# ---- bit_stuff_encoder_flat ----
bit_stuff_encoder_flat/port_trees.png
(4 px per um)
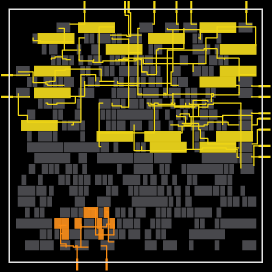

--- src/rtl/bit_stuff_encoder_if.sv ---
// Serial bit-source and line-output bundle for the USB bit-stuffing encoder.
// The slave side is the encoder. The master side drives the bit sources and watches the line.
interface bit_stuff_encoder_if #(
   parameter int NUM_SRC = 2
);
   logic [NUM_SRC-1:0] src_valid;
   logic [NUM_SRC-1:0] src_bit;
   logic [NUM_SRC-1:0] src_ready;
   logic               out_valid;
   logic               out_bit;

   modport master (
      output src_valid, src_bit,
      input  src_ready, out_valid, out_bit
   );

   modport slave (
      input  src_valid, src_bit,
      output src_ready, out_valid, out_bit
   );
endinterface

--- src/rtl/bit_stuff_encoder.sv ---
// USB transmit bit-stuffing encoder: locks onto one of NUM_SRC serial sources per packet,
// passes the PID through and inserts a 0 after every RUN_LEN consecutive ones.
module bit_stuff_encoder #(
   parameter int RUN_LEN  = 6,
   parameter int SKIP_LEN = 8,
   parameter int NUM_SRC  = 2
) (
   input  logic                clock,
   input  logic                reset_n,
   bit_stuff_encoder_if.slave  bus,
   input  logic                stuff_en,
   input  logic                stat_clr,
   output logic                busy,
   output logic [15:0]         stuff_cnt
);
   localparam int SEL_W  = (NUM_SRC > 1) ? $clog2(NUM_SRC) : 1;
   localparam int SKIP_W = (SKIP_LEN > 0) ? $clog2(SKIP_LEN + 1) : 1;
   localparam int ONES_W = (RUN_LEN > 1) ? $clog2(RUN_LEN) : 1;

   typedef enum logic [1:0] {IDLE, SKIP, RUN, STUFF} state_t;

   state_t              state_q, state_d;
   logic [SEL_W-1:0]    sel_q, sel_d, first_idx;
   logic [SKIP_W-1:0]   skip_q, skip_d;
   logic [ONES_W-1:0]   ones_q, ones_d, ones_base;
   logic [15:0]         cnt_q, cnt_d;
   logic [NUM_SRC-1:0]  ready;
   logic                valid_o, bit_o, busy_c, run_act, run_bit;

   always_comb begin
      state_d   = state_q;
      sel_d     = sel_q;
      skip_d    = skip_q;
      ones_d    = ones_q;
      ready     = '0;
      valid_o   = 1'b0;
      bit_o     = 1'b0;
      busy_c    = (state_q != IDLE);
      run_act   = 1'b0;
      run_bit   = 1'b0;
      first_idx = '0;
      ones_base = (state_q == IDLE) ? '0 : ones_q;

      // Descending scan so the lowest-index valid source wins arbitration
      for (int i = NUM_SRC - 1; i >= 0; i--) begin
         if (bus.src_valid[i]) first_idx = SEL_W'(i);
      end

      case (state_q)
         IDLE: begin
            if (|bus.src_valid) begin
               ready[first_idx] = 1'b1;
               valid_o          = 1'b1;
               bit_o            = bus.src_bit[first_idx];
               busy_c           = 1'b1;
               sel_d            = first_idx;
               ones_d           = '0;
               if (SKIP_LEN == 0) begin
                  run_act = 1'b1;
                  run_bit = bus.src_bit[first_idx];
                  state_d = RUN;
               end else begin
                  skip_d  = SKIP_W'(1);
                  state_d = (SKIP_LEN > 1) ? SKIP : RUN;
               end
            end
         end
         SKIP: begin
            if (bus.src_valid[sel_q]) begin
               ready[sel_q] = 1'b1;
               valid_o      = 1'b1;
               bit_o        = bus.src_bit[sel_q];
               skip_d       = skip_q + 1'b1;
               if (int'(skip_q) + 1 >= SKIP_LEN) state_d = RUN;
            end else begin
               state_d = IDLE;
            end
         end
         RUN: begin
            if (bus.src_valid[sel_q]) begin
               ready[sel_q] = 1'b1;
               valid_o      = 1'b1;
               bit_o        = bus.src_bit[sel_q];
               run_act      = 1'b1;
               run_bit      = bus.src_bit[sel_q];
            end else begin
               state_d = IDLE;
               ones_d  = '0;
            end
         end
         STUFF: begin
            valid_o = 1'b1;
            bit_o   = 1'b0;
            state_d = bus.src_valid[sel_q] ? RUN : IDLE;
         end
         default: state_d = IDLE;
      endcase

      // A completed run always clears the count; stuff_en only decides whether a 0 follows
      if (run_act) begin
         if (!run_bit) begin
            ones_d = '0;
         end else if (int'(ones_base) + 1 >= RUN_LEN) begin
            ones_d = '0;
            if (stuff_en) state_d = STUFF;
         end else begin
            ones_d = ones_base + 1'b1;
         end
      end

      if (!reset_n) begin
         valid_o = 1'b0;
         bit_o   = 1'b0;
         busy_c  = 1'b0;
      end

      if (stat_clr)                                 cnt_d = '0;
      else if (state_q == STUFF && cnt_q != 16'hFFFF) cnt_d = cnt_q + 16'd1;
      else                                          cnt_d = cnt_q;
   end

   always_ff @(posedge clock or negedge reset_n) begin
      if (!reset_n) begin
         state_q <= IDLE;
         sel_q   <= '0;
         skip_q  <= '0;
         ones_q  <= '0;
         cnt_q   <= '0;
      end else begin
         state_q <= state_d;
         sel_q   <= sel_d;
         skip_q  <= skip_d;
         ones_q  <= ones_d;
         cnt_q   <= cnt_d;
      end
   end

   assign bus.src_ready = ready;
   assign bus.out_valid = valid_o;
   assign bus.out_bit   = bit_o;
   assign busy          = busy_c;
   assign stuff_cnt     = cnt_q;
endmodule

--- src/flat_wrapper.sv ---
// flat-port wrapper written by rule: the top's interface ports become plain ports
module bit_stuff_encoder_flat 
#(
   parameter int RUN_LEN  = 6,
   parameter int SKIP_LEN = 8,
   parameter int NUM_SRC  = 2
)
  (clock, reset_n, stuff_en, stat_clr, busy, stuff_cnt, bus_src_valid, bus_src_bit, bus_src_ready, bus_out_valid, bus_out_bit);
  bit_stuff_encoder_if #(.NUM_SRC(NUM_SRC)) bus_i ();
  input  logic clock;
  input  logic reset_n;
  input  logic stuff_en;
  input  logic stat_clr;
  output logic busy;
  output logic [15:0] stuff_cnt;
  input wire logic [$bits(bus_i.src_valid)-1:0] bus_src_valid;
  input wire logic [$bits(bus_i.src_bit)-1:0] bus_src_bit;
  output wire logic [$bits(bus_i.src_ready)-1:0] bus_src_ready;
  output wire logic [$bits(bus_i.out_valid)-1:0] bus_out_valid;
  output wire logic [$bits(bus_i.out_bit)-1:0] bus_out_bit;
  assign bus_i.src_valid = bus_src_valid;
  assign bus_i.src_bit = bus_src_bit;
  assign bus_src_ready = bus_i.src_ready;
  assign bus_out_valid = bus_i.out_valid;
  assign bus_out_bit = bus_i.out_bit;
  bit_stuff_encoder #(.RUN_LEN(RUN_LEN), .SKIP_LEN(SKIP_LEN), .NUM_SRC(NUM_SRC)) u_core (.clock(clock), .reset_n(reset_n), .bus(bus_i), .stuff_en(stuff_en), .stat_clr(stat_clr), .busy(busy), .stuff_cnt(stuff_cnt));
endmodule
--- config.mk ---
export PLATFORM = sky130hd
export DESIGN_NAME = bit_stuff_encoder_flat
export DESIGN_NICKNAME = d
export VERILOG_FILES = /design/src/rtl/bit_stuff_encoder_if.sv /design/src/rtl/bit_stuff_encoder.sv /design/src/flat_wrapper.sv
export SDC_FILE = /design/constraint.sdc
export NUM_CORES = 1
export LEC_CHECK = 0
export ABC_AREA = 1
export CAP_MARGIN = 20
export CORE_UTILIZATION = 50
export DETAILED_ROUTE_END_ITERATION = 6
export HOLD_SLACK_MARGIN = 0.15
export PLACE_DENSITY = 0.72
export RECOVER_POWER = 100
export SYNTH_ARGS = -nofsm -noshare
export SYNTH_HDL_FRONTEND = slang
export SYNTH_SLANG_ARGS = --single-unit
--- constraint.sdc ---
create_clock -name clock -period 2.6 [get_ports clock]
set_clock_uncertainty 0.15 [all_clocks]
set_input_delay 0.39 -clock clock [delete_from_list [all_inputs] [get_ports clock]]
set_output_delay 0.39 -clock clock [all_outputs]
set_load 0.02 [all_outputs]
# ---- sc_frame_packer ----
File: src/rtl/sc_frame_packer.sv
`default_nettype none
// ============================================================================
// Module   : sc_frame_packer
// Purpose  : Snapshots N_CHIPS parameter vectors on a start edge and writes
//            them MSB-first as WORD_W-bit words into an external FIFO.
// Revision : 1.0  initial release
// ============================================================================
module sc_frame_packer #(
   parameter int                PARAM_BITS  = 616,
   parameter int                WORD_W      = 8,
   parameter int                N_CHIPS     = 1,
   parameter int                HEADER_EN   = 0,
   parameter logic [WORD_W-1:0] HEADER_WORD = WORD_W'(8'hA5)
) (
   input  logic                          Clk,
   input  logic                          Rst,
   input  logic                          Start_In,
   input  logic [N_CHIPS*PARAM_BITS-1:0] In_Param,
   input  logic                          In_Fifo_Full,
   output logic                          Out_Ex_Fifo_Wr_En,
   output logic [WORD_W-1:0]             Out_Ex_Fifo_Din,
   output logic                          Busy,
   output logic                          End_Flag,
   output logic [15:0]                   Out_Word_Cnt
);

   localparam int WPC        = (PARAM_BITS + WORD_W - 1) / WORD_W;
   localparam int CHIP_W     = WPC * WORD_W;
   localparam int PAD        = CHIP_W - PARAM_BITS;
   localparam int FRAME_BITS = N_CHIPS * CHIP_W;
   localparam int TOTAL      = HEADER_EN + N_CHIPS * WPC;
   localparam logic [15:0] LAST_IDX = 16'(TOTAL - 1);

   typedef enum logic [1:0] {
      S_IDLE = 2'd0,
      S_LOAD = 2'd1,
      S_SEND = 2'd2,
      S_END  = 2'd3
   } state_t;

   state_t                  state_q, state_d;
   logic                    start_dly_q, start_dly_d;
   logic [FRAME_BITS-1:0]   sh_q, sh_d;
   logic [15:0]             cnt_q, cnt_d;
   logic                    wr_q, wr_d;
   logic [WORD_W-1:0]       din_q, din_d;
   logic                    busy_q, busy_d;
   logic                    endf_q, endf_d;
   logic [FRAME_BITS-1:0]   w_snap;
   logic                    w_start;

   // Each chip is left-aligned in its own word-padded slot; chip N_CHIPS-1 lands on top.
   always_comb begin
      w_snap = '0;
      for (int k = 0; k < N_CHIPS; k++) begin
         w_snap[k*CHIP_W + PAD +: PARAM_BITS] = In_Param[k*PARAM_BITS +: PARAM_BITS];
      end
   end

   assign w_start = Start_In & ~start_dly_q;

   always_comb begin
      state_d     = state_q;
      start_dly_d = Start_In;
      sh_d        = sh_q;
      cnt_d       = cnt_q;
      wr_d        = 1'b0;
      din_d       = din_q;
      busy_d      = 1'b0;
      endf_d      = 1'b0;
      case (state_q)
         S_IDLE: begin
            if (w_start) begin
               state_d = S_LOAD;
               busy_d  = 1'b1;
            end
         end
         S_LOAD: begin
            sh_d    = w_snap;
            cnt_d   = '0;
            busy_d  = 1'b1;
            state_d = S_SEND;
         end
         S_SEND: begin
            busy_d = 1'b1;
            if (!In_Fifo_Full) begin
               wr_d  = 1'b1;
               cnt_d = cnt_q + 16'd1;
               if (HEADER_EN != 0 && cnt_q == 16'd0) begin
                  din_d = HEADER_WORD;
               end else begin
                  din_d = sh_q[FRAME_BITS-1 -: WORD_W];
                  sh_d  = sh_q << WORD_W;
               end
               if (cnt_q == LAST_IDX) begin
                  state_d = S_END;
               end
            end
         end
         S_END: begin
            busy_d  = 1'b1;
            din_d   = '0;
            endf_d  = 1'b1;
            state_d = S_IDLE;
         end
         default: state_d = S_IDLE;
      endcase
   end

   always_ff @(posedge Clk) begin
      if (Rst) begin
         state_q     <= S_IDLE;
         // Capturing the live level means a Start_In held across reset shows no edge.
         start_dly_q <= Start_In;
         sh_q        <= '0;
         cnt_q       <= '0;
         wr_q        <= 1'b0;
         din_q       <= '0;
         busy_q      <= 1'b0;
         endf_q      <= 1'b0;
      end else begin
         state_q     <= state_d;
         start_dly_q <= start_dly_d;
         sh_q        <= sh_d;
         cnt_q       <= cnt_d;
         wr_q        <= wr_d;
         din_q       <= din_d;
         busy_q      <= busy_d;
         endf_q      <= endf_d;
      end
   end

   assign Out_Ex_Fifo_Wr_En = wr_q;
   assign Out_Ex_Fifo_Din   = din_q;
   assign Busy              = busy_q;
   assign End_Flag          = endf_q;
   assign Out_Word_Cnt      = cnt_q;

endmodule
`default_nettype wire

File: config.mk
export PLATFORM = sky130hd
export DESIGN_NAME = sc_frame_packer
export DESIGN_NICKNAME = d
export VERILOG_FILES = /design/src/rtl/sc_frame_packer.sv
export SDC_FILE = /design/constraint.sdc
export NUM_CORES = 1
export LEC_CHECK = 0
export CAP_MARGIN = 20
export CORE_ASPECT_RATIO = 0.5
export CORE_MARGIN = 2
export CORE_UTILIZATION = 55
export DETAILED_ROUTE_END_ITERATION = 10
export GPL_ROUTABILITY_DRIVEN = 0
export PLACE_DENSITY = 0.94
export SETUP_SLACK_MARGIN = 0.05
export SYNTH_ARGS = -nofsm -noshare
export SYNTH_HDL_FRONTEND = slang
export SYNTH_SLANG_ARGS = --single-unit
File: constraint.sdc
create_clock -name Clk -period 4.4 [get_ports Clk]
set_input_delay 0.88 -clock Clk [delete_from_list [all_inputs] [get_ports Clk]]
set_output_delay 0.88 -clock Clk [all_outputs]
set_load 0.01 [all_outputs]

==> notes/layouts.md <==
Pictures saved along the way, in no particular order.

M1 wires.
panel A
(2 px per um) Supply wires on this layer in grey. Cells faint in the background.
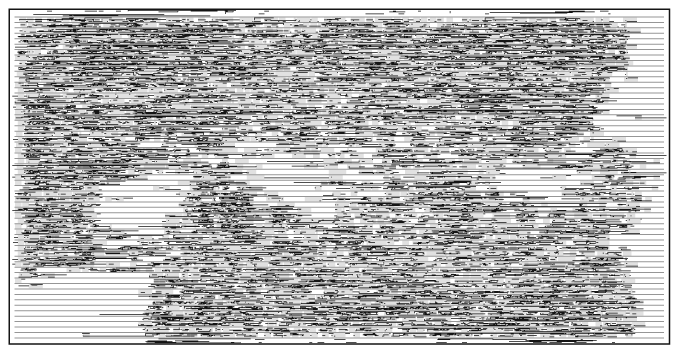
panel B
(8 px per um) Supply wires on this layer in grey. Cells faint in the background.
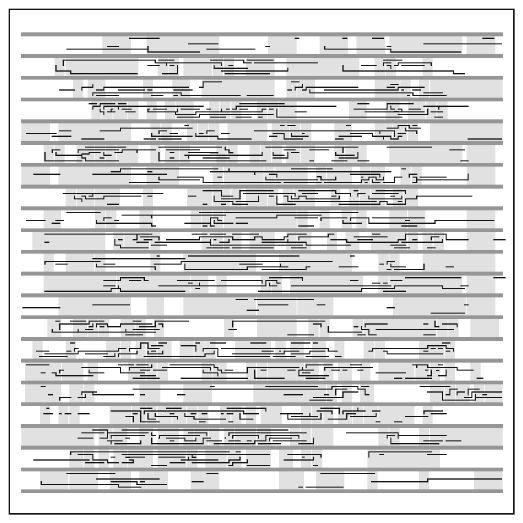
Of these, largest die: panel A
panel B: bit_stuff_encoder_flat
panel A: sc_frame_packer

Key to panel A:
main direction: horizontal
share of all routed wire: 38%

sc_frame_packer/util_map.png
(1.5 px per um) 33 x 17 tiles, from dark blue (low) to red (high), 0 to 100% covered.
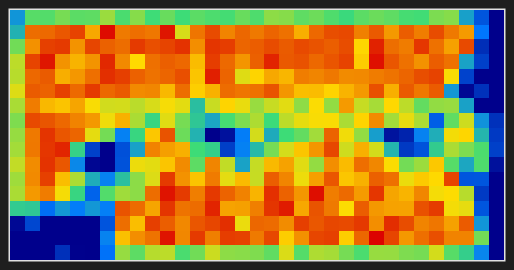
tiles over 75% full: 53%
mean over tiles: 67%
emptiest ninth of the die: lower left
nearly empty tiles: 6.4%
fullest tile: 100%

sc_frame_packer/placed.png
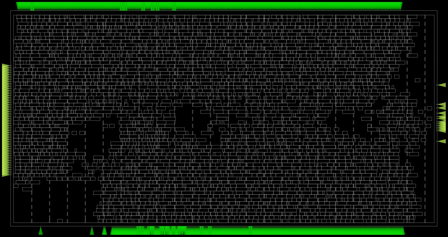
count of fill cells added during filler insertion: 3537
count of non-filler cells in the finished layout: 4164
area of the core: 52100 um2

==> impl_metrics.env, sc_frame_packer <==
# flow metrics
export IMPL_status="completed"
export IMPL_num_tap_cells=701
export IMPL_sh_seq_area=0.343
export IMPL_placement_rows=59
export IMPL_synth_area_leader_cell="sky130_fd_sc_hd__dfxtp_1"
export IMPL_bufAreaShareNonClock=0.186
export IMPL_power_density_nw_per_um2=714
export IMPL_lkg_pwr_nw=12.3
export IMPL_pwr_group_combinational_mw=11.8
export IMPL_dominant_cell_class="logic gates"
export IMPL_fin_tns_setup_ns=0
export IMPL_clk_root_buffer_cell="sky130_fd_sc_hd__clkbuf_16"
export IMPL_area_delta_synth_final_pct=29.6
export IMPL_final_setup_viols=0
export IMPL_cts_max_level=2
export IMPL_pwr_share_comb=0.437
export IMPL_period_minus_slack_ns=3.59
export IMPL_power_largest_group="combinational cells"
export IMPL_grt_start_max_net_pins=167
export IMPL_cp_cell_sequence="inv_1 -> ha_4 -> nand2b_1 -> nand2_8 -> buf_12 -> buf_12 -> nor2_1 -> a211oi_1"
export IMPL_timing_critical_path_max_delay_family="simple AND/OR/NAND/NOR gates"
export IMPL_synth_simple_gate_area_share=0.0924
export IMPL_crit_reg2reg_capture="sh_q[102]"
export IMPL_route_antenna_remaining_nets=0
export IMPL_path_common_cell="sky130_fd_sc_hd__buf_12"
export IMPL_worst_setup_path_end_kind="flop"
export IMPL_synth_seq_area_share=0.444
export IMPL_ys_warn_count=0
export IMPL_number_of_cts_inserted_buffers=56
## sc_frame_packer: cell usage in the layout, fill, tap and decap left out, drive strengths merged, types with 6 or more instances in the layout
cell and n:
bufinv 6, clkbuf 78, diode 66, a22oi 17, nand2 8, mux2i 608
clkdlybuf4s50 645, ha 7, nor4 6, a211oi 608, inv 6, nand4 6
buf 41, clkinv 15, nor2 637, a21oi 10, o21ai 7, dfxtp 646
## sc_frame_packer: layer usage
metal  vias to the layer above  wire (um)  share of wire  global-route usage
met1                     11400      33300           0.38               0.346
met3                       382       4390          0.050              0.0534
met4                         2       7660          0.088               0.269
li1                      11600          -              -                   -
met2                       839      42200           0.48               0.492
met5                         -         13        0.00015                   0
## sc_frame_packer: registers in the layout, indices dropped and copies added, names as in the netlist
register / count
Out_Ex_Fifo_Wr_En: 1
Busy: 1
state_q: 2
start_dly_q: 1
End_Flag: 1
sh_q: 616
Out_Ex_Fifo_Din: 8
Out_Word_Cnt: 16
## sc_frame_packer: through the flow
step	std cells	setup slack (ns)
6_report	4164	0.813
5_1_grt	4163	0.554
4_1_cts	4098	0.786
3_5_place_dp	3995	0.797
3_3_place_gp	3995	1.02
2_1_floorplan	2890	2.36
bit_stuff_encoder_flat/class_map.png
(6 px per um)
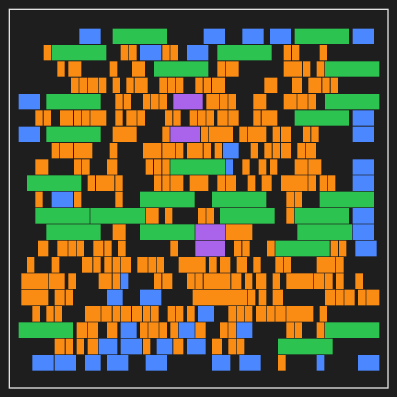
| class | colour | cells | share of their area |
|---|---|---|---|
| registers | green | 26 | 29% |
| remaining buffers and delay cells | blue | 39 | 16% |
| remaining logic cells | orange | 237 | 52% |
| clock drivers and dummy loads | purple | 4 | 2.5% |

## Picture notes: bit_stuff_encoder_flat/port_trees.png
| port | colour | bits | direction | edge | end cells | buffers | wire |
|---|---|---|---|---|---|---|---|
| bus_src_valid | orange | 2 | input | bottom | 10 | 4 | 65.2 um |
| stuff_cnt | yellow | 16 | output | 7 right, 7 top, 2 left | 16 | 16 | 746 um |
number of top-level design ports: 29
Port-buffer cells: 28

==> impl_metrics.env, bit_stuff_encoder_flat <==
# flow metrics
export IMPL_status="completed"
export IMPL_regToRegSetupSlack_ns=0.34
export IMPL_seq_power_mw=0.496
export IMPL_power_largest_group="combinational cells"
export IMPL_synth_top_area_share=0.351
export IMPL_timing_critical_path_max_delay_family="buffers and inverters"
export IMPL_syn_avg_cell_area_um2=6.94
export IMPL_synthesis_instances=267
export IMPL_hold_path_startpoint="u_core.ones_q[0]"
export IMPL_route_antenna_remaining_nets=0
export IMPL_dr_total_vias=1812
export IMPL_grt_start_max_net_pins=27
export IMPL_cts_hold_fix_buffers=0
export IMPL_final_core_util=0.658
export IMPL_fa_ha_area_frac=0.0608
export IMPL_synth_simple_gate_area_share=0.405
export IMPL_floorplan_core_util=0.538
export IMPL_synth_seq_area_share=0.351
export IMPL_timing_critical_path_from_type="flop"
export IMPL_final_setup_viols=0
export IMPL_timing_critical_path_arrival_ns=1.92
export IMPL_period_minus_slack_ns=2.46
export IMPL_slew_headroom=0.0600
export IMPL_detail_route_drc_violations=0
export IMPL_final_hold_violation_count=0
export IMPL_synth_async_reset_ratio=1.00
export IMPL_ff2ff_path_depth=10
export IMPL_drt_pre_antenna_iters=4
-- bit_stuff_encoder_flat: placed cells by master (no fill, tap or decap), drive strengths merged, types with 8 or more instances in the layout --
master / count
a21oi: 10
clkbuf: 8
dfrtp: 26
dlygate4sd3: 18
ha: 9
inv: 26
nand2: 100
nand3: 21
nand4: 14
nor2: 32
o21ai: 9
-- bit_stuff_encoder_flat: state kept, by name, summed over array words and instances (netlist names) --
name / cells
u_core.stuff_cnt: 16
u_core.skip_q: 4
u_core.ones_q: 3
u_core.state_q: 2
u_core.sel_q: 1
-- bit_stuff_encoder_flat: through the flow --
stage / cell area [um2] / TNS [ns]
2_1_floorplan: 1850 / 0
3_3_place_gp: 2240 / -0.00947
3_5_place_dp: 2240 / -0.0557
4_1_cts: 2290 / 0
5_1_grt: 2270 / 0
6_report: 2270 / 0
-- bit_stuff_encoder_flat: area by class of cell --
type                    count  area, um2  share of cell area
well taps                  46       57.6              0.0254
clock buffers               4       55.1              0.0243
multi-input cells         211       1050               0.465
inverters                  26        100              0.0442
repair buffers             39        348               0.154
flip-flops and latches     26        651               0.287

# ---- enable_strobe_serializer ----
## config.mk

```make
export PLATFORM = sky130hd
export DESIGN_NAME = enable_strobe_serializer
export DESIGN_NICKNAME = d
export VERILOG_FILES = /design/src/rtl/enable_strobe_serializer.sv
export SDC_FILE = /design/constraint.sdc
export NUM_CORES = 1
export LEC_CHECK = 0
export CORE_MARGIN = 2
export CORE_UTILIZATION = 51
export DETAILED_ROUTE_END_ITERATION = 10
export PLACE_DENSITY = 0.8
export REMOVE_ABC_BUFFERS = 1
export SLEW_MARGIN = 20
export SYNTH_ARGS = -nofsm -noshare
export SYNTH_HDL_FRONTEND = slang
export SYNTH_SLANG_ARGS = --single-unit
```

## constraint.sdc

```tcl
create_clock -name clock -period 4.15 [get_ports clock]
set_clock_uncertainty 0.05 [all_clocks]
set_input_delay 1.0375 -clock clock [delete_from_list [all_inputs] [get_ports clock]]
set_output_delay 1.0375 -clock clock [all_outputs]
set_load 0.01 [all_outputs]
```

## src/rtl/enable_strobe_serializer.sv

```systemverilog
// enable_strobe_serializer
// Accepts an N-bit word over a valid/ready handshake and replays it LSB first
// on ser_d, one bit every DIV clocks, each bit qualified by a one-cycle
// ser_enable strobe. ser_last marks the final strobe of a word.
//
// Optional build macro: SER_PARITY_EN
//   defined   -> an extra (N+1)-th strobe carries the even parity of the word
//   undefined -> exactly N strobes, no parity storage
//
// state | meaning
// ------+-----------------------------------------------------------
// IDLE  | waiting for a word; load_ready high
// SHIFT | replaying the stored word, one strobe per DIV clocks
module enable_strobe_serializer #(
   parameter int N   = 8,
   parameter int DIV = 4
) (
   input  logic         clock,
   input  logic         reset,
   input  logic         load_valid,
   output logic         load_ready,
   input  logic [N-1:0] load_data,
   output logic         ser_enable,
   output logic         ser_d,
   output logic         ser_last,
   output logic         busy
);

`ifdef SER_PARITY_EN
   localparam int L = N + 1;
`else
   localparam int L = N;
`endif
   localparam int DW = (DIV > 1) ? $clog2(DIV) : 1;
   localparam int BW = $clog2(L + 1);

   localparam logic [DW-1:0] DIV_TC = DW'(DIV - 1);
   localparam logic [BW-1:0] BIT_TC = BW'(L - 1);

   typedef enum logic {
      IDLE  = 1'b0,
      SHIFT = 1'b1
   } state_t;

   state_t          state;
   logic [L-1:0]    shreg;
   logic [DW-1:0]   div_cnt;
   logic [BW-1:0]   bit_cnt;

   // Handshake, bit pacing and registered serial outputs.
   always_ff @(posedge clock) begin
      if (reset) begin
         state      <= IDLE;
         shreg      <= '0;
         div_cnt    <= '0;
         bit_cnt    <= '0;
         ser_enable <= 1'b0;
         ser_d      <= 1'b0;
         ser_last   <= 1'b0;
      end else begin
         case (state)
            IDLE: begin
               ser_enable <= 1'b0;
               ser_last   <= 1'b0;
               if (load_valid) begin
`ifdef SER_PARITY_EN
                  // Parity rides as the top bit so it falls out of the shift last.
                  shreg <= {^load_data, load_data};
`else
                  shreg <= load_data;
`endif
                  div_cnt <= '0;
                  bit_cnt <= '0;
                  state   <= SHIFT;
               end
            end
            SHIFT: begin
               if (div_cnt == DIV_TC) begin
                  div_cnt    <= '0;
                  ser_enable <= 1'b1;
                  ser_d      <= shreg[0];
                  shreg      <= shreg >> 1;
                  ser_last   <= (bit_cnt == BIT_TC);
                  bit_cnt    <= bit_cnt + 1'b1;
                  // Returning to IDLE on the final strobe lets the next word
                  // be accepted while that strobe is still visible.
                  if (bit_cnt == BIT_TC)
                     state <= IDLE;
               end else begin
                  div_cnt    <= div_cnt + 1'b1;
                  ser_enable <= 1'b0;
                  ser_last   <= 1'b0;
               end
            end
            default: state <= IDLE;
         endcase
      end
   end

   assign load_ready = (state == IDLE);
   assign busy       = (state == SHIFT);

endmodule

```

# ---- btn_debounce_flat ----
### src/rtl/btn_debounce_if.sv
// Button conditioner bus: raw inputs towards the debouncer,
// clean levels and pulses back to user logic.
interface btn_debounce_if #(
  parameter int WIDTH = 5
);
  logic [WIDTH-1:0] btn_in;
  logic [WIDTH-1:0] btn_level;
  logic [WIDTH-1:0] btn_rise;
  logic [WIDTH-1:0] btn_fall;
  logic [WIDTH-1:0] btn_repeat;

  modport master (
    output btn_in,
    input  btn_level,
    input  btn_rise,
    input  btn_fall,
    input  btn_repeat
  );

  modport slave (
    input  btn_in,
    output btn_level,
    output btn_rise,
    output btn_fall,
    output btn_repeat
  );
endinterface

### src/rtl/btn_debounce.sv
// Per-channel sync + debounce FSM with level/rise/fall outputs.
// Optional auto-repeat on long hold: define BTN_HOLD_REPEAT_EN.
module btn_debounce #(
  parameter int WIDTH           = 5,
  parameter int DEBOUNCE_CYCLES = 1000000,
  parameter int CNT_W           = 20,
  parameter int HOLD_CYCLES     = 50000000,
  parameter int REPEAT_CYCLES   = 10000000
) (
  input logic         clk,
  input logic         rst_n,
  btn_debounce_if.slave bus
);

  typedef enum logic [1:0] {
    LOW       = 2'd0,
    LOW_PEND  = 2'd1,
    HIGH      = 2'd2,
    HIGH_PEND = 2'd3
  } st_t;

  localparam logic [CNT_W-1:0] LAST =
    CNT_W'(DEBOUNCE_CYCLES - 1);

  if (DEBOUNCE_CYCLES < 2 ||
      DEBOUNCE_CYCLES > (2 ** CNT_W) ||
      HOLD_CYCLES < 1 ||
      REPEAT_CYCLES < 1) begin : g_bad_cfg
    $error("btn_debounce: bad parameters");
  end

  logic [WIDTH-1:0] s1;
  logic [WIDTH-1:0] s2;
  st_t              st_q  [WIDTH];
  st_t              st_d  [WIDTH];
  logic [CNT_W-1:0] cnt_q [WIDTH];
  logic [CNT_W-1:0] cnt_d [WIDTH];
  logic [WIDTH-1:0] level_d;
  logic [WIDTH-1:0] level_q;
  logic [WIDTH-1:0] rise_q;
  logic [WIDTH-1:0] fall_q;
  logic [WIDTH-1:0] rep_d;
  logic [WIDTH-1:0] rep_q;

  always_ff @(posedge clk or negedge rst_n) begin
    if (!rst_n) begin
      s1 <= '0;
      s2 <= '0;
    end else begin
      s1 <= bus.btn_in;
      s2 <= s1;
    end
  end

  always_ff @(posedge clk or negedge rst_n) begin
    if (!rst_n) begin
      for (int i = 0; i < WIDTH; i++) begin
        st_q[i]  <= LOW;
        cnt_q[i] <= '0;
      end
    end else begin
      for (int i = 0; i < WIDTH; i++) begin
        st_q[i]  <= st_d[i];
        cnt_q[i] <= cnt_d[i];
      end
    end
  end

  // cnt holds the run length of the pending level minus one
  always_comb begin
    for (int i = 0; i < WIDTH; i++) begin
      st_d[i]  = st_q[i];
      cnt_d[i] = cnt_q[i];
      unique case (st_q[i])
        LOW: begin
          if (s2[i]) begin
            st_d[i]  = LOW_PEND;
            cnt_d[i] = CNT_W'(1);
          end
        end
        LOW_PEND: begin
          if (!s2[i]) begin
            st_d[i]  = LOW;
            cnt_d[i] = '0;
          end else if (cnt_q[i] == LAST) begin
            st_d[i]  = HIGH;
            cnt_d[i] = '0;
          end else begin
            cnt_d[i] = cnt_q[i] + CNT_W'(1);
          end
        end
        HIGH: begin
          if (!s2[i]) begin
            st_d[i]  = HIGH_PEND;
            cnt_d[i] = CNT_W'(1);
          end
        end
        HIGH_PEND: begin
          if (s2[i]) begin
            st_d[i]  = HIGH;
            cnt_d[i] = '0;
          end else if (cnt_q[i] == LAST) begin
            st_d[i]  = LOW;
            cnt_d[i] = '0;
          end else begin
            cnt_d[i] = cnt_q[i] + CNT_W'(1);
          end
        end
        default: begin
          st_d[i]  = LOW;
          cnt_d[i] = '0;
        end
      endcase
    end
  end

  always_comb begin
    level_d = '0;
    for (int i = 0; i < WIDTH; i++) begin
      level_d[i] = (st_q[i] == HIGH) ||
                   (st_q[i] == HIGH_PEND);
    end
  end

`ifdef BTN_HOLD_REPEAT_EN
  localparam int HMAX =
    (HOLD_CYCLES > REPEAT_CYCLES) ?
    HOLD_CYCLES : REPEAT_CYCLES;
  localparam int HW = $clog2(HMAX + 1);
  localparam logic [HW-1:0] HOLD_T = HW'(HOLD_CYCLES);
  localparam logic [HW-1:0] RPT_T  = HW'(REPEAT_CYCLES);

  logic [HW-1:0]    hold_q [WIDTH];
  logic [HW-1:0]    hold_d [WIDTH];
  logic [WIDTH-1:0] mode_q;
  logic [WIDTH-1:0] mode_d;

  always_ff @(posedge clk or negedge rst_n) begin
    if (!rst_n) begin
      for (int i = 0; i < WIDTH; i++) begin
        hold_q[i] <= '0;
      end
      mode_q <= '0;
    end else begin
      for (int i = 0; i < WIDTH; i++) begin
        hold_q[i] <= hold_d[i];
      end
      mode_q <= mode_d;
    end
  end

  // hold_q counts cycles since the last pulse (or since acceptance);
  // mode_q selects the first-hold or the repeat period
  always_comb begin
    rep_d  = '0;
    mode_d = mode_q;
    for (int i = 0; i < WIDTH; i++) begin
      hold_d[i] = hold_q[i];
      if (level_d[i]) begin
        rep_d[i] = hold_q[i] == (mode_q[i] ? RPT_T : HOLD_T);
        if (st_d[i] == LOW) begin
          hold_d[i] = '0;
          mode_d[i] = 1'b0;
        end else if (rep_d[i]) begin
          hold_d[i] = HW'(1);
          mode_d[i] = 1'b1;
        end else begin
          hold_d[i] = hold_q[i] + HW'(1);
        end
      end
    end
  end
`else
  assign rep_d = '0;
`endif

  always_ff @(posedge clk or negedge rst_n) begin
    if (!rst_n) begin
      level_q <= '0;
      rise_q  <= '0;
      fall_q  <= '0;
      rep_q   <= '0;
    end else begin
      level_q <= level_d;
      rise_q  <= level_d & ~level_q;
      fall_q  <= ~level_d & level_q;
      rep_q   <= rep_d;
    end
  end

  assign bus.btn_level  = level_q;
  assign bus.btn_rise   = rise_q;
  assign bus.btn_fall   = fall_q;
  assign bus.btn_repeat = rep_q;

endmodule
### src/flat_wrapper.sv
// flat-port wrapper written by rule: the top's interface ports become plain ports
module btn_debounce_flat 
#(
  parameter int WIDTH           = 5,
  parameter int DEBOUNCE_CYCLES = 1000000,
  parameter int CNT_W           = 20,
  parameter int HOLD_CYCLES     = 50000000,
  parameter int REPEAT_CYCLES   = 10000000
)
  (clk, rst_n, bus_btn_in, bus_btn_level, bus_btn_rise, bus_btn_fall, bus_btn_repeat);
  btn_debounce_if #(.WIDTH(WIDTH)) bus_i ();
  input logic clk;
  input logic rst_n;
  input wire logic [$bits(bus_i.btn_in)-1:0] bus_btn_in;
  output wire logic [$bits(bus_i.btn_level)-1:0] bus_btn_level;
  output wire logic [$bits(bus_i.btn_rise)-1:0] bus_btn_rise;
  output wire logic [$bits(bus_i.btn_fall)-1:0] bus_btn_fall;
  output wire logic [$bits(bus_i.btn_repeat)-1:0] bus_btn_repeat;
  assign bus_i.btn_in = bus_btn_in;
  assign bus_btn_level = bus_i.btn_level;
  assign bus_btn_rise = bus_i.btn_rise;
  assign bus_btn_fall = bus_i.btn_fall;
  assign bus_btn_repeat = bus_i.btn_repeat;
  btn_debounce #(.WIDTH(WIDTH), .DEBOUNCE_CYCLES(DEBOUNCE_CYCLES), .CNT_W(CNT_W), .HOLD_CYCLES(HOLD_CYCLES), .REPEAT_CYCLES(REPEAT_CYCLES)) u_core (.clk(clk), .rst_n(rst_n), .bus(bus_i));
endmodule
### config.mk
export PLATFORM = sky130hd
export DESIGN_NAME = btn_debounce_flat
export DESIGN_NICKNAME = d
export VERILOG_FILES = /design/src/rtl/btn_debounce_if.sv /design/src/rtl/btn_debounce.sv /design/src/flat_wrapper.sv
export SDC_FILE = /design/constraint.sdc
export NUM_CORES = 1
export LEC_CHECK = 0
export CAP_MARGIN = 5
export CORE_MARGIN = 2
export CORE_UTILIZATION = 25
export CTS_BUF_LIST = sky130_fd_sc_hd__clkbuf_4 sky130_fd_sc_hd__clkbuf_8
export CTS_CLUSTER_DIAMETER = 50
export DETAILED_ROUTE_END_ITERATION = 8
export GPL_TIMING_DRIVEN = 0
export PLACE_DENSITY = 0.39
export SLEW_MARGIN = 20
export SYNTH_ARGS = -nofsm -noshare
export SYNTH_HDL_FRONTEND = slang
export SYNTH_SLANG_ARGS = --single-unit
export TNS_END_PERCENT = 50
### constraint.sdc
create_clock -name clk -period 2.5 [get_ports clk]
set_input_delay 0.375 -clock clk [delete_from_list [all_inputs] [get_ports clk]]
set_output_delay 0.375 -clock clk [all_outputs]
set_load 0.01 [all_outputs]
enable_strobe_serializer/port_trees.png
(6 px per um)
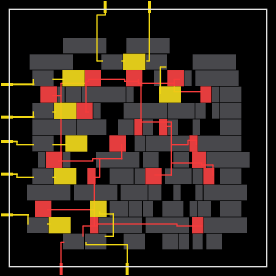
| port | colour | bits | direction | edge | end cells | buffers | wire |
|---|---|---|---|---|---|---|---|
| reset | red | 1 | input | bottom | 18 | 1 | 146 um |
| load_data | yellow | 8 | input | 5 left, 2 top, 1 bottom | 8 | 8 | 69.5 um |
Port-buffer cells: 15
number of top-level design ports: 16

enable_strobe_serializer/m1.png
(12 px per um) Supply wires on this layer in grey. Cells faint in the background.
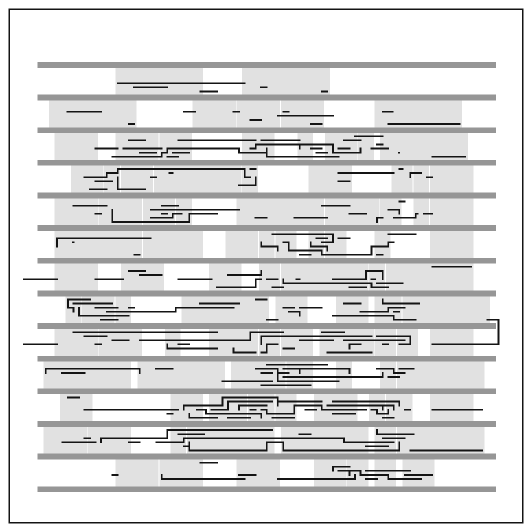
wire length on this layer: 617 um
main direction: horizontal
Detailed Route WL: 1290 um
met1 track demand over resource: 0.193
via count: 607

==> impl_metrics.env, enable_strobe_serializer <==
# flow metrics
export IMPL_die_width_um=42.7
export IMPL_grt_ovfl_total=0
export IMPL_synth_seq_area_share=0.473
export IMPL_syn_avg_cell_area_um2=9.29
export IMPL_drive_above_1_share=0.0619
export IMPL_pwr_group_combinational_mw=0.0435
export IMPL_worst_setup_path_end_kind="output pin"
export IMPL_number_of_nets_in_the_finished_design=112
export IMPL_sh_seq_area=0.378
export IMPL_power_density_nw_per_um2=352
export IMPL_cts_path_max_buffers=2
export IMPL_routed_top_layer="met3"
export IMPL_cp_cell_sequence="buf_4 -> inv_1 -> clkdlybuf4s50_1"
export IMPL_slew_headroom=0.570
export IMPL_ys_warn_count=0
export IMPL_diodes=0
export IMPL_critPathKind="flop to output pin"
export IMPL_track_usage=0.162
export IMPL_synthesis_instances=82
export IMPL_met3RoutedLength_um=67
export IMPL_synth_stat_cells=82
export IMPL_first_global_vias=536
export IMPL_reg2reg_from="div_cnt[0]"
export IMPL_status="completed"
export IMPL_placement_rows=13
==> enable_strobe_serializer: synth_stat cells <==
library cell               count
sky130_fd_sc_hd__buf_1         1
sky130_fd_sc_hd__nor2b_1       1
sky130_fd_sc_hd__nand3_1       2
sky130_fd_sc_hd__or3_1         1
sky130_fd_sc_hd__nor4_1        1
sky130_fd_sc_hd__mux2i_1       8
sky130_fd_sc_hd__a211oi_1      9
sky130_fd_sc_hd__a31oi_1       1
sky130_fd_sc_hd__a22oi_1       1
sky130_fd_sc_hd__clkbuf_1      2
sky130_fd_sc_hd__nor3_1        3
sky130_fd_sc_hd__a32oi_1       1
sky130_fd_sc_hd__nor3b_1       2
sky130_fd_sc_hd__mux2_2        1
sky130_fd_sc_hd__nor2_1       13
sky130_fd_sc_hd__dfxtp_1      18
sky130_fd_sc_hd__o21ai_0       2
sky130_fd_sc_hd__nand2_1       4
sky130_fd_sc_hd__buf_2         2
sky130_fd_sc_hd__ha_1          3
sky130_fd_sc_hd__a21oi_1       5
sky130_fd_sc_hd__inv_1         1
==> enable_strobe_serializer: flip-flops by register name, indices dropped and copies added, names as in the netlist <==
register	count
ser_d	1
ser_enable	1
div_cnt	2
shreg	8
busy	1
bit_cnt	4
ser_last	1
btn_debounce_flat/m1.png
(3 px per um) Supply wires on this layer in grey. Cells faint in the background.
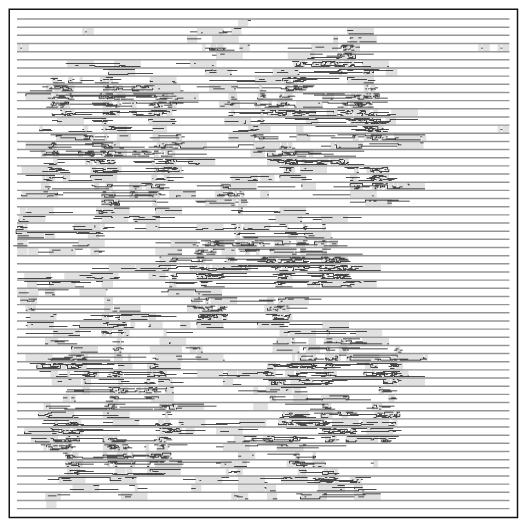
share of all routed wire: 48%
nets with wire on the layer: 702
longest straight run: 33.1 um
via count: 5565
met1 track demand over resource: 0.155

==> impl_metrics.env, btn_debounce_flat <==
# flow metrics
export IMPL_status="completed"
export IMPL_post_cts_repair_setup_buffers=0
export IMPL_lkg_pwr_nw=3.21
export IMPL_yosys_register_bits=135
export IMPL_unrepaired_setup_endpoints_after_global_routing="no"
export IMPL_worst_hold_path_num_cells=0
export IMPL_synthesis_instances=696
export IMPL_cts_path_max_buffers=2
export IMPL_final_hold_violation_count=0
export IMPL_seq_cell_count=135
export IMPL_cts_hold_fix_buffers=1
export IMPL_floorplan_core_util=0.254
export IMPL_grt_antenna_before_repair=0
export IMPL_die_height_um=169
export IMPL_place_congestion=0.766
export IMPL_max_clock_freq_mhz=459
export IMPL_placement_rows=60
export IMPL_cp_max_fo=10
export IMPL_min_period_over_period=0.871
export IMPL_warning_count=26
export IMPL_post_dp_hpwl_um=10400
export IMPL_worst_skew_pair_late_latency_ns=0.45
export IMPL_timing_critical_path_slowest_stage_cell="sky130_fd_sc_hd__dfrtp_1"
export IMPL_portBuffers=21
export IMPL_setup_worst_path_end="u_core.cnt_q[56]"
export IMPL_grt_ovfl_total=0
export IMPL_fa_ha_area_frac=0.00920
export IMPL_worst_ep_required_time_ns=2.87
export IMPL_first_global_vias=5307
export IMPL_grt_start_max_net_pins=82
export IMPL_synth_stat_cells=696
export IMPL_yosys_cell_count_top_type="sky130_fd_sc_hd__dfrtp_1"
export IMPL_synth_xor_xnor_area_share=0.0331
export IMPL_final_core_util=0.294
export IMPL_fin_tns_setup_ns=0
export IMPL_clkbuf_count=21
export IMPL_postSynth_topFlopCell="sky130_fd_sc_hd__dfrtp_1"
==> btn_debounce_flat: state kept, by name, indices dropped and copies added (netlist names), named ones only <==
register	flops
u_core.cnt_q	100
u_core.bus.btn_fall	5
u_core.bus.btn_level	5
u_core.bus.btn_rise	5
u_core.s1	5
u_core.s2	5
u_core.st_q	5
==> btn_debounce_flat: stage by stage <==
step           power, mW  setup WS, ns  area [um2]  cells
2_1_floorplan       2.86         0.681        6820    700
4_1_cts             4.92         0.306        7870   1096
5_1_grt             5.11         0.138        7870   1096
3_5_place_dp        3.14         0.320        7480   1063
6_report            4.82         0.322        7870   1096
3_3_place_gp        3.12         -4.69        7450   1062
==> btn_debounce_flat: power by group <==
group	switching, mW	total, mW	internal (mW)
Clock	0.890	1.73	0.844
Sequential	0.119	2.41	2.29
Combinational	0.410	0.674	0.265
Total	1.42	4.82	3.40
==> btn_debounce_flat: metal layers <==
layer	share of wire	track usage	vias to the layer above	wire length [um]
met1	0.48	0.155	2779	7590
met5	0	0	-	0
met3	0.042	0.0264	21	652
met2	0.46	0.180	112	7210
met4	0.014	0.0427	0	223
li1	-	-	2653	-

## Gallery

Cell outlines without signal wires.
image #1
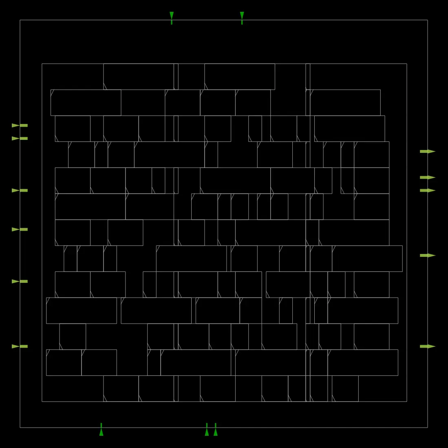
image #2
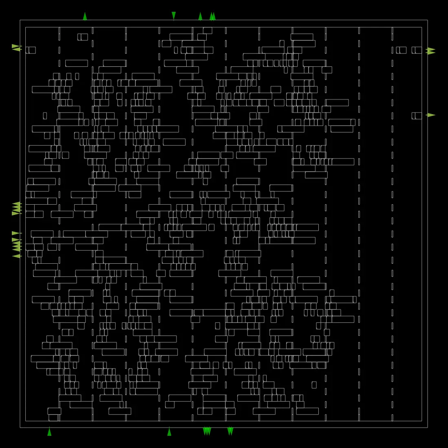
| from | picture |
|---|---|
| btn_debounce_flat | image #2 |
| enable_strobe_serializer | image #1 |
- most cells: image #2
- most sequential cells: image #2


# ---- step_sched ----
File: config.mk
export PLATFORM = sky130hd
export DESIGN_NAME = step_sched
export DESIGN_NICKNAME = d
export VERILOG_FILES = /design/src/rtl/step_sched_pkg.sv /design/src/rtl/step_fifo.sv /design/src/rtl/step_sched.sv
export SDC_FILE = /design/constraint.sdc
export NUM_CORES = 1
export LEC_CHECK = 0
export CORE_MARGIN = 8
export CORE_UTILIZATION = 50
export CTS_CLUSTER_DIAMETER = 40
export DETAILED_ROUTE_END_ITERATION = 10
export GPL_TIMING_DRIVEN = 1
export PLACE_DENSITY = 0.69
export SYNTH_ARGS = -nofsm -noshare
export SYNTH_HDL_FRONTEND = slang
export SYNTH_SLANG_ARGS = --single-unit
File: constraint.sdc
create_clock -name clk -period 3.6 [get_ports clk]
set_clock_uncertainty 0.05 [all_clocks]
set_input_delay 0.54 -clock clk [delete_from_list [all_inputs] [get_ports clk]]
set_output_delay 0.54 -clock clk [all_outputs]
set_load 0.01 [all_outputs]
File: src/rtl/step_sched_pkg.sv
// Shared types for the step scheduler: FSM state encoding, queued move entry,
// and the helper that clamps a requested interval to the shortest legal period.
package step_sched_pkg;

  typedef enum logic [2:0] {
    ST_IDLE,
    ST_DIR_SETUP,
    ST_STEP_HIGH,
    ST_STEP_WAIT,
    ST_DWELL
  } state_e;

  typedef struct packed {
    logic [15:0] interval;
    logic [15:0] count;
    logic        dir;
  } move_t;

  // A step period can never be shorter than the pulse plus one low cycle.
  function automatic logic [15:0] eff_interval(input logic [15:0] iv, input int pulse);
    logic [15:0] floor_v;
    floor_v = 16'(pulse + 1);
    return (iv < floor_v) ? floor_v : iv;
  endfunction

endpackage

File: src/rtl/step_fifo.sv
// Move queue: DEPTH-entry synchronous FIFO with registered occupancy.
// Head data is read from storage, so a pushed entry is poppable one cycle later.
module step_fifo
  import step_sched_pkg::*;
#(
  parameter int DEPTH = 4
) (
  input  logic                     clk,
  input  logic                     rst_n,
  input  logic                     flush,
  input  logic                     push,
  input  logic                     pop,
  input  move_t                    din,
  output move_t                    dout,
  output logic                     empty,
  output logic                     full,
  output logic [$clog2(DEPTH):0]   level
);

  localparam int AW = $clog2(DEPTH);
  localparam int LW = AW + 1;

  move_t           mem_q [DEPTH];
  logic [AW-1:0]   wr_ptr_q, rd_ptr_q;
  logic [AW:0]     level_q;

  assign level = level_q;
  assign empty = (level_q == '0);
  assign full  = (level_q == LW'(DEPTH));
  assign dout  = mem_q[rd_ptr_q];

  always_ff @(posedge clk or negedge rst_n) begin
    if (!rst_n) begin
      wr_ptr_q <= '0;
      rd_ptr_q <= '0;
      level_q  <= '0;
    end else if (flush) begin
      wr_ptr_q <= '0;
      rd_ptr_q <= '0;
      level_q  <= '0;
    end else begin
      if (push) wr_ptr_q <= wr_ptr_q + AW'(1);
      if (pop)  rd_ptr_q <= rd_ptr_q + AW'(1);
      if (push && !pop)      level_q <= level_q + LW'(1);
      else if (pop && !push) level_q <= level_q - LW'(1);
    end
  end

  always_ff @(posedge clk) begin
    if (push) mem_q[wr_ptr_q] <= din;
  end

endmodule

File: src/rtl/step_sched.sv
// Step/direction motor pulse scheduler fed from a small move queue.
// Entries chain back-to-back; a direction change inserts a setup gap before the next rise.
//
// state        | meaning
// IDLE         | nothing active, waiting for enable and a queued entry
// DIR_SETUP    | dir_o just changed, holding step_o low for the setup time
// STEP_HIGH    | step_o high for the pulse width
// STEP_WAIT    | step_o low until the step interval expires
// DWELL        | zero-count entry, idle for one interval
module step_sched
  import step_sched_pkg::*;
#(
  parameter int DEPTH     = 4,
  parameter int DIR_SETUP = 4,
  parameter int PULSE     = 2
) (
  input  logic                    clk,
  input  logic                    rst_n,
  input  logic                    enable,
  input  logic                    abort,
  input  logic                    wr_valid,
  output logic                    wr_ready,
  input  logic [15:0]             wr_interval,
  input  logic [15:0]             wr_count,
  input  logic                    wr_dir,
  input  logic                    pos_clr,
  output logic                    step_o,
  output logic                    dir_o,
  output logic                    busy,
  output logic [$clog2(DEPTH):0]  level,
  output logic [31:0]             position
);

  localparam logic [15:0] PULSE_M1 = 16'(PULSE - 1);
  localparam logic [15:0] SETUP_M1 = 16'(DIR_SETUP - 1);

  state_e       state_q;
  logic [15:0]  tmr_q, rem_q, ivl_q, pls_q;
  logic         push, pop, empty, full;
  logic         tmr_done, entry_end, chain_step, rise;
  logic [15:0]  head_ivl;
  logic [31:0]  step_delta;
  move_t        wr_entry, head;

  assign wr_ready = !full && !abort;
  assign push     = wr_valid && wr_ready;
  assign wr_entry = '{interval: wr_interval, count: wr_count, dir: wr_dir};
  assign busy     = (state_q != ST_IDLE);

  step_fifo #(.DEPTH(DEPTH)) u_fifo (
    .clk   (clk),
    .rst_n (rst_n),
    .flush (abort),
    .push  (push),
    .pop   (pop),
    .din   (wr_entry),
    .dout  (head),
    .empty (empty),
    .full  (full),
    .level (level)
  );

  assign tmr_done   = (tmr_q == 16'd0);
  assign entry_end  = tmr_done && (rem_q == 16'd0) &&
                      (state_q == ST_STEP_WAIT || state_q == ST_DWELL);
  assign pop        = !abort && enable && !empty && (state_q == ST_IDLE || entry_end);
  assign head_ivl   = eff_interval(head.interval, PULSE);
  // Chaining into a same-direction entry steps on the old interval boundary with no setup gap.
  assign chain_step = pop && (state_q != ST_IDLE) && (head.count != 16'd0) && (head.dir == dir_o);
  assign rise       = !abort && (chain_step ||
                      (tmr_done && ((state_q == ST_DIR_SETUP) ||
                                    (state_q == ST_STEP_WAIT && rem_q != 16'd0))));
  assign step_delta = dir_o ? 32'd1 : '1;

  always_ff @(posedge clk or negedge rst_n) begin
    if (!rst_n) begin
      state_q  <= ST_IDLE;
      step_o   <= 1'b0;
      dir_o    <= 1'b0;
      tmr_q    <= '0;
      rem_q    <= '0;
      ivl_q    <= '0;
      pls_q    <= '0;
      position <= '0;
    end else begin
      if (rise)         position <= (pos_clr ? 32'd0 : position) + step_delta;
      else if (pos_clr) position <= '0;

      if (abort) begin
        state_q <= ST_IDLE;
        step_o  <= 1'b0;
      end else if (pop) begin
        ivl_q <= head_ivl;
        tmr_q <= head_ivl - 16'd1;
        if (head.count == 16'd0) begin
          state_q <= ST_DWELL;
          rem_q   <= '0;
        end else if (chain_step) begin
          state_q <= ST_STEP_HIGH;
          step_o  <= 1'b1;
          pls_q   <= PULSE_M1;
          rem_q   <= head.count - 16'd1;
        end else begin
          state_q <= ST_DIR_SETUP;
          dir_o   <= head.dir;
          rem_q   <= head.count;
          tmr_q   <= SETUP_M1;
        end
      end else begin
        case (state_q)
          ST_DIR_SETUP, ST_STEP_WAIT: begin
            if (rise) begin
              state_q <= ST_STEP_HIGH;
              step_o  <= 1'b1;
              pls_q   <= PULSE_M1;
              rem_q   <= rem_q - 16'd1;
              tmr_q   <= ivl_q - 16'd1;
            end else if (tmr_done) begin
              state_q <= ST_IDLE;
            end else begin
              tmr_q <= tmr_q - 16'd1;
            end
          end
          ST_STEP_HIGH: begin
            if (!tmr_done) tmr_q <= tmr_q - 16'd1;
            if (pls_q == 16'd0) begin
              step_o  <= 1'b0;
              state_q <= ST_STEP_WAIT;
            end else begin
              pls_q <= pls_q - 16'd1;
            end
          end
          ST_DWELL: begin
            if (tmr_done) state_q <= ST_IDLE;
            else          tmr_q   <= tmr_q - 16'd1;
          end
          default: ;
        endcase
      end
    end
  end

endmodule

# ---- plic ----
### src/rtl/plic.sv
// plic: platform-level interrupt controller, claim/complete over a 2-cycle D-bus slave port.
// Define PLIC_EDGE_EN for rising-edge gateways; default is level-triggered.
module plic #(
  parameter int NSRC   = 8,
  parameter int PRIO_W = 3
) (
  input  logic              clk,
  input  logic              rst,
  input  logic              i_ss,
  input  logic              i_bstart,
  input  logic [31:0]       i_addr,
  input  logic              i_ttype,
  input  logic [1:0]        i_tsize,
  input  logic [31:0]       i_wdata,
  output logic [31:0]       o_rdata,
  output logic              o_bdone,
  input  logic [NSRC-1:0]   i_src,
  output logic              o_irq_ext
);
  localparam logic       WRITE = 1'b1;
  localparam logic [1:0] WORD  = 2'd2;
  typedef enum logic {IDLE, RESP} state_t;
  state_t            r_state;
  logic [PRIO_W-1:0] r_prio [1:NSRC];
  logic [NSRC:1]     r_en, r_pend, r_infl;
  logic [PRIO_W-1:0] r_thr;
  logic              r_irq, r_bdone;
  logic [31:0]       r_rdata;
  logic [9:0]        w_off;
  logic [4:0]        w_pidx, w_id;
  logic              w_acc, w_wr, w_rd, w_is_prio, w_clm, w_cmp;
  logic [NSRC:1]     w_elig, w_claim, w_cpl, w_set;
  logic [PRIO_W-1:0] w_best;
  logic [31:0]       w_rmux;
  logic              w_unused;
  assign w_unused  = ^{i_addr[31:10], i_addr[1:0]};
  assign w_off     = i_addr[9:0];
  assign w_pidx    = w_off[6:2];
  assign w_acc     = r_state == IDLE && i_ss && i_bstart;
  assign w_wr      = w_acc && i_ttype == WRITE && i_tsize == WORD;
  assign w_rd      = w_acc && i_ttype != WRITE;
  assign w_is_prio = w_off[9:7] == 3'd0 && w_pidx != 5'd0 && w_pidx <= 5'(NSRC);
  assign w_clm     = w_rd && w_off == 10'h204;
  assign w_cmp     = w_wr && w_off == 10'h204;
  // Strict '>' keeps the lowest ID on priority ties; inflight sources wait for complete.
  always_comb begin
    w_elig  = '0;
    w_claim = '0;
    w_cpl   = '0;
    w_id    = '0;
    w_best  = '0;
    for (int k = 1; k <= NSRC; k++) begin
      w_elig[k] = r_pend[k] & ~r_infl[k] & r_en[k] & (r_prio[k] > r_thr);
      if (w_elig[k] && r_prio[k] > w_best) begin
        w_id   = 5'(k);
        w_best = r_prio[k];
      end
    end
    for (int k = 1; k <= NSRC; k++) begin
      w_claim[k] = w_clm && w_id == 5'(k);
      w_cpl[k]   = w_cmp && i_wdata == 32'(k);
    end
  end
  always_comb
    w_rmux = w_is_prio            ? 32'(r_prio[w_pidx]) :
             w_off == 10'h080     ? 32'({r_pend, 1'b0}) :
             w_off == 10'h100     ? 32'({r_en, 1'b0})   :
             w_off == 10'h200     ? 32'(r_thr)          :
             w_off == 10'h204     ? 32'(w_id)           : '0;
`ifdef PLIC_EDGE_EN
  logic [NSRC-1:0] r_s1, r_s2;
  always_ff @(posedge clk)
    if (rst) begin
      r_s1 <= '0;
      r_s2 <= '0;
    end else begin
      r_s1 <= i_src;
      r_s2 <= r_s1;
    end
  assign w_set = r_s1 & ~r_s2;
`else
  // Claim wins over a same-cycle level set for the claimed ID.
  assign w_set = i_src & ~r_infl & ~w_claim;
`endif
  always_ff @(posedge clk)
    if (rst) begin
      r_state <= IDLE;
      r_bdone <= 1'b0;
      r_rdata <= '0;
      r_irq   <= 1'b0;
      r_en    <= '0;
      r_pend  <= '0;
      r_infl  <= '0;
      r_thr   <= '0;
      for (int k = 1; k <= NSRC; k++) r_prio[k] <= '0;
    end else begin
      r_state <= w_acc ? RESP : IDLE;
      r_bdone <= w_acc;
      if (w_acc) r_rdata <= w_rd ? w_rmux : '0;
      r_irq   <= |w_elig;
      if (w_wr && w_is_prio) r_prio[w_pidx] <= i_wdata[PRIO_W-1:0];
      if (w_wr && w_off == 10'h100) r_en <= i_wdata[NSRC:1];
      if (w_wr && w_off == 10'h200) r_thr <= i_wdata[PRIO_W-1:0];
      r_pend  <= w_set | (r_pend & ~w_claim);
      r_infl  <= w_claim | (r_infl & ~w_cpl);
    end
  // Reset landing on the response cycle suppresses bdone so the master restarts.
  assign o_bdone   = r_bdone & ~rst;
  assign o_rdata   = r_rdata;
  assign o_irq_ext = r_irq;
endmodule

### config.mk
export PLATFORM = sky130hd
export DESIGN_NAME = plic
export DESIGN_NICKNAME = d
export VERILOG_FILES = /design/src/rtl/plic.sv
export SDC_FILE = /design/constraint.sdc
export NUM_CORES = 1
export LEC_CHECK = 0
export CORE_ASPECT_RATIO = 0.8
export CORE_MARGIN = 5
export CORE_UTILIZATION = 26
export CTS_CLUSTER_SIZE = 25
export DETAILED_ROUTE_END_ITERATION = 8
export DONT_BUFFER_PORTS = 1
export GPL_ROUTABILITY_DRIVEN = 1
export SETUP_SLACK_MARGIN = 0.15
export SYNTH_ARGS = -nofsm -noshare
export SYNTH_HDL_FRONTEND = slang
export SYNTH_SLANG_ARGS = --single-unit
### constraint.sdc
create_clock -name clk -period 12.9 [get_ports clk]
set_clock_uncertainty 0.1 [all_clocks]
set_input_delay 1.935 -clock clk [delete_from_list [all_inputs] [get_ports clk]]
set_output_delay 1.935 -clock clk [all_outputs]
set_load 0.02 [all_outputs]
# ---- serial_frame_arbiter_flat ----
==> src/rtl/display_pkg.sv <==
// Shared definitions for the serial display chain: frame geometry and the
// frame arbiter state encoding.
package display_pkg;

  localparam int DIGITS      = 6;
  localparam int SEG_BITS    = 8;
  localparam int SHIFT_WIDTH = DIGITS * SEG_BITS;

  typedef enum logic [1:0] {
    IDLE  = 2'd0,
    SHIFT = 2'd1,
    LATCH = 2'd2,
    GAP   = 2'd3
  } state_t;

endpackage

==> src/rtl/serial_frame_arbiter_if.sv <==
// Frame-source side of the serial display chain arbiter: two request/frame
// pairs, their grants, status, and the serial data/latch pins.
interface serial_frame_arbiter_if #(
  parameter int FRAME_W = display_pkg::SHIFT_WIDTH
);

  logic               i_en;
  logic               i_req0;
  logic [FRAME_W-1:0] i_frame0;
  logic               i_req1;
  logic [FRAME_W-1:0] i_frame1;
  logic               o_grant0;
  logic               o_grant1;
  logic               o_busy;
  logic               o_done;
  logic               o_serial_data;
  logic               o_serial_latch;

  // The arbiter itself.
  modport slave (
    input  i_en, i_req0, i_frame0, i_req1, i_frame1,
    output o_grant0, o_grant1, o_busy, o_done, o_serial_data, o_serial_latch
  );

  // The formatters and pin-side observers.
  modport master (
    output i_en, i_req0, i_frame0, i_req1, i_frame1,
    input  o_grant0, o_grant1, o_busy, o_done, o_serial_data, o_serial_latch
  );

endinterface

==> src/rtl/serial_frame_arbiter_rr_arbiter2.sv <==
// Two-way round-robin pick: a lone requester wins; on a tie the requester
// that did not win last time gets the chain.
module rr_arbiter2 (
  input  logic req0,
  input  logic req1,
  input  logic rr_last,
  output logic valid,
  output logic winner
);

  assign valid  = req0 | req1;
  assign winner = req1 & (~req0 | ~rr_last);

endmodule

==> src/rtl/serial_frame_arbiter.sv <==
// Shares the 48-bit shift-then-latch display chain between two frame sources:
// round-robin grant, MSB-first shift, one negedge latch strobe, then a short gap.
module serial_frame_arbiter #(
  parameter int SHIFT_WIDTH = display_pkg::SHIFT_WIDTH,
  parameter int IDLE_GAP    = 2
) (
  input logic                   o_serial_clk,
  input logic                   i_reset_n,
  serial_frame_arbiter_if.slave bus
);

  import display_pkg::*;

  localparam int                CNT_W    = $clog2(SHIFT_WIDTH + 1);
  localparam logic [CNT_W-1:0]  CNT_LOAD = CNT_W'(SHIFT_WIDTH - 1);
  localparam logic [CNT_W-1:0]  GAP_LOAD = CNT_W'(IDLE_GAP);
  localparam logic [CNT_W-1:0]  CNT_ONE  = CNT_W'(1);

  state_t                 state_reg, state_next;
  logic [CNT_W-1:0]       cnt_reg, cnt_next;
  logic [SHIFT_WIDTH-1:0] shreg_reg, shreg_next;
  logic                   data_reg, data_next;
  logic                   rr_last_reg, rr_last_next;
  logic                   grant0_reg, grant0_next;
  logic                   grant1_reg, grant1_next;
  logic                   done_reg, done_next;
  logic                   latch_req_reg, latch_req_next;
  logic                   latch_reg;

  logic                   arb_valid;
  logic                   arb_winner;
  logic [SHIFT_WIDTH-1:0] sel_frame;

  rr_arbiter2 u_rr_arbiter2 (
    .req0    (bus.i_req0),
    .req1    (bus.i_req1),
    .rr_last (rr_last_reg),
    .valid   (arb_valid),
    .winner  (arb_winner)
  );

  assign sel_frame = arb_winner ? bus.i_frame1 : bus.i_frame0;

  always_comb begin
    state_next     = state_reg;
    cnt_next       = cnt_reg;
    shreg_next     = shreg_reg;
    data_next      = 1'b0;
    rr_last_next   = rr_last_reg;
    grant0_next    = 1'b0;
    grant1_next    = 1'b0;
    done_next      = 1'b0;
    latch_req_next = 1'b0;

    case (state_reg)
      IDLE: begin
        if (bus.i_en && arb_valid) begin
          // MSB goes out on the grant edge; the rest waits in shreg.
          data_next    = sel_frame[SHIFT_WIDTH-1];
          shreg_next   = {sel_frame[SHIFT_WIDTH-2:0], 1'b0};
          grant0_next  = ~arb_winner;
          grant1_next  = arb_winner;
          rr_last_next = arb_winner;
          cnt_next     = CNT_LOAD;
          state_next   = SHIFT;
        end
      end
      SHIFT: begin
        if (cnt_reg == '0) begin
          latch_req_next = 1'b1;
          state_next     = LATCH;
        end else begin
          data_next  = shreg_reg[SHIFT_WIDTH-1];
          shreg_next = shreg_reg << 1;
          cnt_next   = cnt_reg - CNT_ONE;
        end
      end
      LATCH: begin
        done_next = 1'b1;
        if (IDLE_GAP == 0) begin
          state_next = IDLE;
        end else begin
          cnt_next   = GAP_LOAD;
          state_next = GAP;
        end
      end
      GAP: begin
        if (cnt_reg <= CNT_ONE) begin
          cnt_next   = '0;
          state_next = IDLE;
        end else begin
          cnt_next = cnt_reg - CNT_ONE;
        end
      end
      default: state_next = IDLE;
    endcase
  end

  always_ff @(posedge o_serial_clk) begin
    if (!i_reset_n) begin
      state_reg     <= IDLE;
      cnt_reg       <= '0;
      shreg_reg     <= '0;
      data_reg      <= 1'b0;
      rr_last_reg   <= 1'b1;
      grant0_reg    <= 1'b0;
      grant1_reg    <= 1'b0;
      done_reg      <= 1'b0;
      latch_req_reg <= 1'b0;
    end else begin
      state_reg     <= state_next;
      cnt_reg       <= cnt_next;
      shreg_reg     <= shreg_next;
      data_reg      <= data_next;
      rr_last_reg   <= rr_last_next;
      grant0_reg    <= grant0_next;
      grant1_reg    <= grant1_next;
      done_reg      <= done_next;
      latch_req_reg <= latch_req_next;
    end
  end

  // Retiming the strobe onto the falling edge keeps both latch edges half a
  // cycle away from the chain's shift edge.
  always_ff @(negedge o_serial_clk) begin
    if (!i_reset_n) begin
      latch_reg <= 1'b0;
    end else begin
      latch_reg <= latch_req_reg;
    end
  end

  assign bus.o_grant0       = grant0_reg;
  assign bus.o_grant1       = grant1_reg;
  assign bus.o_busy         = (state_reg != IDLE);
  assign bus.o_done         = done_reg;
  assign bus.o_serial_data  = data_reg;
  assign bus.o_serial_latch = latch_reg;

endmodule

==> src/flat_wrapper.sv <==
// flat-port wrapper written by rule: the top's interface ports become plain ports
module serial_frame_arbiter_flat import display_pkg::*;
#(
  parameter int SHIFT_WIDTH = display_pkg::SHIFT_WIDTH,
  parameter int IDLE_GAP    = 2
)
  (o_serial_clk, i_reset_n, bus_i_en, bus_i_req0, bus_i_frame0, bus_i_req1, bus_i_frame1, bus_o_grant0, bus_o_grant1, bus_o_busy, bus_o_done, bus_o_serial_data, bus_o_serial_latch);
  serial_frame_arbiter_if #(.FRAME_W((48))) bus_i ();
  input logic o_serial_clk;
  input logic i_reset_n;
  input wire logic [$bits(bus_i.i_en)-1:0] bus_i_en;
  input wire logic [$bits(bus_i.i_req0)-1:0] bus_i_req0;
  input wire logic [$bits(bus_i.i_frame0)-1:0] bus_i_frame0;
  input wire logic [$bits(bus_i.i_req1)-1:0] bus_i_req1;
  input wire logic [$bits(bus_i.i_frame1)-1:0] bus_i_frame1;
  output wire logic [$bits(bus_i.o_grant0)-1:0] bus_o_grant0;
  output wire logic [$bits(bus_i.o_grant1)-1:0] bus_o_grant1;
  output wire logic [$bits(bus_i.o_busy)-1:0] bus_o_busy;
  output wire logic [$bits(bus_i.o_done)-1:0] bus_o_done;
  output wire logic [$bits(bus_i.o_serial_data)-1:0] bus_o_serial_data;
  output wire logic [$bits(bus_i.o_serial_latch)-1:0] bus_o_serial_latch;
  assign bus_i.i_en = bus_i_en;
  assign bus_i.i_req0 = bus_i_req0;
  assign bus_i.i_frame0 = bus_i_frame0;
  assign bus_i.i_req1 = bus_i_req1;
  assign bus_i.i_frame1 = bus_i_frame1;
  assign bus_o_grant0 = bus_i.o_grant0;
  assign bus_o_grant1 = bus_i.o_grant1;
  assign bus_o_busy = bus_i.o_busy;
  assign bus_o_done = bus_i.o_done;
  assign bus_o_serial_data = bus_i.o_serial_data;
  assign bus_o_serial_latch = bus_i.o_serial_latch;
  serial_frame_arbiter #(.SHIFT_WIDTH(SHIFT_WIDTH), .IDLE_GAP(IDLE_GAP)) u_core (.o_serial_clk(o_serial_clk), .i_reset_n(i_reset_n), .bus(bus_i));
endmodule
==> config.mk <==
export PLATFORM = sky130hd
export DESIGN_NAME = serial_frame_arbiter_flat
export DESIGN_NICKNAME = d
export VERILOG_FILES = /design/src/rtl/display_pkg.sv /design/src/rtl/serial_frame_arbiter_if.sv /design/src/rtl/serial_frame_arbiter_rr_arbiter2.sv /design/src/rtl/serial_frame_arbiter.sv /design/src/flat_wrapper.sv
export SDC_FILE = /design/constraint.sdc
export NUM_CORES = 1
export LEC_CHECK = 0
export CORE_MARGIN = 2
export CORE_UTILIZATION = 35
export CTS_CLUSTER_DIAMETER = 50
export DETAILED_ROUTE_END_ITERATION = 8
export GPL_TIMING_DRIVEN = 0
export PLACE_DENSITY_LB_ADDON = 0.08
export SLEW_MARGIN = 30
export SYNTH_ARGS = -nofsm -noshare
export SYNTH_HDL_FRONTEND = slang
export SYNTH_HIERARCHICAL = 1
export SYNTH_SLANG_ARGS = --single-unit
==> constraint.sdc <==
create_clock -name o_serial_clk -period 1.8 [get_ports o_serial_clk]
set_input_delay 0.45 -clock o_serial_clk [delete_from_list [all_inputs] [get_ports o_serial_clk]]
set_output_delay 0.45 -clock o_serial_clk [all_outputs]
set_load 0.05 [all_outputs]
# ---- quiz_round_controller_flat ----
File: src/rtl/quiz_round_controller_if.sv
// Joystick, answer and restart inputs plus all game-state outputs of the quiz round controller.
interface quiz_round_controller_if;
    logic [7:0] joy_n;
    logic [2:0] ans;
    logic       restart;
    logic [3:0] q_index;
    logic [2:0] score_p1;
    logic [2:0] score_p2;
    logic       lock_p1;
    logic       lock_p2;
    logic [1:0] result;
    logic [1:0] result_player;
    logic       game_over;
    logic       beep;

    modport master (
        output joy_n, ans, restart,
        input  q_index, score_p1, score_p2, lock_p1, lock_p2, result, result_player,
               game_over, beep
    );

    modport slave (
        input  joy_n, ans, restart,
        output q_index, score_p1, score_p2, lock_p1, lock_p2, result, result_player,
               game_over, beep
    );
endinterface

File: src/rtl/quiz_round_controller.sv
// Two-player quiz sequencer: debounces the shared active-low joystick bus, arbitrates first
// press with round-robin tie-break, judges against ans and tracks question, scores and locks.
module quiz_round_controller #(
    parameter int unsigned DEBOUNCE_CYCLES = 50000,
    parameter int unsigned RESULT_CYCLES   = 25000000,
    parameter int unsigned NUM_QUESTIONS   = 10,
    parameter int unsigned WIN_SCORE       = 5
) (
    input logic                    clk,
    input logic                    rst_n,
    quiz_round_controller_if.slave bus
);
    localparam int unsigned StabW = $clog2(DEBOUNCE_CYCLES + 1);
    localparam int unsigned ShowW = $clog2(RESULT_CYCLES + 1);
    localparam logic [StabW-1:0] StabMax  = StabW'(DEBOUNCE_CYCLES - 1);
    localparam logic [ShowW-1:0] ShowLast = ShowW'(RESULT_CYCLES - 1);
    localparam logic [3:0]       QLast    = 4'(NUM_QUESTIONS - 1);
    localparam logic [2:0]       Win      = 3'(WIN_SCORE);

    typedef enum logic [2:0] {StArm, StWait, StJudge, StShow, StNext, StOver} state_e;

    function automatic logic one_zero(input logic [3:0] n);
        return (n == 4'b0111) || (n == 4'b1011) || (n == 4'b1101) || (n == 4'b1110);
    endfunction

    function automatic logic [2:0] choice_of(input logic [3:0] n);
        case (n)
            4'b0111: return 3'd1;
            4'b1011: return 3'd2;
            4'b1101: return 3'd3;
            4'b1110: return 3'd4;
            default: return 3'd0;
        endcase
    endfunction

    state_e           state_q, state_d;
    logic [7:0]       sync1_q, sync2_q, prev_q, press_q, press_d;
    logic [StabW-1:0] stab_q, stab_d;
    logic [ShowW-1:0] show_q, show_d;
    logic [3:0]       q_q, q_d;
    logic [2:0]       s1_q, s1_d, s2_q, s2_d;
    logic             l1_q, l1_d, l2_q, l2_d;
    logic [1:0]       res_q, res_d, rp_q, rp_d;
    logic             prio_q, prio_d;

    logic [7:0] masked;
    logic       stable, v1, v2, j1, j2, sel_p2, correct;
    logic [2:0] ch;

    always_ff @(posedge clk or negedge rst_n) begin
        if (!rst_n) begin
            state_q <= StArm;
            sync1_q <= 8'hFF;
            sync2_q <= 8'hFF;
            prev_q  <= 8'hFF;
            press_q <= 8'hFF;
            stab_q  <= '0;
            show_q  <= '0;
            q_q     <= '0;
            s1_q    <= '0;
            s2_q    <= '0;
            l1_q    <= 1'b0;
            l2_q    <= 1'b0;
            res_q   <= 2'b00;
            rp_q    <= 2'b00;
            prio_q  <= 1'b0;
        end else begin
            state_q <= state_d;
            sync1_q <= bus.joy_n;
            sync2_q <= sync1_q;
            prev_q  <= masked;
            press_q <= press_d;
            stab_q  <= stab_d;
            show_q  <= show_d;
            q_q     <= q_d;
            s1_q    <= s1_d;
            s2_q    <= s2_d;
            l1_q    <= l1_d;
            l2_q    <= l2_d;
            res_q   <= res_d;
            rp_q    <= rp_d;
            prio_q  <= prio_d;
        end
    end

    always_comb begin
        masked = sync2_q | {{4{l1_q}}, {4{l2_q}}};
        v1     = one_zero(masked[7:4]);
        v2     = one_zero(masked[3:0]);
        // stab_d counts how long the current pattern has been present, minus one
        if (masked != prev_q)      stab_d = '0;
        else if (stab_q < StabMax) stab_d = stab_q + 1'b1;
        else                       stab_d = stab_q;
        stable = (stab_d == StabMax);

        j1      = one_zero(press_q[7:4]);
        j2      = one_zero(press_q[3:0]);
        sel_p2  = j2 && (!j1 || prio_q);
        ch      = sel_p2 ? choice_of(press_q[3:0]) : choice_of(press_q[7:4]);
        correct = (ch == bus.ans);

        state_d = state_q;
        press_d = press_q;
        show_d  = show_q;
        q_d     = q_q;
        s1_d    = s1_q;
        s2_d    = s2_q;
        l1_d    = l1_q;
        l2_d    = l2_q;
        res_d   = res_q;
        rp_d    = rp_q;
        prio_d  = prio_q;

        unique case (state_q)
            StArm: if (stable && masked == 8'hFF) state_d = StWait;
            StWait: begin
                if (stable && (v1 || v2)) begin
                    press_d = masked;
                    state_d = StJudge;
                end
            end
            StJudge: begin
                if (j1 && j2) prio_d = ~prio_q;
                rp_d = sel_p2 ? 2'b10 : 2'b01;
                if (correct) begin
                    res_d = 2'b01;
                    if (sel_p2 && s2_q < Win)       s2_d = s2_q + 1'b1;
                    else if (!sel_p2 && s1_q < Win) s1_d = s1_q + 1'b1;
                end else begin
                    res_d = 2'b10;
                    if (sel_p2) l2_d = 1'b1;
                    else        l1_d = 1'b1;
                end
                show_d  = '0;
                state_d = StShow;
            end
            StShow: begin
                if (show_q == ShowLast) begin
                    show_d = '0;
                    res_d  = 2'b00;
                    rp_d   = 2'b00;
                    if (s1_q == Win || s2_q == Win)          state_d = StOver;
                    else if (res_q == 2'b01 || (l1_q && l2_q)) state_d = StNext;
                    else                                       state_d = StArm;
                end else begin
                    show_d = show_q + 1'b1;
                end
            end
            StNext: begin
                q_d     = (q_q == QLast) ? 4'd0 : q_q + 4'd1;
                l1_d    = 1'b0;
                l2_d    = 1'b0;
                res_d   = 2'b00;
                rp_d    = 2'b00;
                state_d = StArm;
            end
            StOver: state_d = StOver;
            default: state_d = StArm;
        endcase

        // Restart wins over everything but keeps the tie-break owner
        if (bus.restart) begin
            state_d = StArm;
            press_d = 8'hFF;
            stab_d  = '0;
            show_d  = '0;
            q_d     = '0;
            s1_d    = '0;
            s2_d    = '0;
            l1_d    = 1'b0;
            l2_d    = 1'b0;
            res_d   = 2'b00;
            rp_d    = 2'b00;
        end
    end

    assign bus.q_index       = q_q;
    assign bus.score_p1      = s1_q;
    assign bus.score_p2      = s2_q;
    assign bus.lock_p1       = l1_q;
    assign bus.lock_p2       = l2_q;
    assign bus.result        = res_q;
    assign bus.result_player = rp_q;
    assign bus.game_over     = (state_q == StOver);
    assign bus.beep          = (state_q == StOver);
endmodule

File: src/flat_wrapper.sv
// flat-port wrapper written by rule: the top's interface ports become plain ports
module quiz_round_controller_flat 
#(
    parameter int unsigned DEBOUNCE_CYCLES = 50000,
    parameter int unsigned RESULT_CYCLES   = 25000000,
    parameter int unsigned NUM_QUESTIONS   = 10,
    parameter int unsigned WIN_SCORE       = 5
)
  (clk, rst_n, bus_joy_n, bus_ans, bus_restart, bus_q_index, bus_score_p1, bus_score_p2, bus_lock_p1, bus_lock_p2, bus_result, bus_result_player, bus_game_over, bus_beep);
  quiz_round_controller_if bus_i ();
  input logic clk;
  input logic rst_n;
  input wire logic [$bits(bus_i.joy_n)-1:0] bus_joy_n;
  input wire logic [$bits(bus_i.ans)-1:0] bus_ans;
  input wire logic [$bits(bus_i.restart)-1:0] bus_restart;
  output wire logic [$bits(bus_i.q_index)-1:0] bus_q_index;
  output wire logic [$bits(bus_i.score_p1)-1:0] bus_score_p1;
  output wire logic [$bits(bus_i.score_p2)-1:0] bus_score_p2;
  output wire logic [$bits(bus_i.lock_p1)-1:0] bus_lock_p1;
  output wire logic [$bits(bus_i.lock_p2)-1:0] bus_lock_p2;
  output wire logic [$bits(bus_i.result)-1:0] bus_result;
  output wire logic [$bits(bus_i.result_player)-1:0] bus_result_player;
  output wire logic [$bits(bus_i.game_over)-1:0] bus_game_over;
  output wire logic [$bits(bus_i.beep)-1:0] bus_beep;
  assign bus_i.joy_n = bus_joy_n;
  assign bus_i.ans = bus_ans;
  assign bus_i.restart = bus_restart;
  assign bus_q_index = bus_i.q_index;
  assign bus_score_p1 = bus_i.score_p1;
  assign bus_score_p2 = bus_i.score_p2;
  assign bus_lock_p1 = bus_i.lock_p1;
  assign bus_lock_p2 = bus_i.lock_p2;
  assign bus_result = bus_i.result;
  assign bus_result_player = bus_i.result_player;
  assign bus_game_over = bus_i.game_over;
  assign bus_beep = bus_i.beep;
  quiz_round_controller #(.DEBOUNCE_CYCLES(DEBOUNCE_CYCLES), .RESULT_CYCLES(RESULT_CYCLES), .NUM_QUESTIONS(NUM_QUESTIONS), .WIN_SCORE(WIN_SCORE)) u_core (.clk(clk), .rst_n(rst_n), .bus(bus_i));
endmodule
File: config.mk
export PLATFORM = sky130hd
export DESIGN_NAME = quiz_round_controller_flat
export DESIGN_NICKNAME = d
export VERILOG_FILES = /design/src/rtl/quiz_round_controller_if.sv /design/src/rtl/quiz_round_controller.sv /design/src/flat_wrapper.sv
export SDC_FILE = /design/constraint.sdc
export NUM_CORES = 1
export LEC_CHECK = 0
export CAP_MARGIN = 40
export CORE_ASPECT_RATIO = 0.5
export CORE_UTILIZATION = 60
export CTS_BUF_LIST = sky130_fd_sc_hd__clkbuf_16
export CTS_CLUSTER_DIAMETER = 60
export DETAILED_ROUTE_END_ITERATION = 8
export HOLD_SLACK_MARGIN = 0.12
export PLACE_DENSITY_LB_ADDON = 0.25
export SLEW_MARGIN = 20
export SYNTH_ARGS = -nofsm -noshare
export SYNTH_HDL_FRONTEND = slang
export SYNTH_SLANG_ARGS = --single-unit
File: constraint.sdc
create_clock -name clk -period 8.1 [get_ports clk]
set_input_delay 0.81 -clock clk [delete_from_list [all_inputs] [get_ports clk]]
set_output_delay 0.81 -clock clk [all_outputs]
set_load 0.05 [all_outputs]
plic/m1.png
(3 px per um) Supply wires on this layer in grey. Cells faint in the background.
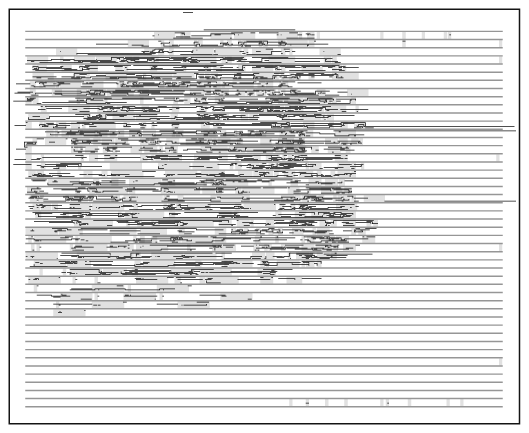
nets with wire on the layer: 608
longest straight run: 60.7 um

==> impl_metrics.env, plic <==
# flow metrics
export IMPL_num_tap_cells=264
export IMPL_hold_end="r_infl[5]"
export IMPL_worst_hold_path_num_cells=2
export IMPL_biggest_area_cells="sky130_fd_sc_hd__edfxtp_1 23%, sky130_fd_sc_hd__dfxtp_1 14%, sky130_fd_sc_hd__ha_1 9.4%"
export IMPL_list_of_most_frequent_post_synthesis_cells="40 x sky130_fd_sc_hd__edfxtp_1, 40 x sky130_fd_sc_hd__ha_1, 38 x sky130_fd_sc_hd__dfxtp_1"
export IMPL_timing_critical_path_arrival_ns=12.09
export IMPL_critical_path_startpoint="r_thr[1]"
export IMPL_synth_area_leader_cell="sky130_fd_sc_hd__edfxtp_1"
export IMPL_routed_wirelength_normalized_by_instance_count_um=18.0
export IMPL_inverters_excl_clock=29
export IMPL_power_density_nw_per_um2=98.2
export IMPL_cts_tree="built"
export IMPL_status="completed"
export IMPL_numClockSinks=78
export IMPL_stdcell_count=836
export IMPL_die_width_um=170
export IMPL_register_area_um2=1960
==> plic: report_power, final <==
group / total (mW) / internal [mW] / leakage [nW] / switching, mW
logic: 0.0419 / 0.0176 / 1.38 / 0.0243
registers: 0.277 / 0.270 / 0.708 / 0.00709
clock network: 0.266 / 0.153 / 0.148 / 0.113
==> plic: cell families after synthesis <==
logic type,synth area share
compound gates,0.157
other cells,0.000708
mux,0.0987
fa+ha+maj,0.0966
buf+inv,0.0680
flops,0.370
xor+xnor,0.00165
simple gates,0.207
==> plic: metal layers <==
layer / track usage / up-vias / part of all wire
met2: 0.182 / 174 / 0.42
met1: 0.192 / 2061 / 0.49
li1: - / 2022 / -
met5: 0 / - / 0
met4: 0.0268 / 0 / 0.010
met3: 0.0336 / 12 / 0.087
==> plic: metrics by stage <==
step | total power [mW] | util | setup WS (ns) | hold WS, ns
6_report | 0.584 | 0.299 | 0.935 | 0.380
5_1_grt | 0.606 | 0.299 | 0.111 | 0.402
4_1_cts | 0.588 | 0.297 | 0.570 | 0.381
3_5_place_dp | 0.323 | 0.281 | 0.634 | 0.372
3_3_place_gp | 0.322 | 0.281 | 0.768 | 0.359
2_1_floorplan | 0.323 | - | 1.46 | 0.354
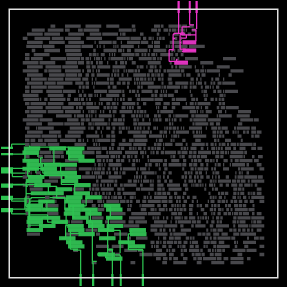
step_sched/port_trees.png
(1.5 px per um)
| port | colour | bits | direction | edge | end cells | buffers | wire |
|---|---|---|---|---|---|---|---|
| level | magenta | 3 | output | top | 3 | 3 | 148 um |
| wr_count | green | 16 | input | 11 left, 5 bottom | 64 | 16 | 876 um |
Port-buffer cells: 77
number of top-level design ports: 78

step_sched/class_map.png
(2 px per um)
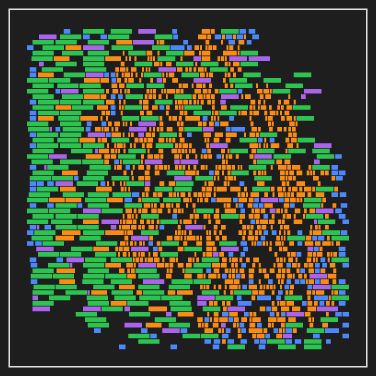
| class | colour | cells | share of their area |
|---|---|---|---|
| remaining buffers and delay cells | blue | 186 | 10% |
| remaining logic cells | orange | 904 | 39% |
| clock drivers and dummy loads | purple | 72 | 8.6% |
| registers | green | 240 | 42% |

==> impl_metrics.env, step_sched <==
# flow metrics
export IMPL_yosys_register_bits=240
export IMPL_worst_setup_path_end_kind="flop"
export IMPL_postSynth_topFlopCell="sky130_fd_sc_hd__edfxtp_1"
export IMPL_critPathKind="flop to flop"
export IMPL_postRouteWirelength_um=30700
export IMPL_seq_power_share=0.320
export IMPL_track_usage=0.196
export IMPL_slew_headroom=0.468
export IMPL_timing_critical_path_max_delay_family="simple AND/OR/NAND/NOR gates"
export IMPL_syn_area_um2=13100
export IMPL_grt_busiest_layer="met2"
export IMPL_yosys_cell_count_top_type="sky130_fd_sc_hd__nand2_1"
export IMPL_synth_stat_cells=1190
export IMPL_grt_start_max_net_pins=67
export IMPL_hold_path_startpoint="pls_q[1]"
export IMPL_number_of_nets_in_the_finished_design=1453
export IMPL_diodes=0
export IMPL_seq_power_mw=3.76
export IMPL_grtUsageMet3=0.0347
export IMPL_power_density_nw_per_um2=718
export IMPL_clkbuf_count=45
export IMPL_hold_end="pls_q[1]"
export IMPL_buffer_and_inverter_tally_for_the_worst_setup_path=1
export IMPL_grt_util_met1=0.260
export IMPL_sh_seq_area=0.408
export IMPL_top_regs="u_fifo.mem_q (132), position (32)"
export IMPL_cp_max_fo=11
export IMPL_clockNetworkAreaShare=0.0838
export IMPL_clkTransAtPathRegs_ns=0.05
export IMPL_layout_top_cells_excl_fill_tap="142 x sky130_fd_sc_hd__nand2_1, 132 x sky130_fd_sc_hd__edfxtp_1, 107 x sky130_fd_sc_hd__dfrtp_1"
export IMPL_area_delta_synth_final_pct=24.7
export IMPL_nFillCells=2070
export IMPL_floorplan_die_area_um2=31700
export IMPL_routed_top_layer="met4"
export IMPL_final_signal_buffer_count=186
export IMPL_pwr_share_comb=0.351
export IMPL_die_height_um=178
export IMPL_flip_flop_count_of_the_largest_register_after_layout=132
export IMPL_status="completed"
export IMPL_timing_final_max_slew_violations=0
export IMPL_enable_flop_cells=132
export IMPL_detail_route_drc_violations=0
export IMPL_max_cap_viol_count=0
step_sched: through the flow:
stage / cell area (um2) / setup WS, ns / cells / utilization / hold WS, ns
after floorplan: 13100 / 0.160 / 1190 / - / 0.194
after global placement: 14900 / -0.0459 / 1659 / 0.576 / 0.410
after detailed placement: 14900 / -0.0510 / 1659 / 0.576 / 0.431
after CTS: 16300 / 0.0310 / 1732 / 0.629 / 0.452
after global routing: 16400 / 0.0127 / 1737 / 0.631 / 0.471
final: 16400 / 0.184 / 1737 / 0.631 / 0.446
step_sched: worst min-delay path, delay by kind of cell, from the launching register on:
family           cells  cell delay (ns)
flip-flops           1             0.34
AND-OR/OR-AND        1             0.06
AND/OR/NAND/NOR      1             0.05
step_sched: cell families (layout without fill, tap and decap cells):
kind of cell               Yosys count  in the layout
buffers and inverters               74            286
AOI/OAI and AO/OA                  248            248
DFF                                240            240
muxes                               42             42
xor gates and xnor gates            95             95
adders and majority gates           43             43
and+or+nand+nor                    448            448
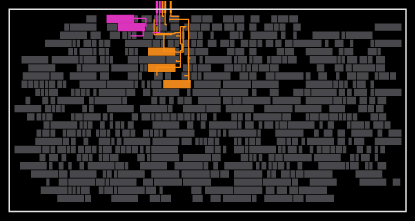
quiz_round_controller_flat/port_trees.png
(3 px per um)
| port | colour | bits | direction | edge | end cells | buffers | wire |
|---|---|---|---|---|---|---|---|
| bus_result_player | magenta | 2 | output | top | 2 | 2 | 28.5 um |
| bus_score_p2 | orange | 3 | output | top | 3 | 3 | 114 um |
number of top-level design ports: 32
Port-buffer cells: 31

quiz_round_controller_flat/class_map.png
(4 px per um)
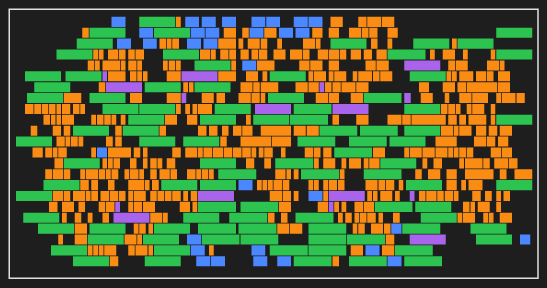
| class | colour | cells | share of their area |
|---|---|---|---|
| registers | green | 93 | 43% |
| remaining buffers and delay cells | blue | 33 | 5.8% |
| remaining logic cells | orange | 411 | 47% |
| clock drivers and dummy loads | purple | 16 | 4.6% |

==> impl_metrics.env, quiz_round_controller_flat <==
# flow metrics
export IMPL_final_setup_viols=0
export IMPL_postPlaceCellArea_um2=5420
export IMPL_list_of_most_frequent_post_synthesis_cells="61 x sky130_fd_sc_hd__dfrtp_1, 60 x sky130_fd_sc_hd__nor2_1, 41 x sky130_fd_sc_hd__nand2_1"
export IMPL_synth_area_leader_cell="sky130_fd_sc_hd__dfrtp_1"
export IMPL_placement_rows=23
export IMPL_dr_total_vias=3953
export IMPL_synth_compound_gate_area_share=0.168
export IMPL_syn_area_um2=5050
export IMPL_postSynth_topFlopCell="sky130_fd_sc_hd__dfrtp_1"
export IMPL_ys_top_logic_family="simple AND/OR/NAND/NOR gates"
export IMPL_status="completed"
export IMPL_synth_seq_area_share=0.468
export IMPL_vdd_ir_drop_worst_v=0.000126
export IMPL_syn_avg_cell_area_um2=9.59
export IMPL_unrepaired_setup_endpoints_after_global_routing="no"
export IMPL_worst_skew_pair_late_latency_ns=0.34
export IMPL_coreArea_um2=8090
export IMPL_drt_first_iter_violations=282
export IMPL_warning_count=29
export IMPL_first_global_vias=3743
export IMPL_number_of_cts_inserted_buffers=9
export IMPL_numClockSinks=93
export IMPL_die_width_um=132
export IMPL_ff2ff_path_depth=9
export IMPL_fin_tns_setup_ns=0
export IMPL_yosys_cell_count_top_type="sky130_fd_sc_hd__dfrtp_1"
export IMPL_preCtsSetupSlack_ns=4.58
export IMPL_route_antenna_remaining_nets=0
export IMPL_report_power_total_mw=0.891
export IMPL_hold_path_startpoint="u_core.sync1_q[3]"
export IMPL_regToRegSetupSlack_ns=4.68
==> quiz_round_controller_flat: power by group <==
part	switching, mW	internal (mW)	leakage (nW)	total (mW)
Clock	0.164	0.201	0.136	0.364
Sequential	0.00791	0.477	1.19	0.485
Combinational	0.0264	0.0150	0.982	0.0413
==> quiz_round_controller_flat: metal layers <==
metal / GRT usage / vias to the layer above / share of wire
met5: 0 / - / 0
met2: 0.433 / 81 / 0.47
met3: 0.0609 / 11 / 0.047
met1: 0.337 / 1925 / 0.47
met4: 0.0669 / 0 / 0.0096
li1: - / 1936 / -
==> quiz_round_controller_flat: final cells by class <==
cell class	instances	area (um2)
Clock buffer	9	225
Clock inverter	7	27.5
Fill cell	585	2420
Inverter	22	82.6
Multi-Input combinational cell	389	2500
Sequential cell	93	2370
Tap cell	112	140
Timing Repair Buffer	33	323
==> quiz_round_controller_flat: critical path: cells and delay by family, from the launching register on <==
family / cells / cell delay, ns
compound gates: 2 / 0.75
simple gates: 5 / 1.77
xor+xnor: 1 / 0.18
fa+ha+maj: 1 / 0.22
flops: 1 / 0.42
serial_frame_arbiter_flat/m1.png
(4 px per um) Supply wires on this layer in grey. Cells faint in the background.
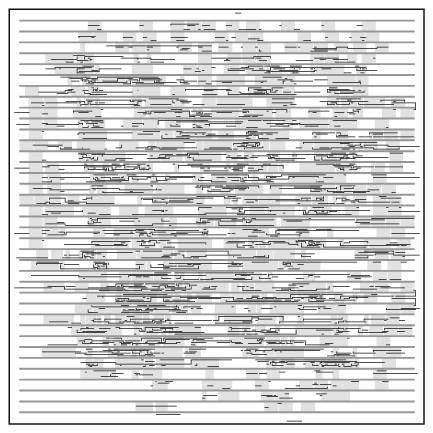
share of all routed wire: 46%
main direction: horizontal
nets with wire on the layer: 573
longest straight run: 28.1 um
wire length on this layer: 4700 um

==> impl_metrics.env, serial_frame_arbiter_flat <==
# flow metrics
export IMPL_warning_count=34
export IMPL_synth_area_leader_cell="sky130_fd_sc_hd__dfxtp_1"
export IMPL_timing_critical_path_slowest_stage_cell="sky130_fd_sc_hd__dfxtp_2"
export IMPL_logic_gate_count=304
export IMPL_syn_area_um2=3450
export IMPL_synth_seq_area_share=0.360
export IMPL_floorplan_core_util=0.356
export IMPL_violations="setup timing"
export IMPL_nFillCells=884
export IMPL_status="finished with violations"
export IMPL_fin_tns_setup_ns=-0.525
export IMPL_m1WireLength_um=4700
export IMPL_timing_final_max_slew_violations=0
export IMPL_timing_critical_path_arrival_ns=1.73
export IMPL_viasPerCell=5.08
export IMPL_preCtsSetupSlack_ns=-0.799
export IMPL_final_core_util=0.575
export IMPL_crit_reg2reg_capture="u_core/shreg_reg[24]"
export IMPL_clockNetworkAreaShare=0.0303
export IMPL_post_cts_repair_setup_buffers=11
export IMPL_clk_root_buffer_cell="sky130_fd_sc_hd__clkbuf_8"
export IMPL_grt_use_met2=0.299
export IMPL_grt_busiest_layer="met2"
export IMPL_drt_pre_antenna_iters=4
export IMPL_synthesis_nets=516
export IMPL_timing_worst_slew_pin_value_ns=0.672
export IMPL_yosys_cell_count_top_type="sky130_fd_sc_hd__nand2_1"
export IMPL_report_power_total_mw=9.27
export IMPL_timing_critical_path_max_delay_family="flip-flops"
export IMPL_dominant_cell_class="logic gates"
export IMPL_final_setup_viols=13
export IMPL_hold_end="u_core/shreg_reg[37]"
export IMPL_worst_slack_ns=-0.379
serial_frame_arbiter_flat: cell families (layout without fill, tap and decap cells):
| family | Yosys count | in the layout | synth area share |
|---|---|---|---|
| simple gates | 125 | 125 | 0.153 |
| fa+ha+maj | 6 | 6 | 0.0218 |
| mux | 48 | 48 | 0.139 |
| compound gates | 125 | 125 | 0.268 |
| flops | 62 | 62 | 0.360 |
| buf+inv | 43 | 186 | 0.0577 |
serial_frame_arbiter_flat: where the power goes:
group	switching (mW)	internal, mW
Clock	0.538	0.528
Combinational	2.90	2.94
Sequential	0.444	1.92
serial_frame_arbiter_flat: how the worst max path moves through the flow:
stage	start	endpoint	slack, ns	cells past startpoint
CTS	u_core/bus.o_serial_latch	bus_o_serial_latch	-0.40	1
floorplan	u_core/state_reg[0]	u_core/shreg_reg[2]	-0.03	8
global placement	bus_i_req1	u_core/shreg_reg[22]	-0.80	8
global route	u_core/bus.o_serial_latch	bus_o_serial_latch	-0.44	1
detailed placement	bus_i_req1	u_core/shreg_reg[23]	-0.80	8
finish	u_core/bus.o_serial_latch	bus_o_serial_latch	-0.38	1

==> layout pictures side by side <==
Cell outlines without signal wires.
Plate I
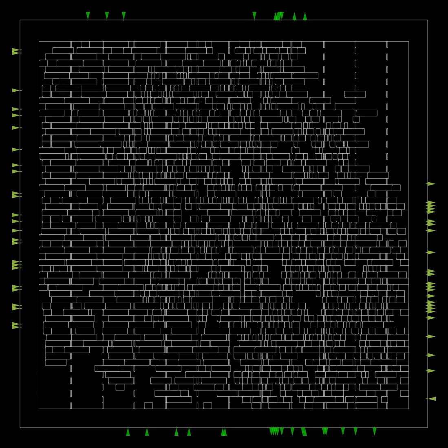
Plate II
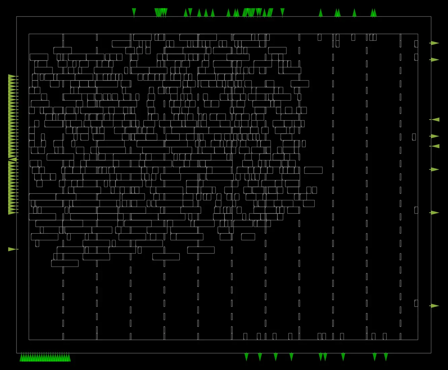
Plate III
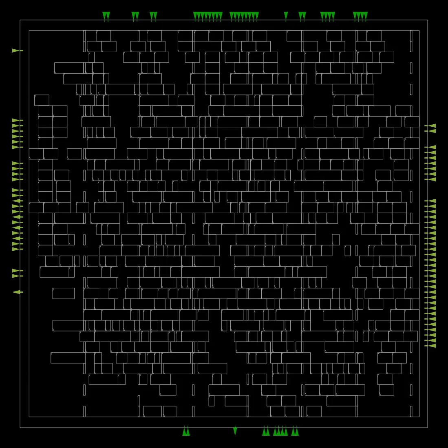
Plate IV
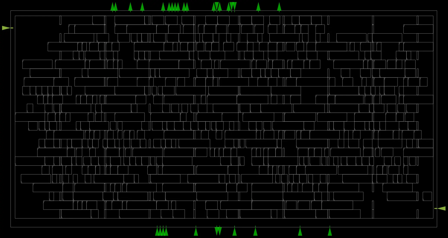
For step_sched, see Plate I.
For quiz_round_controller_flat, see Plate IV.
For plic, see Plate II.
For serial_frame_arbiter_flat, see Plate III.
Of these, most sequential cells: Plate I
Of these, lowest utilization: Plate II



## Gallery

I/O nets highlighted.
shot_01.png
(1.5 px per um)
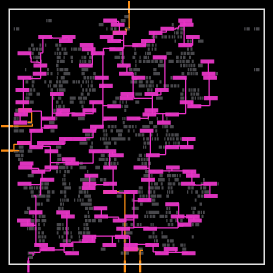
shot_02.png
(1 px per um)
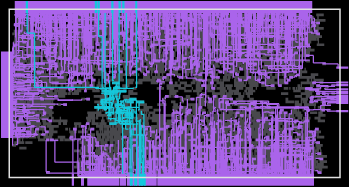
shot_03.png
(1.5 px per um)
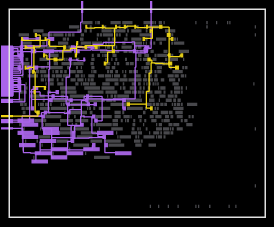
shot_04.png
(3 px per um)
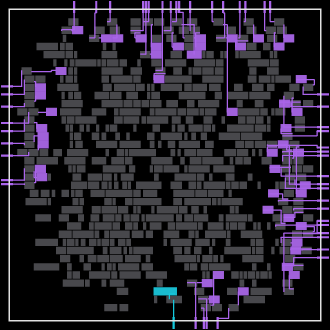
shot_01.png is btn_debounce_flat.
shot_02.png is sc_frame_packer.
shot_03.png is plic.
shot_04.png is serial_frame_arbiter_flat.


==> screenshots <==
Cells coloured by class.
(a)
(10 px per um)
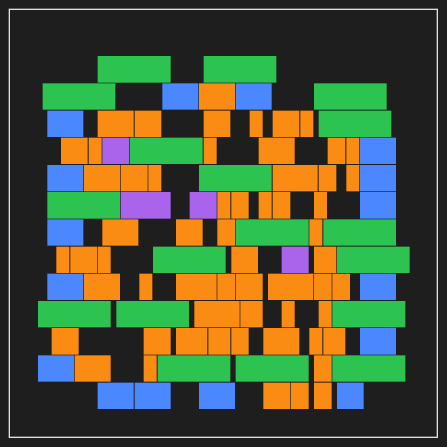
(b)
(2 px per um)
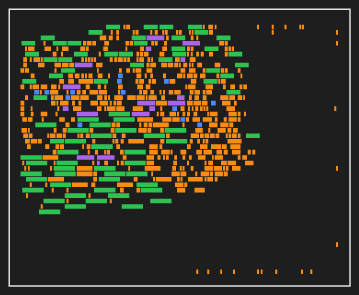
(c)
(1.5 px per um)
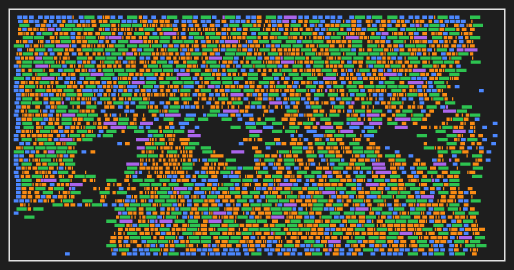
(d)
(2 px per um)
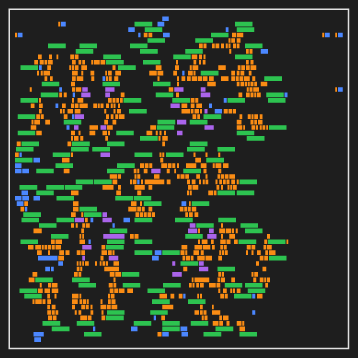
(e)
(4 px per um)
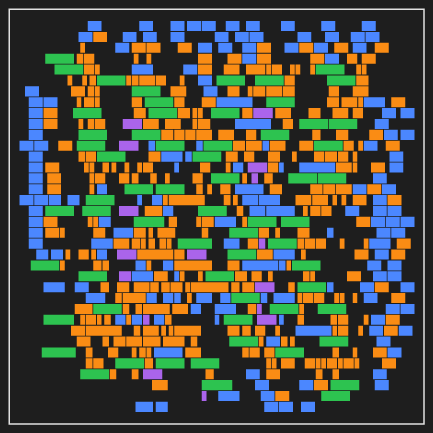
- (e) = serial_frame_arbiter_flat
- (c) = sc_frame_packer
- (b) = plic
- (a) = enable_strobe_serializer
- (d) = btn_debounce_flat
The one with the most sequential cells is (c).
The one with the smallest die is (a).

Key to (b):
| class | colour | cells | share of their area |
|---|---|---|---|
| remaining buffers and delay cells | blue | 13 | 1.7% |
| remaining logic cells | orange | 465 | 58% |
| registers | green | 78 | 35% |
| clock drivers and dummy loads | purple | 16 | 5.4% |

Power figures rest on the tool's default switching activity, not on a simulated workload.
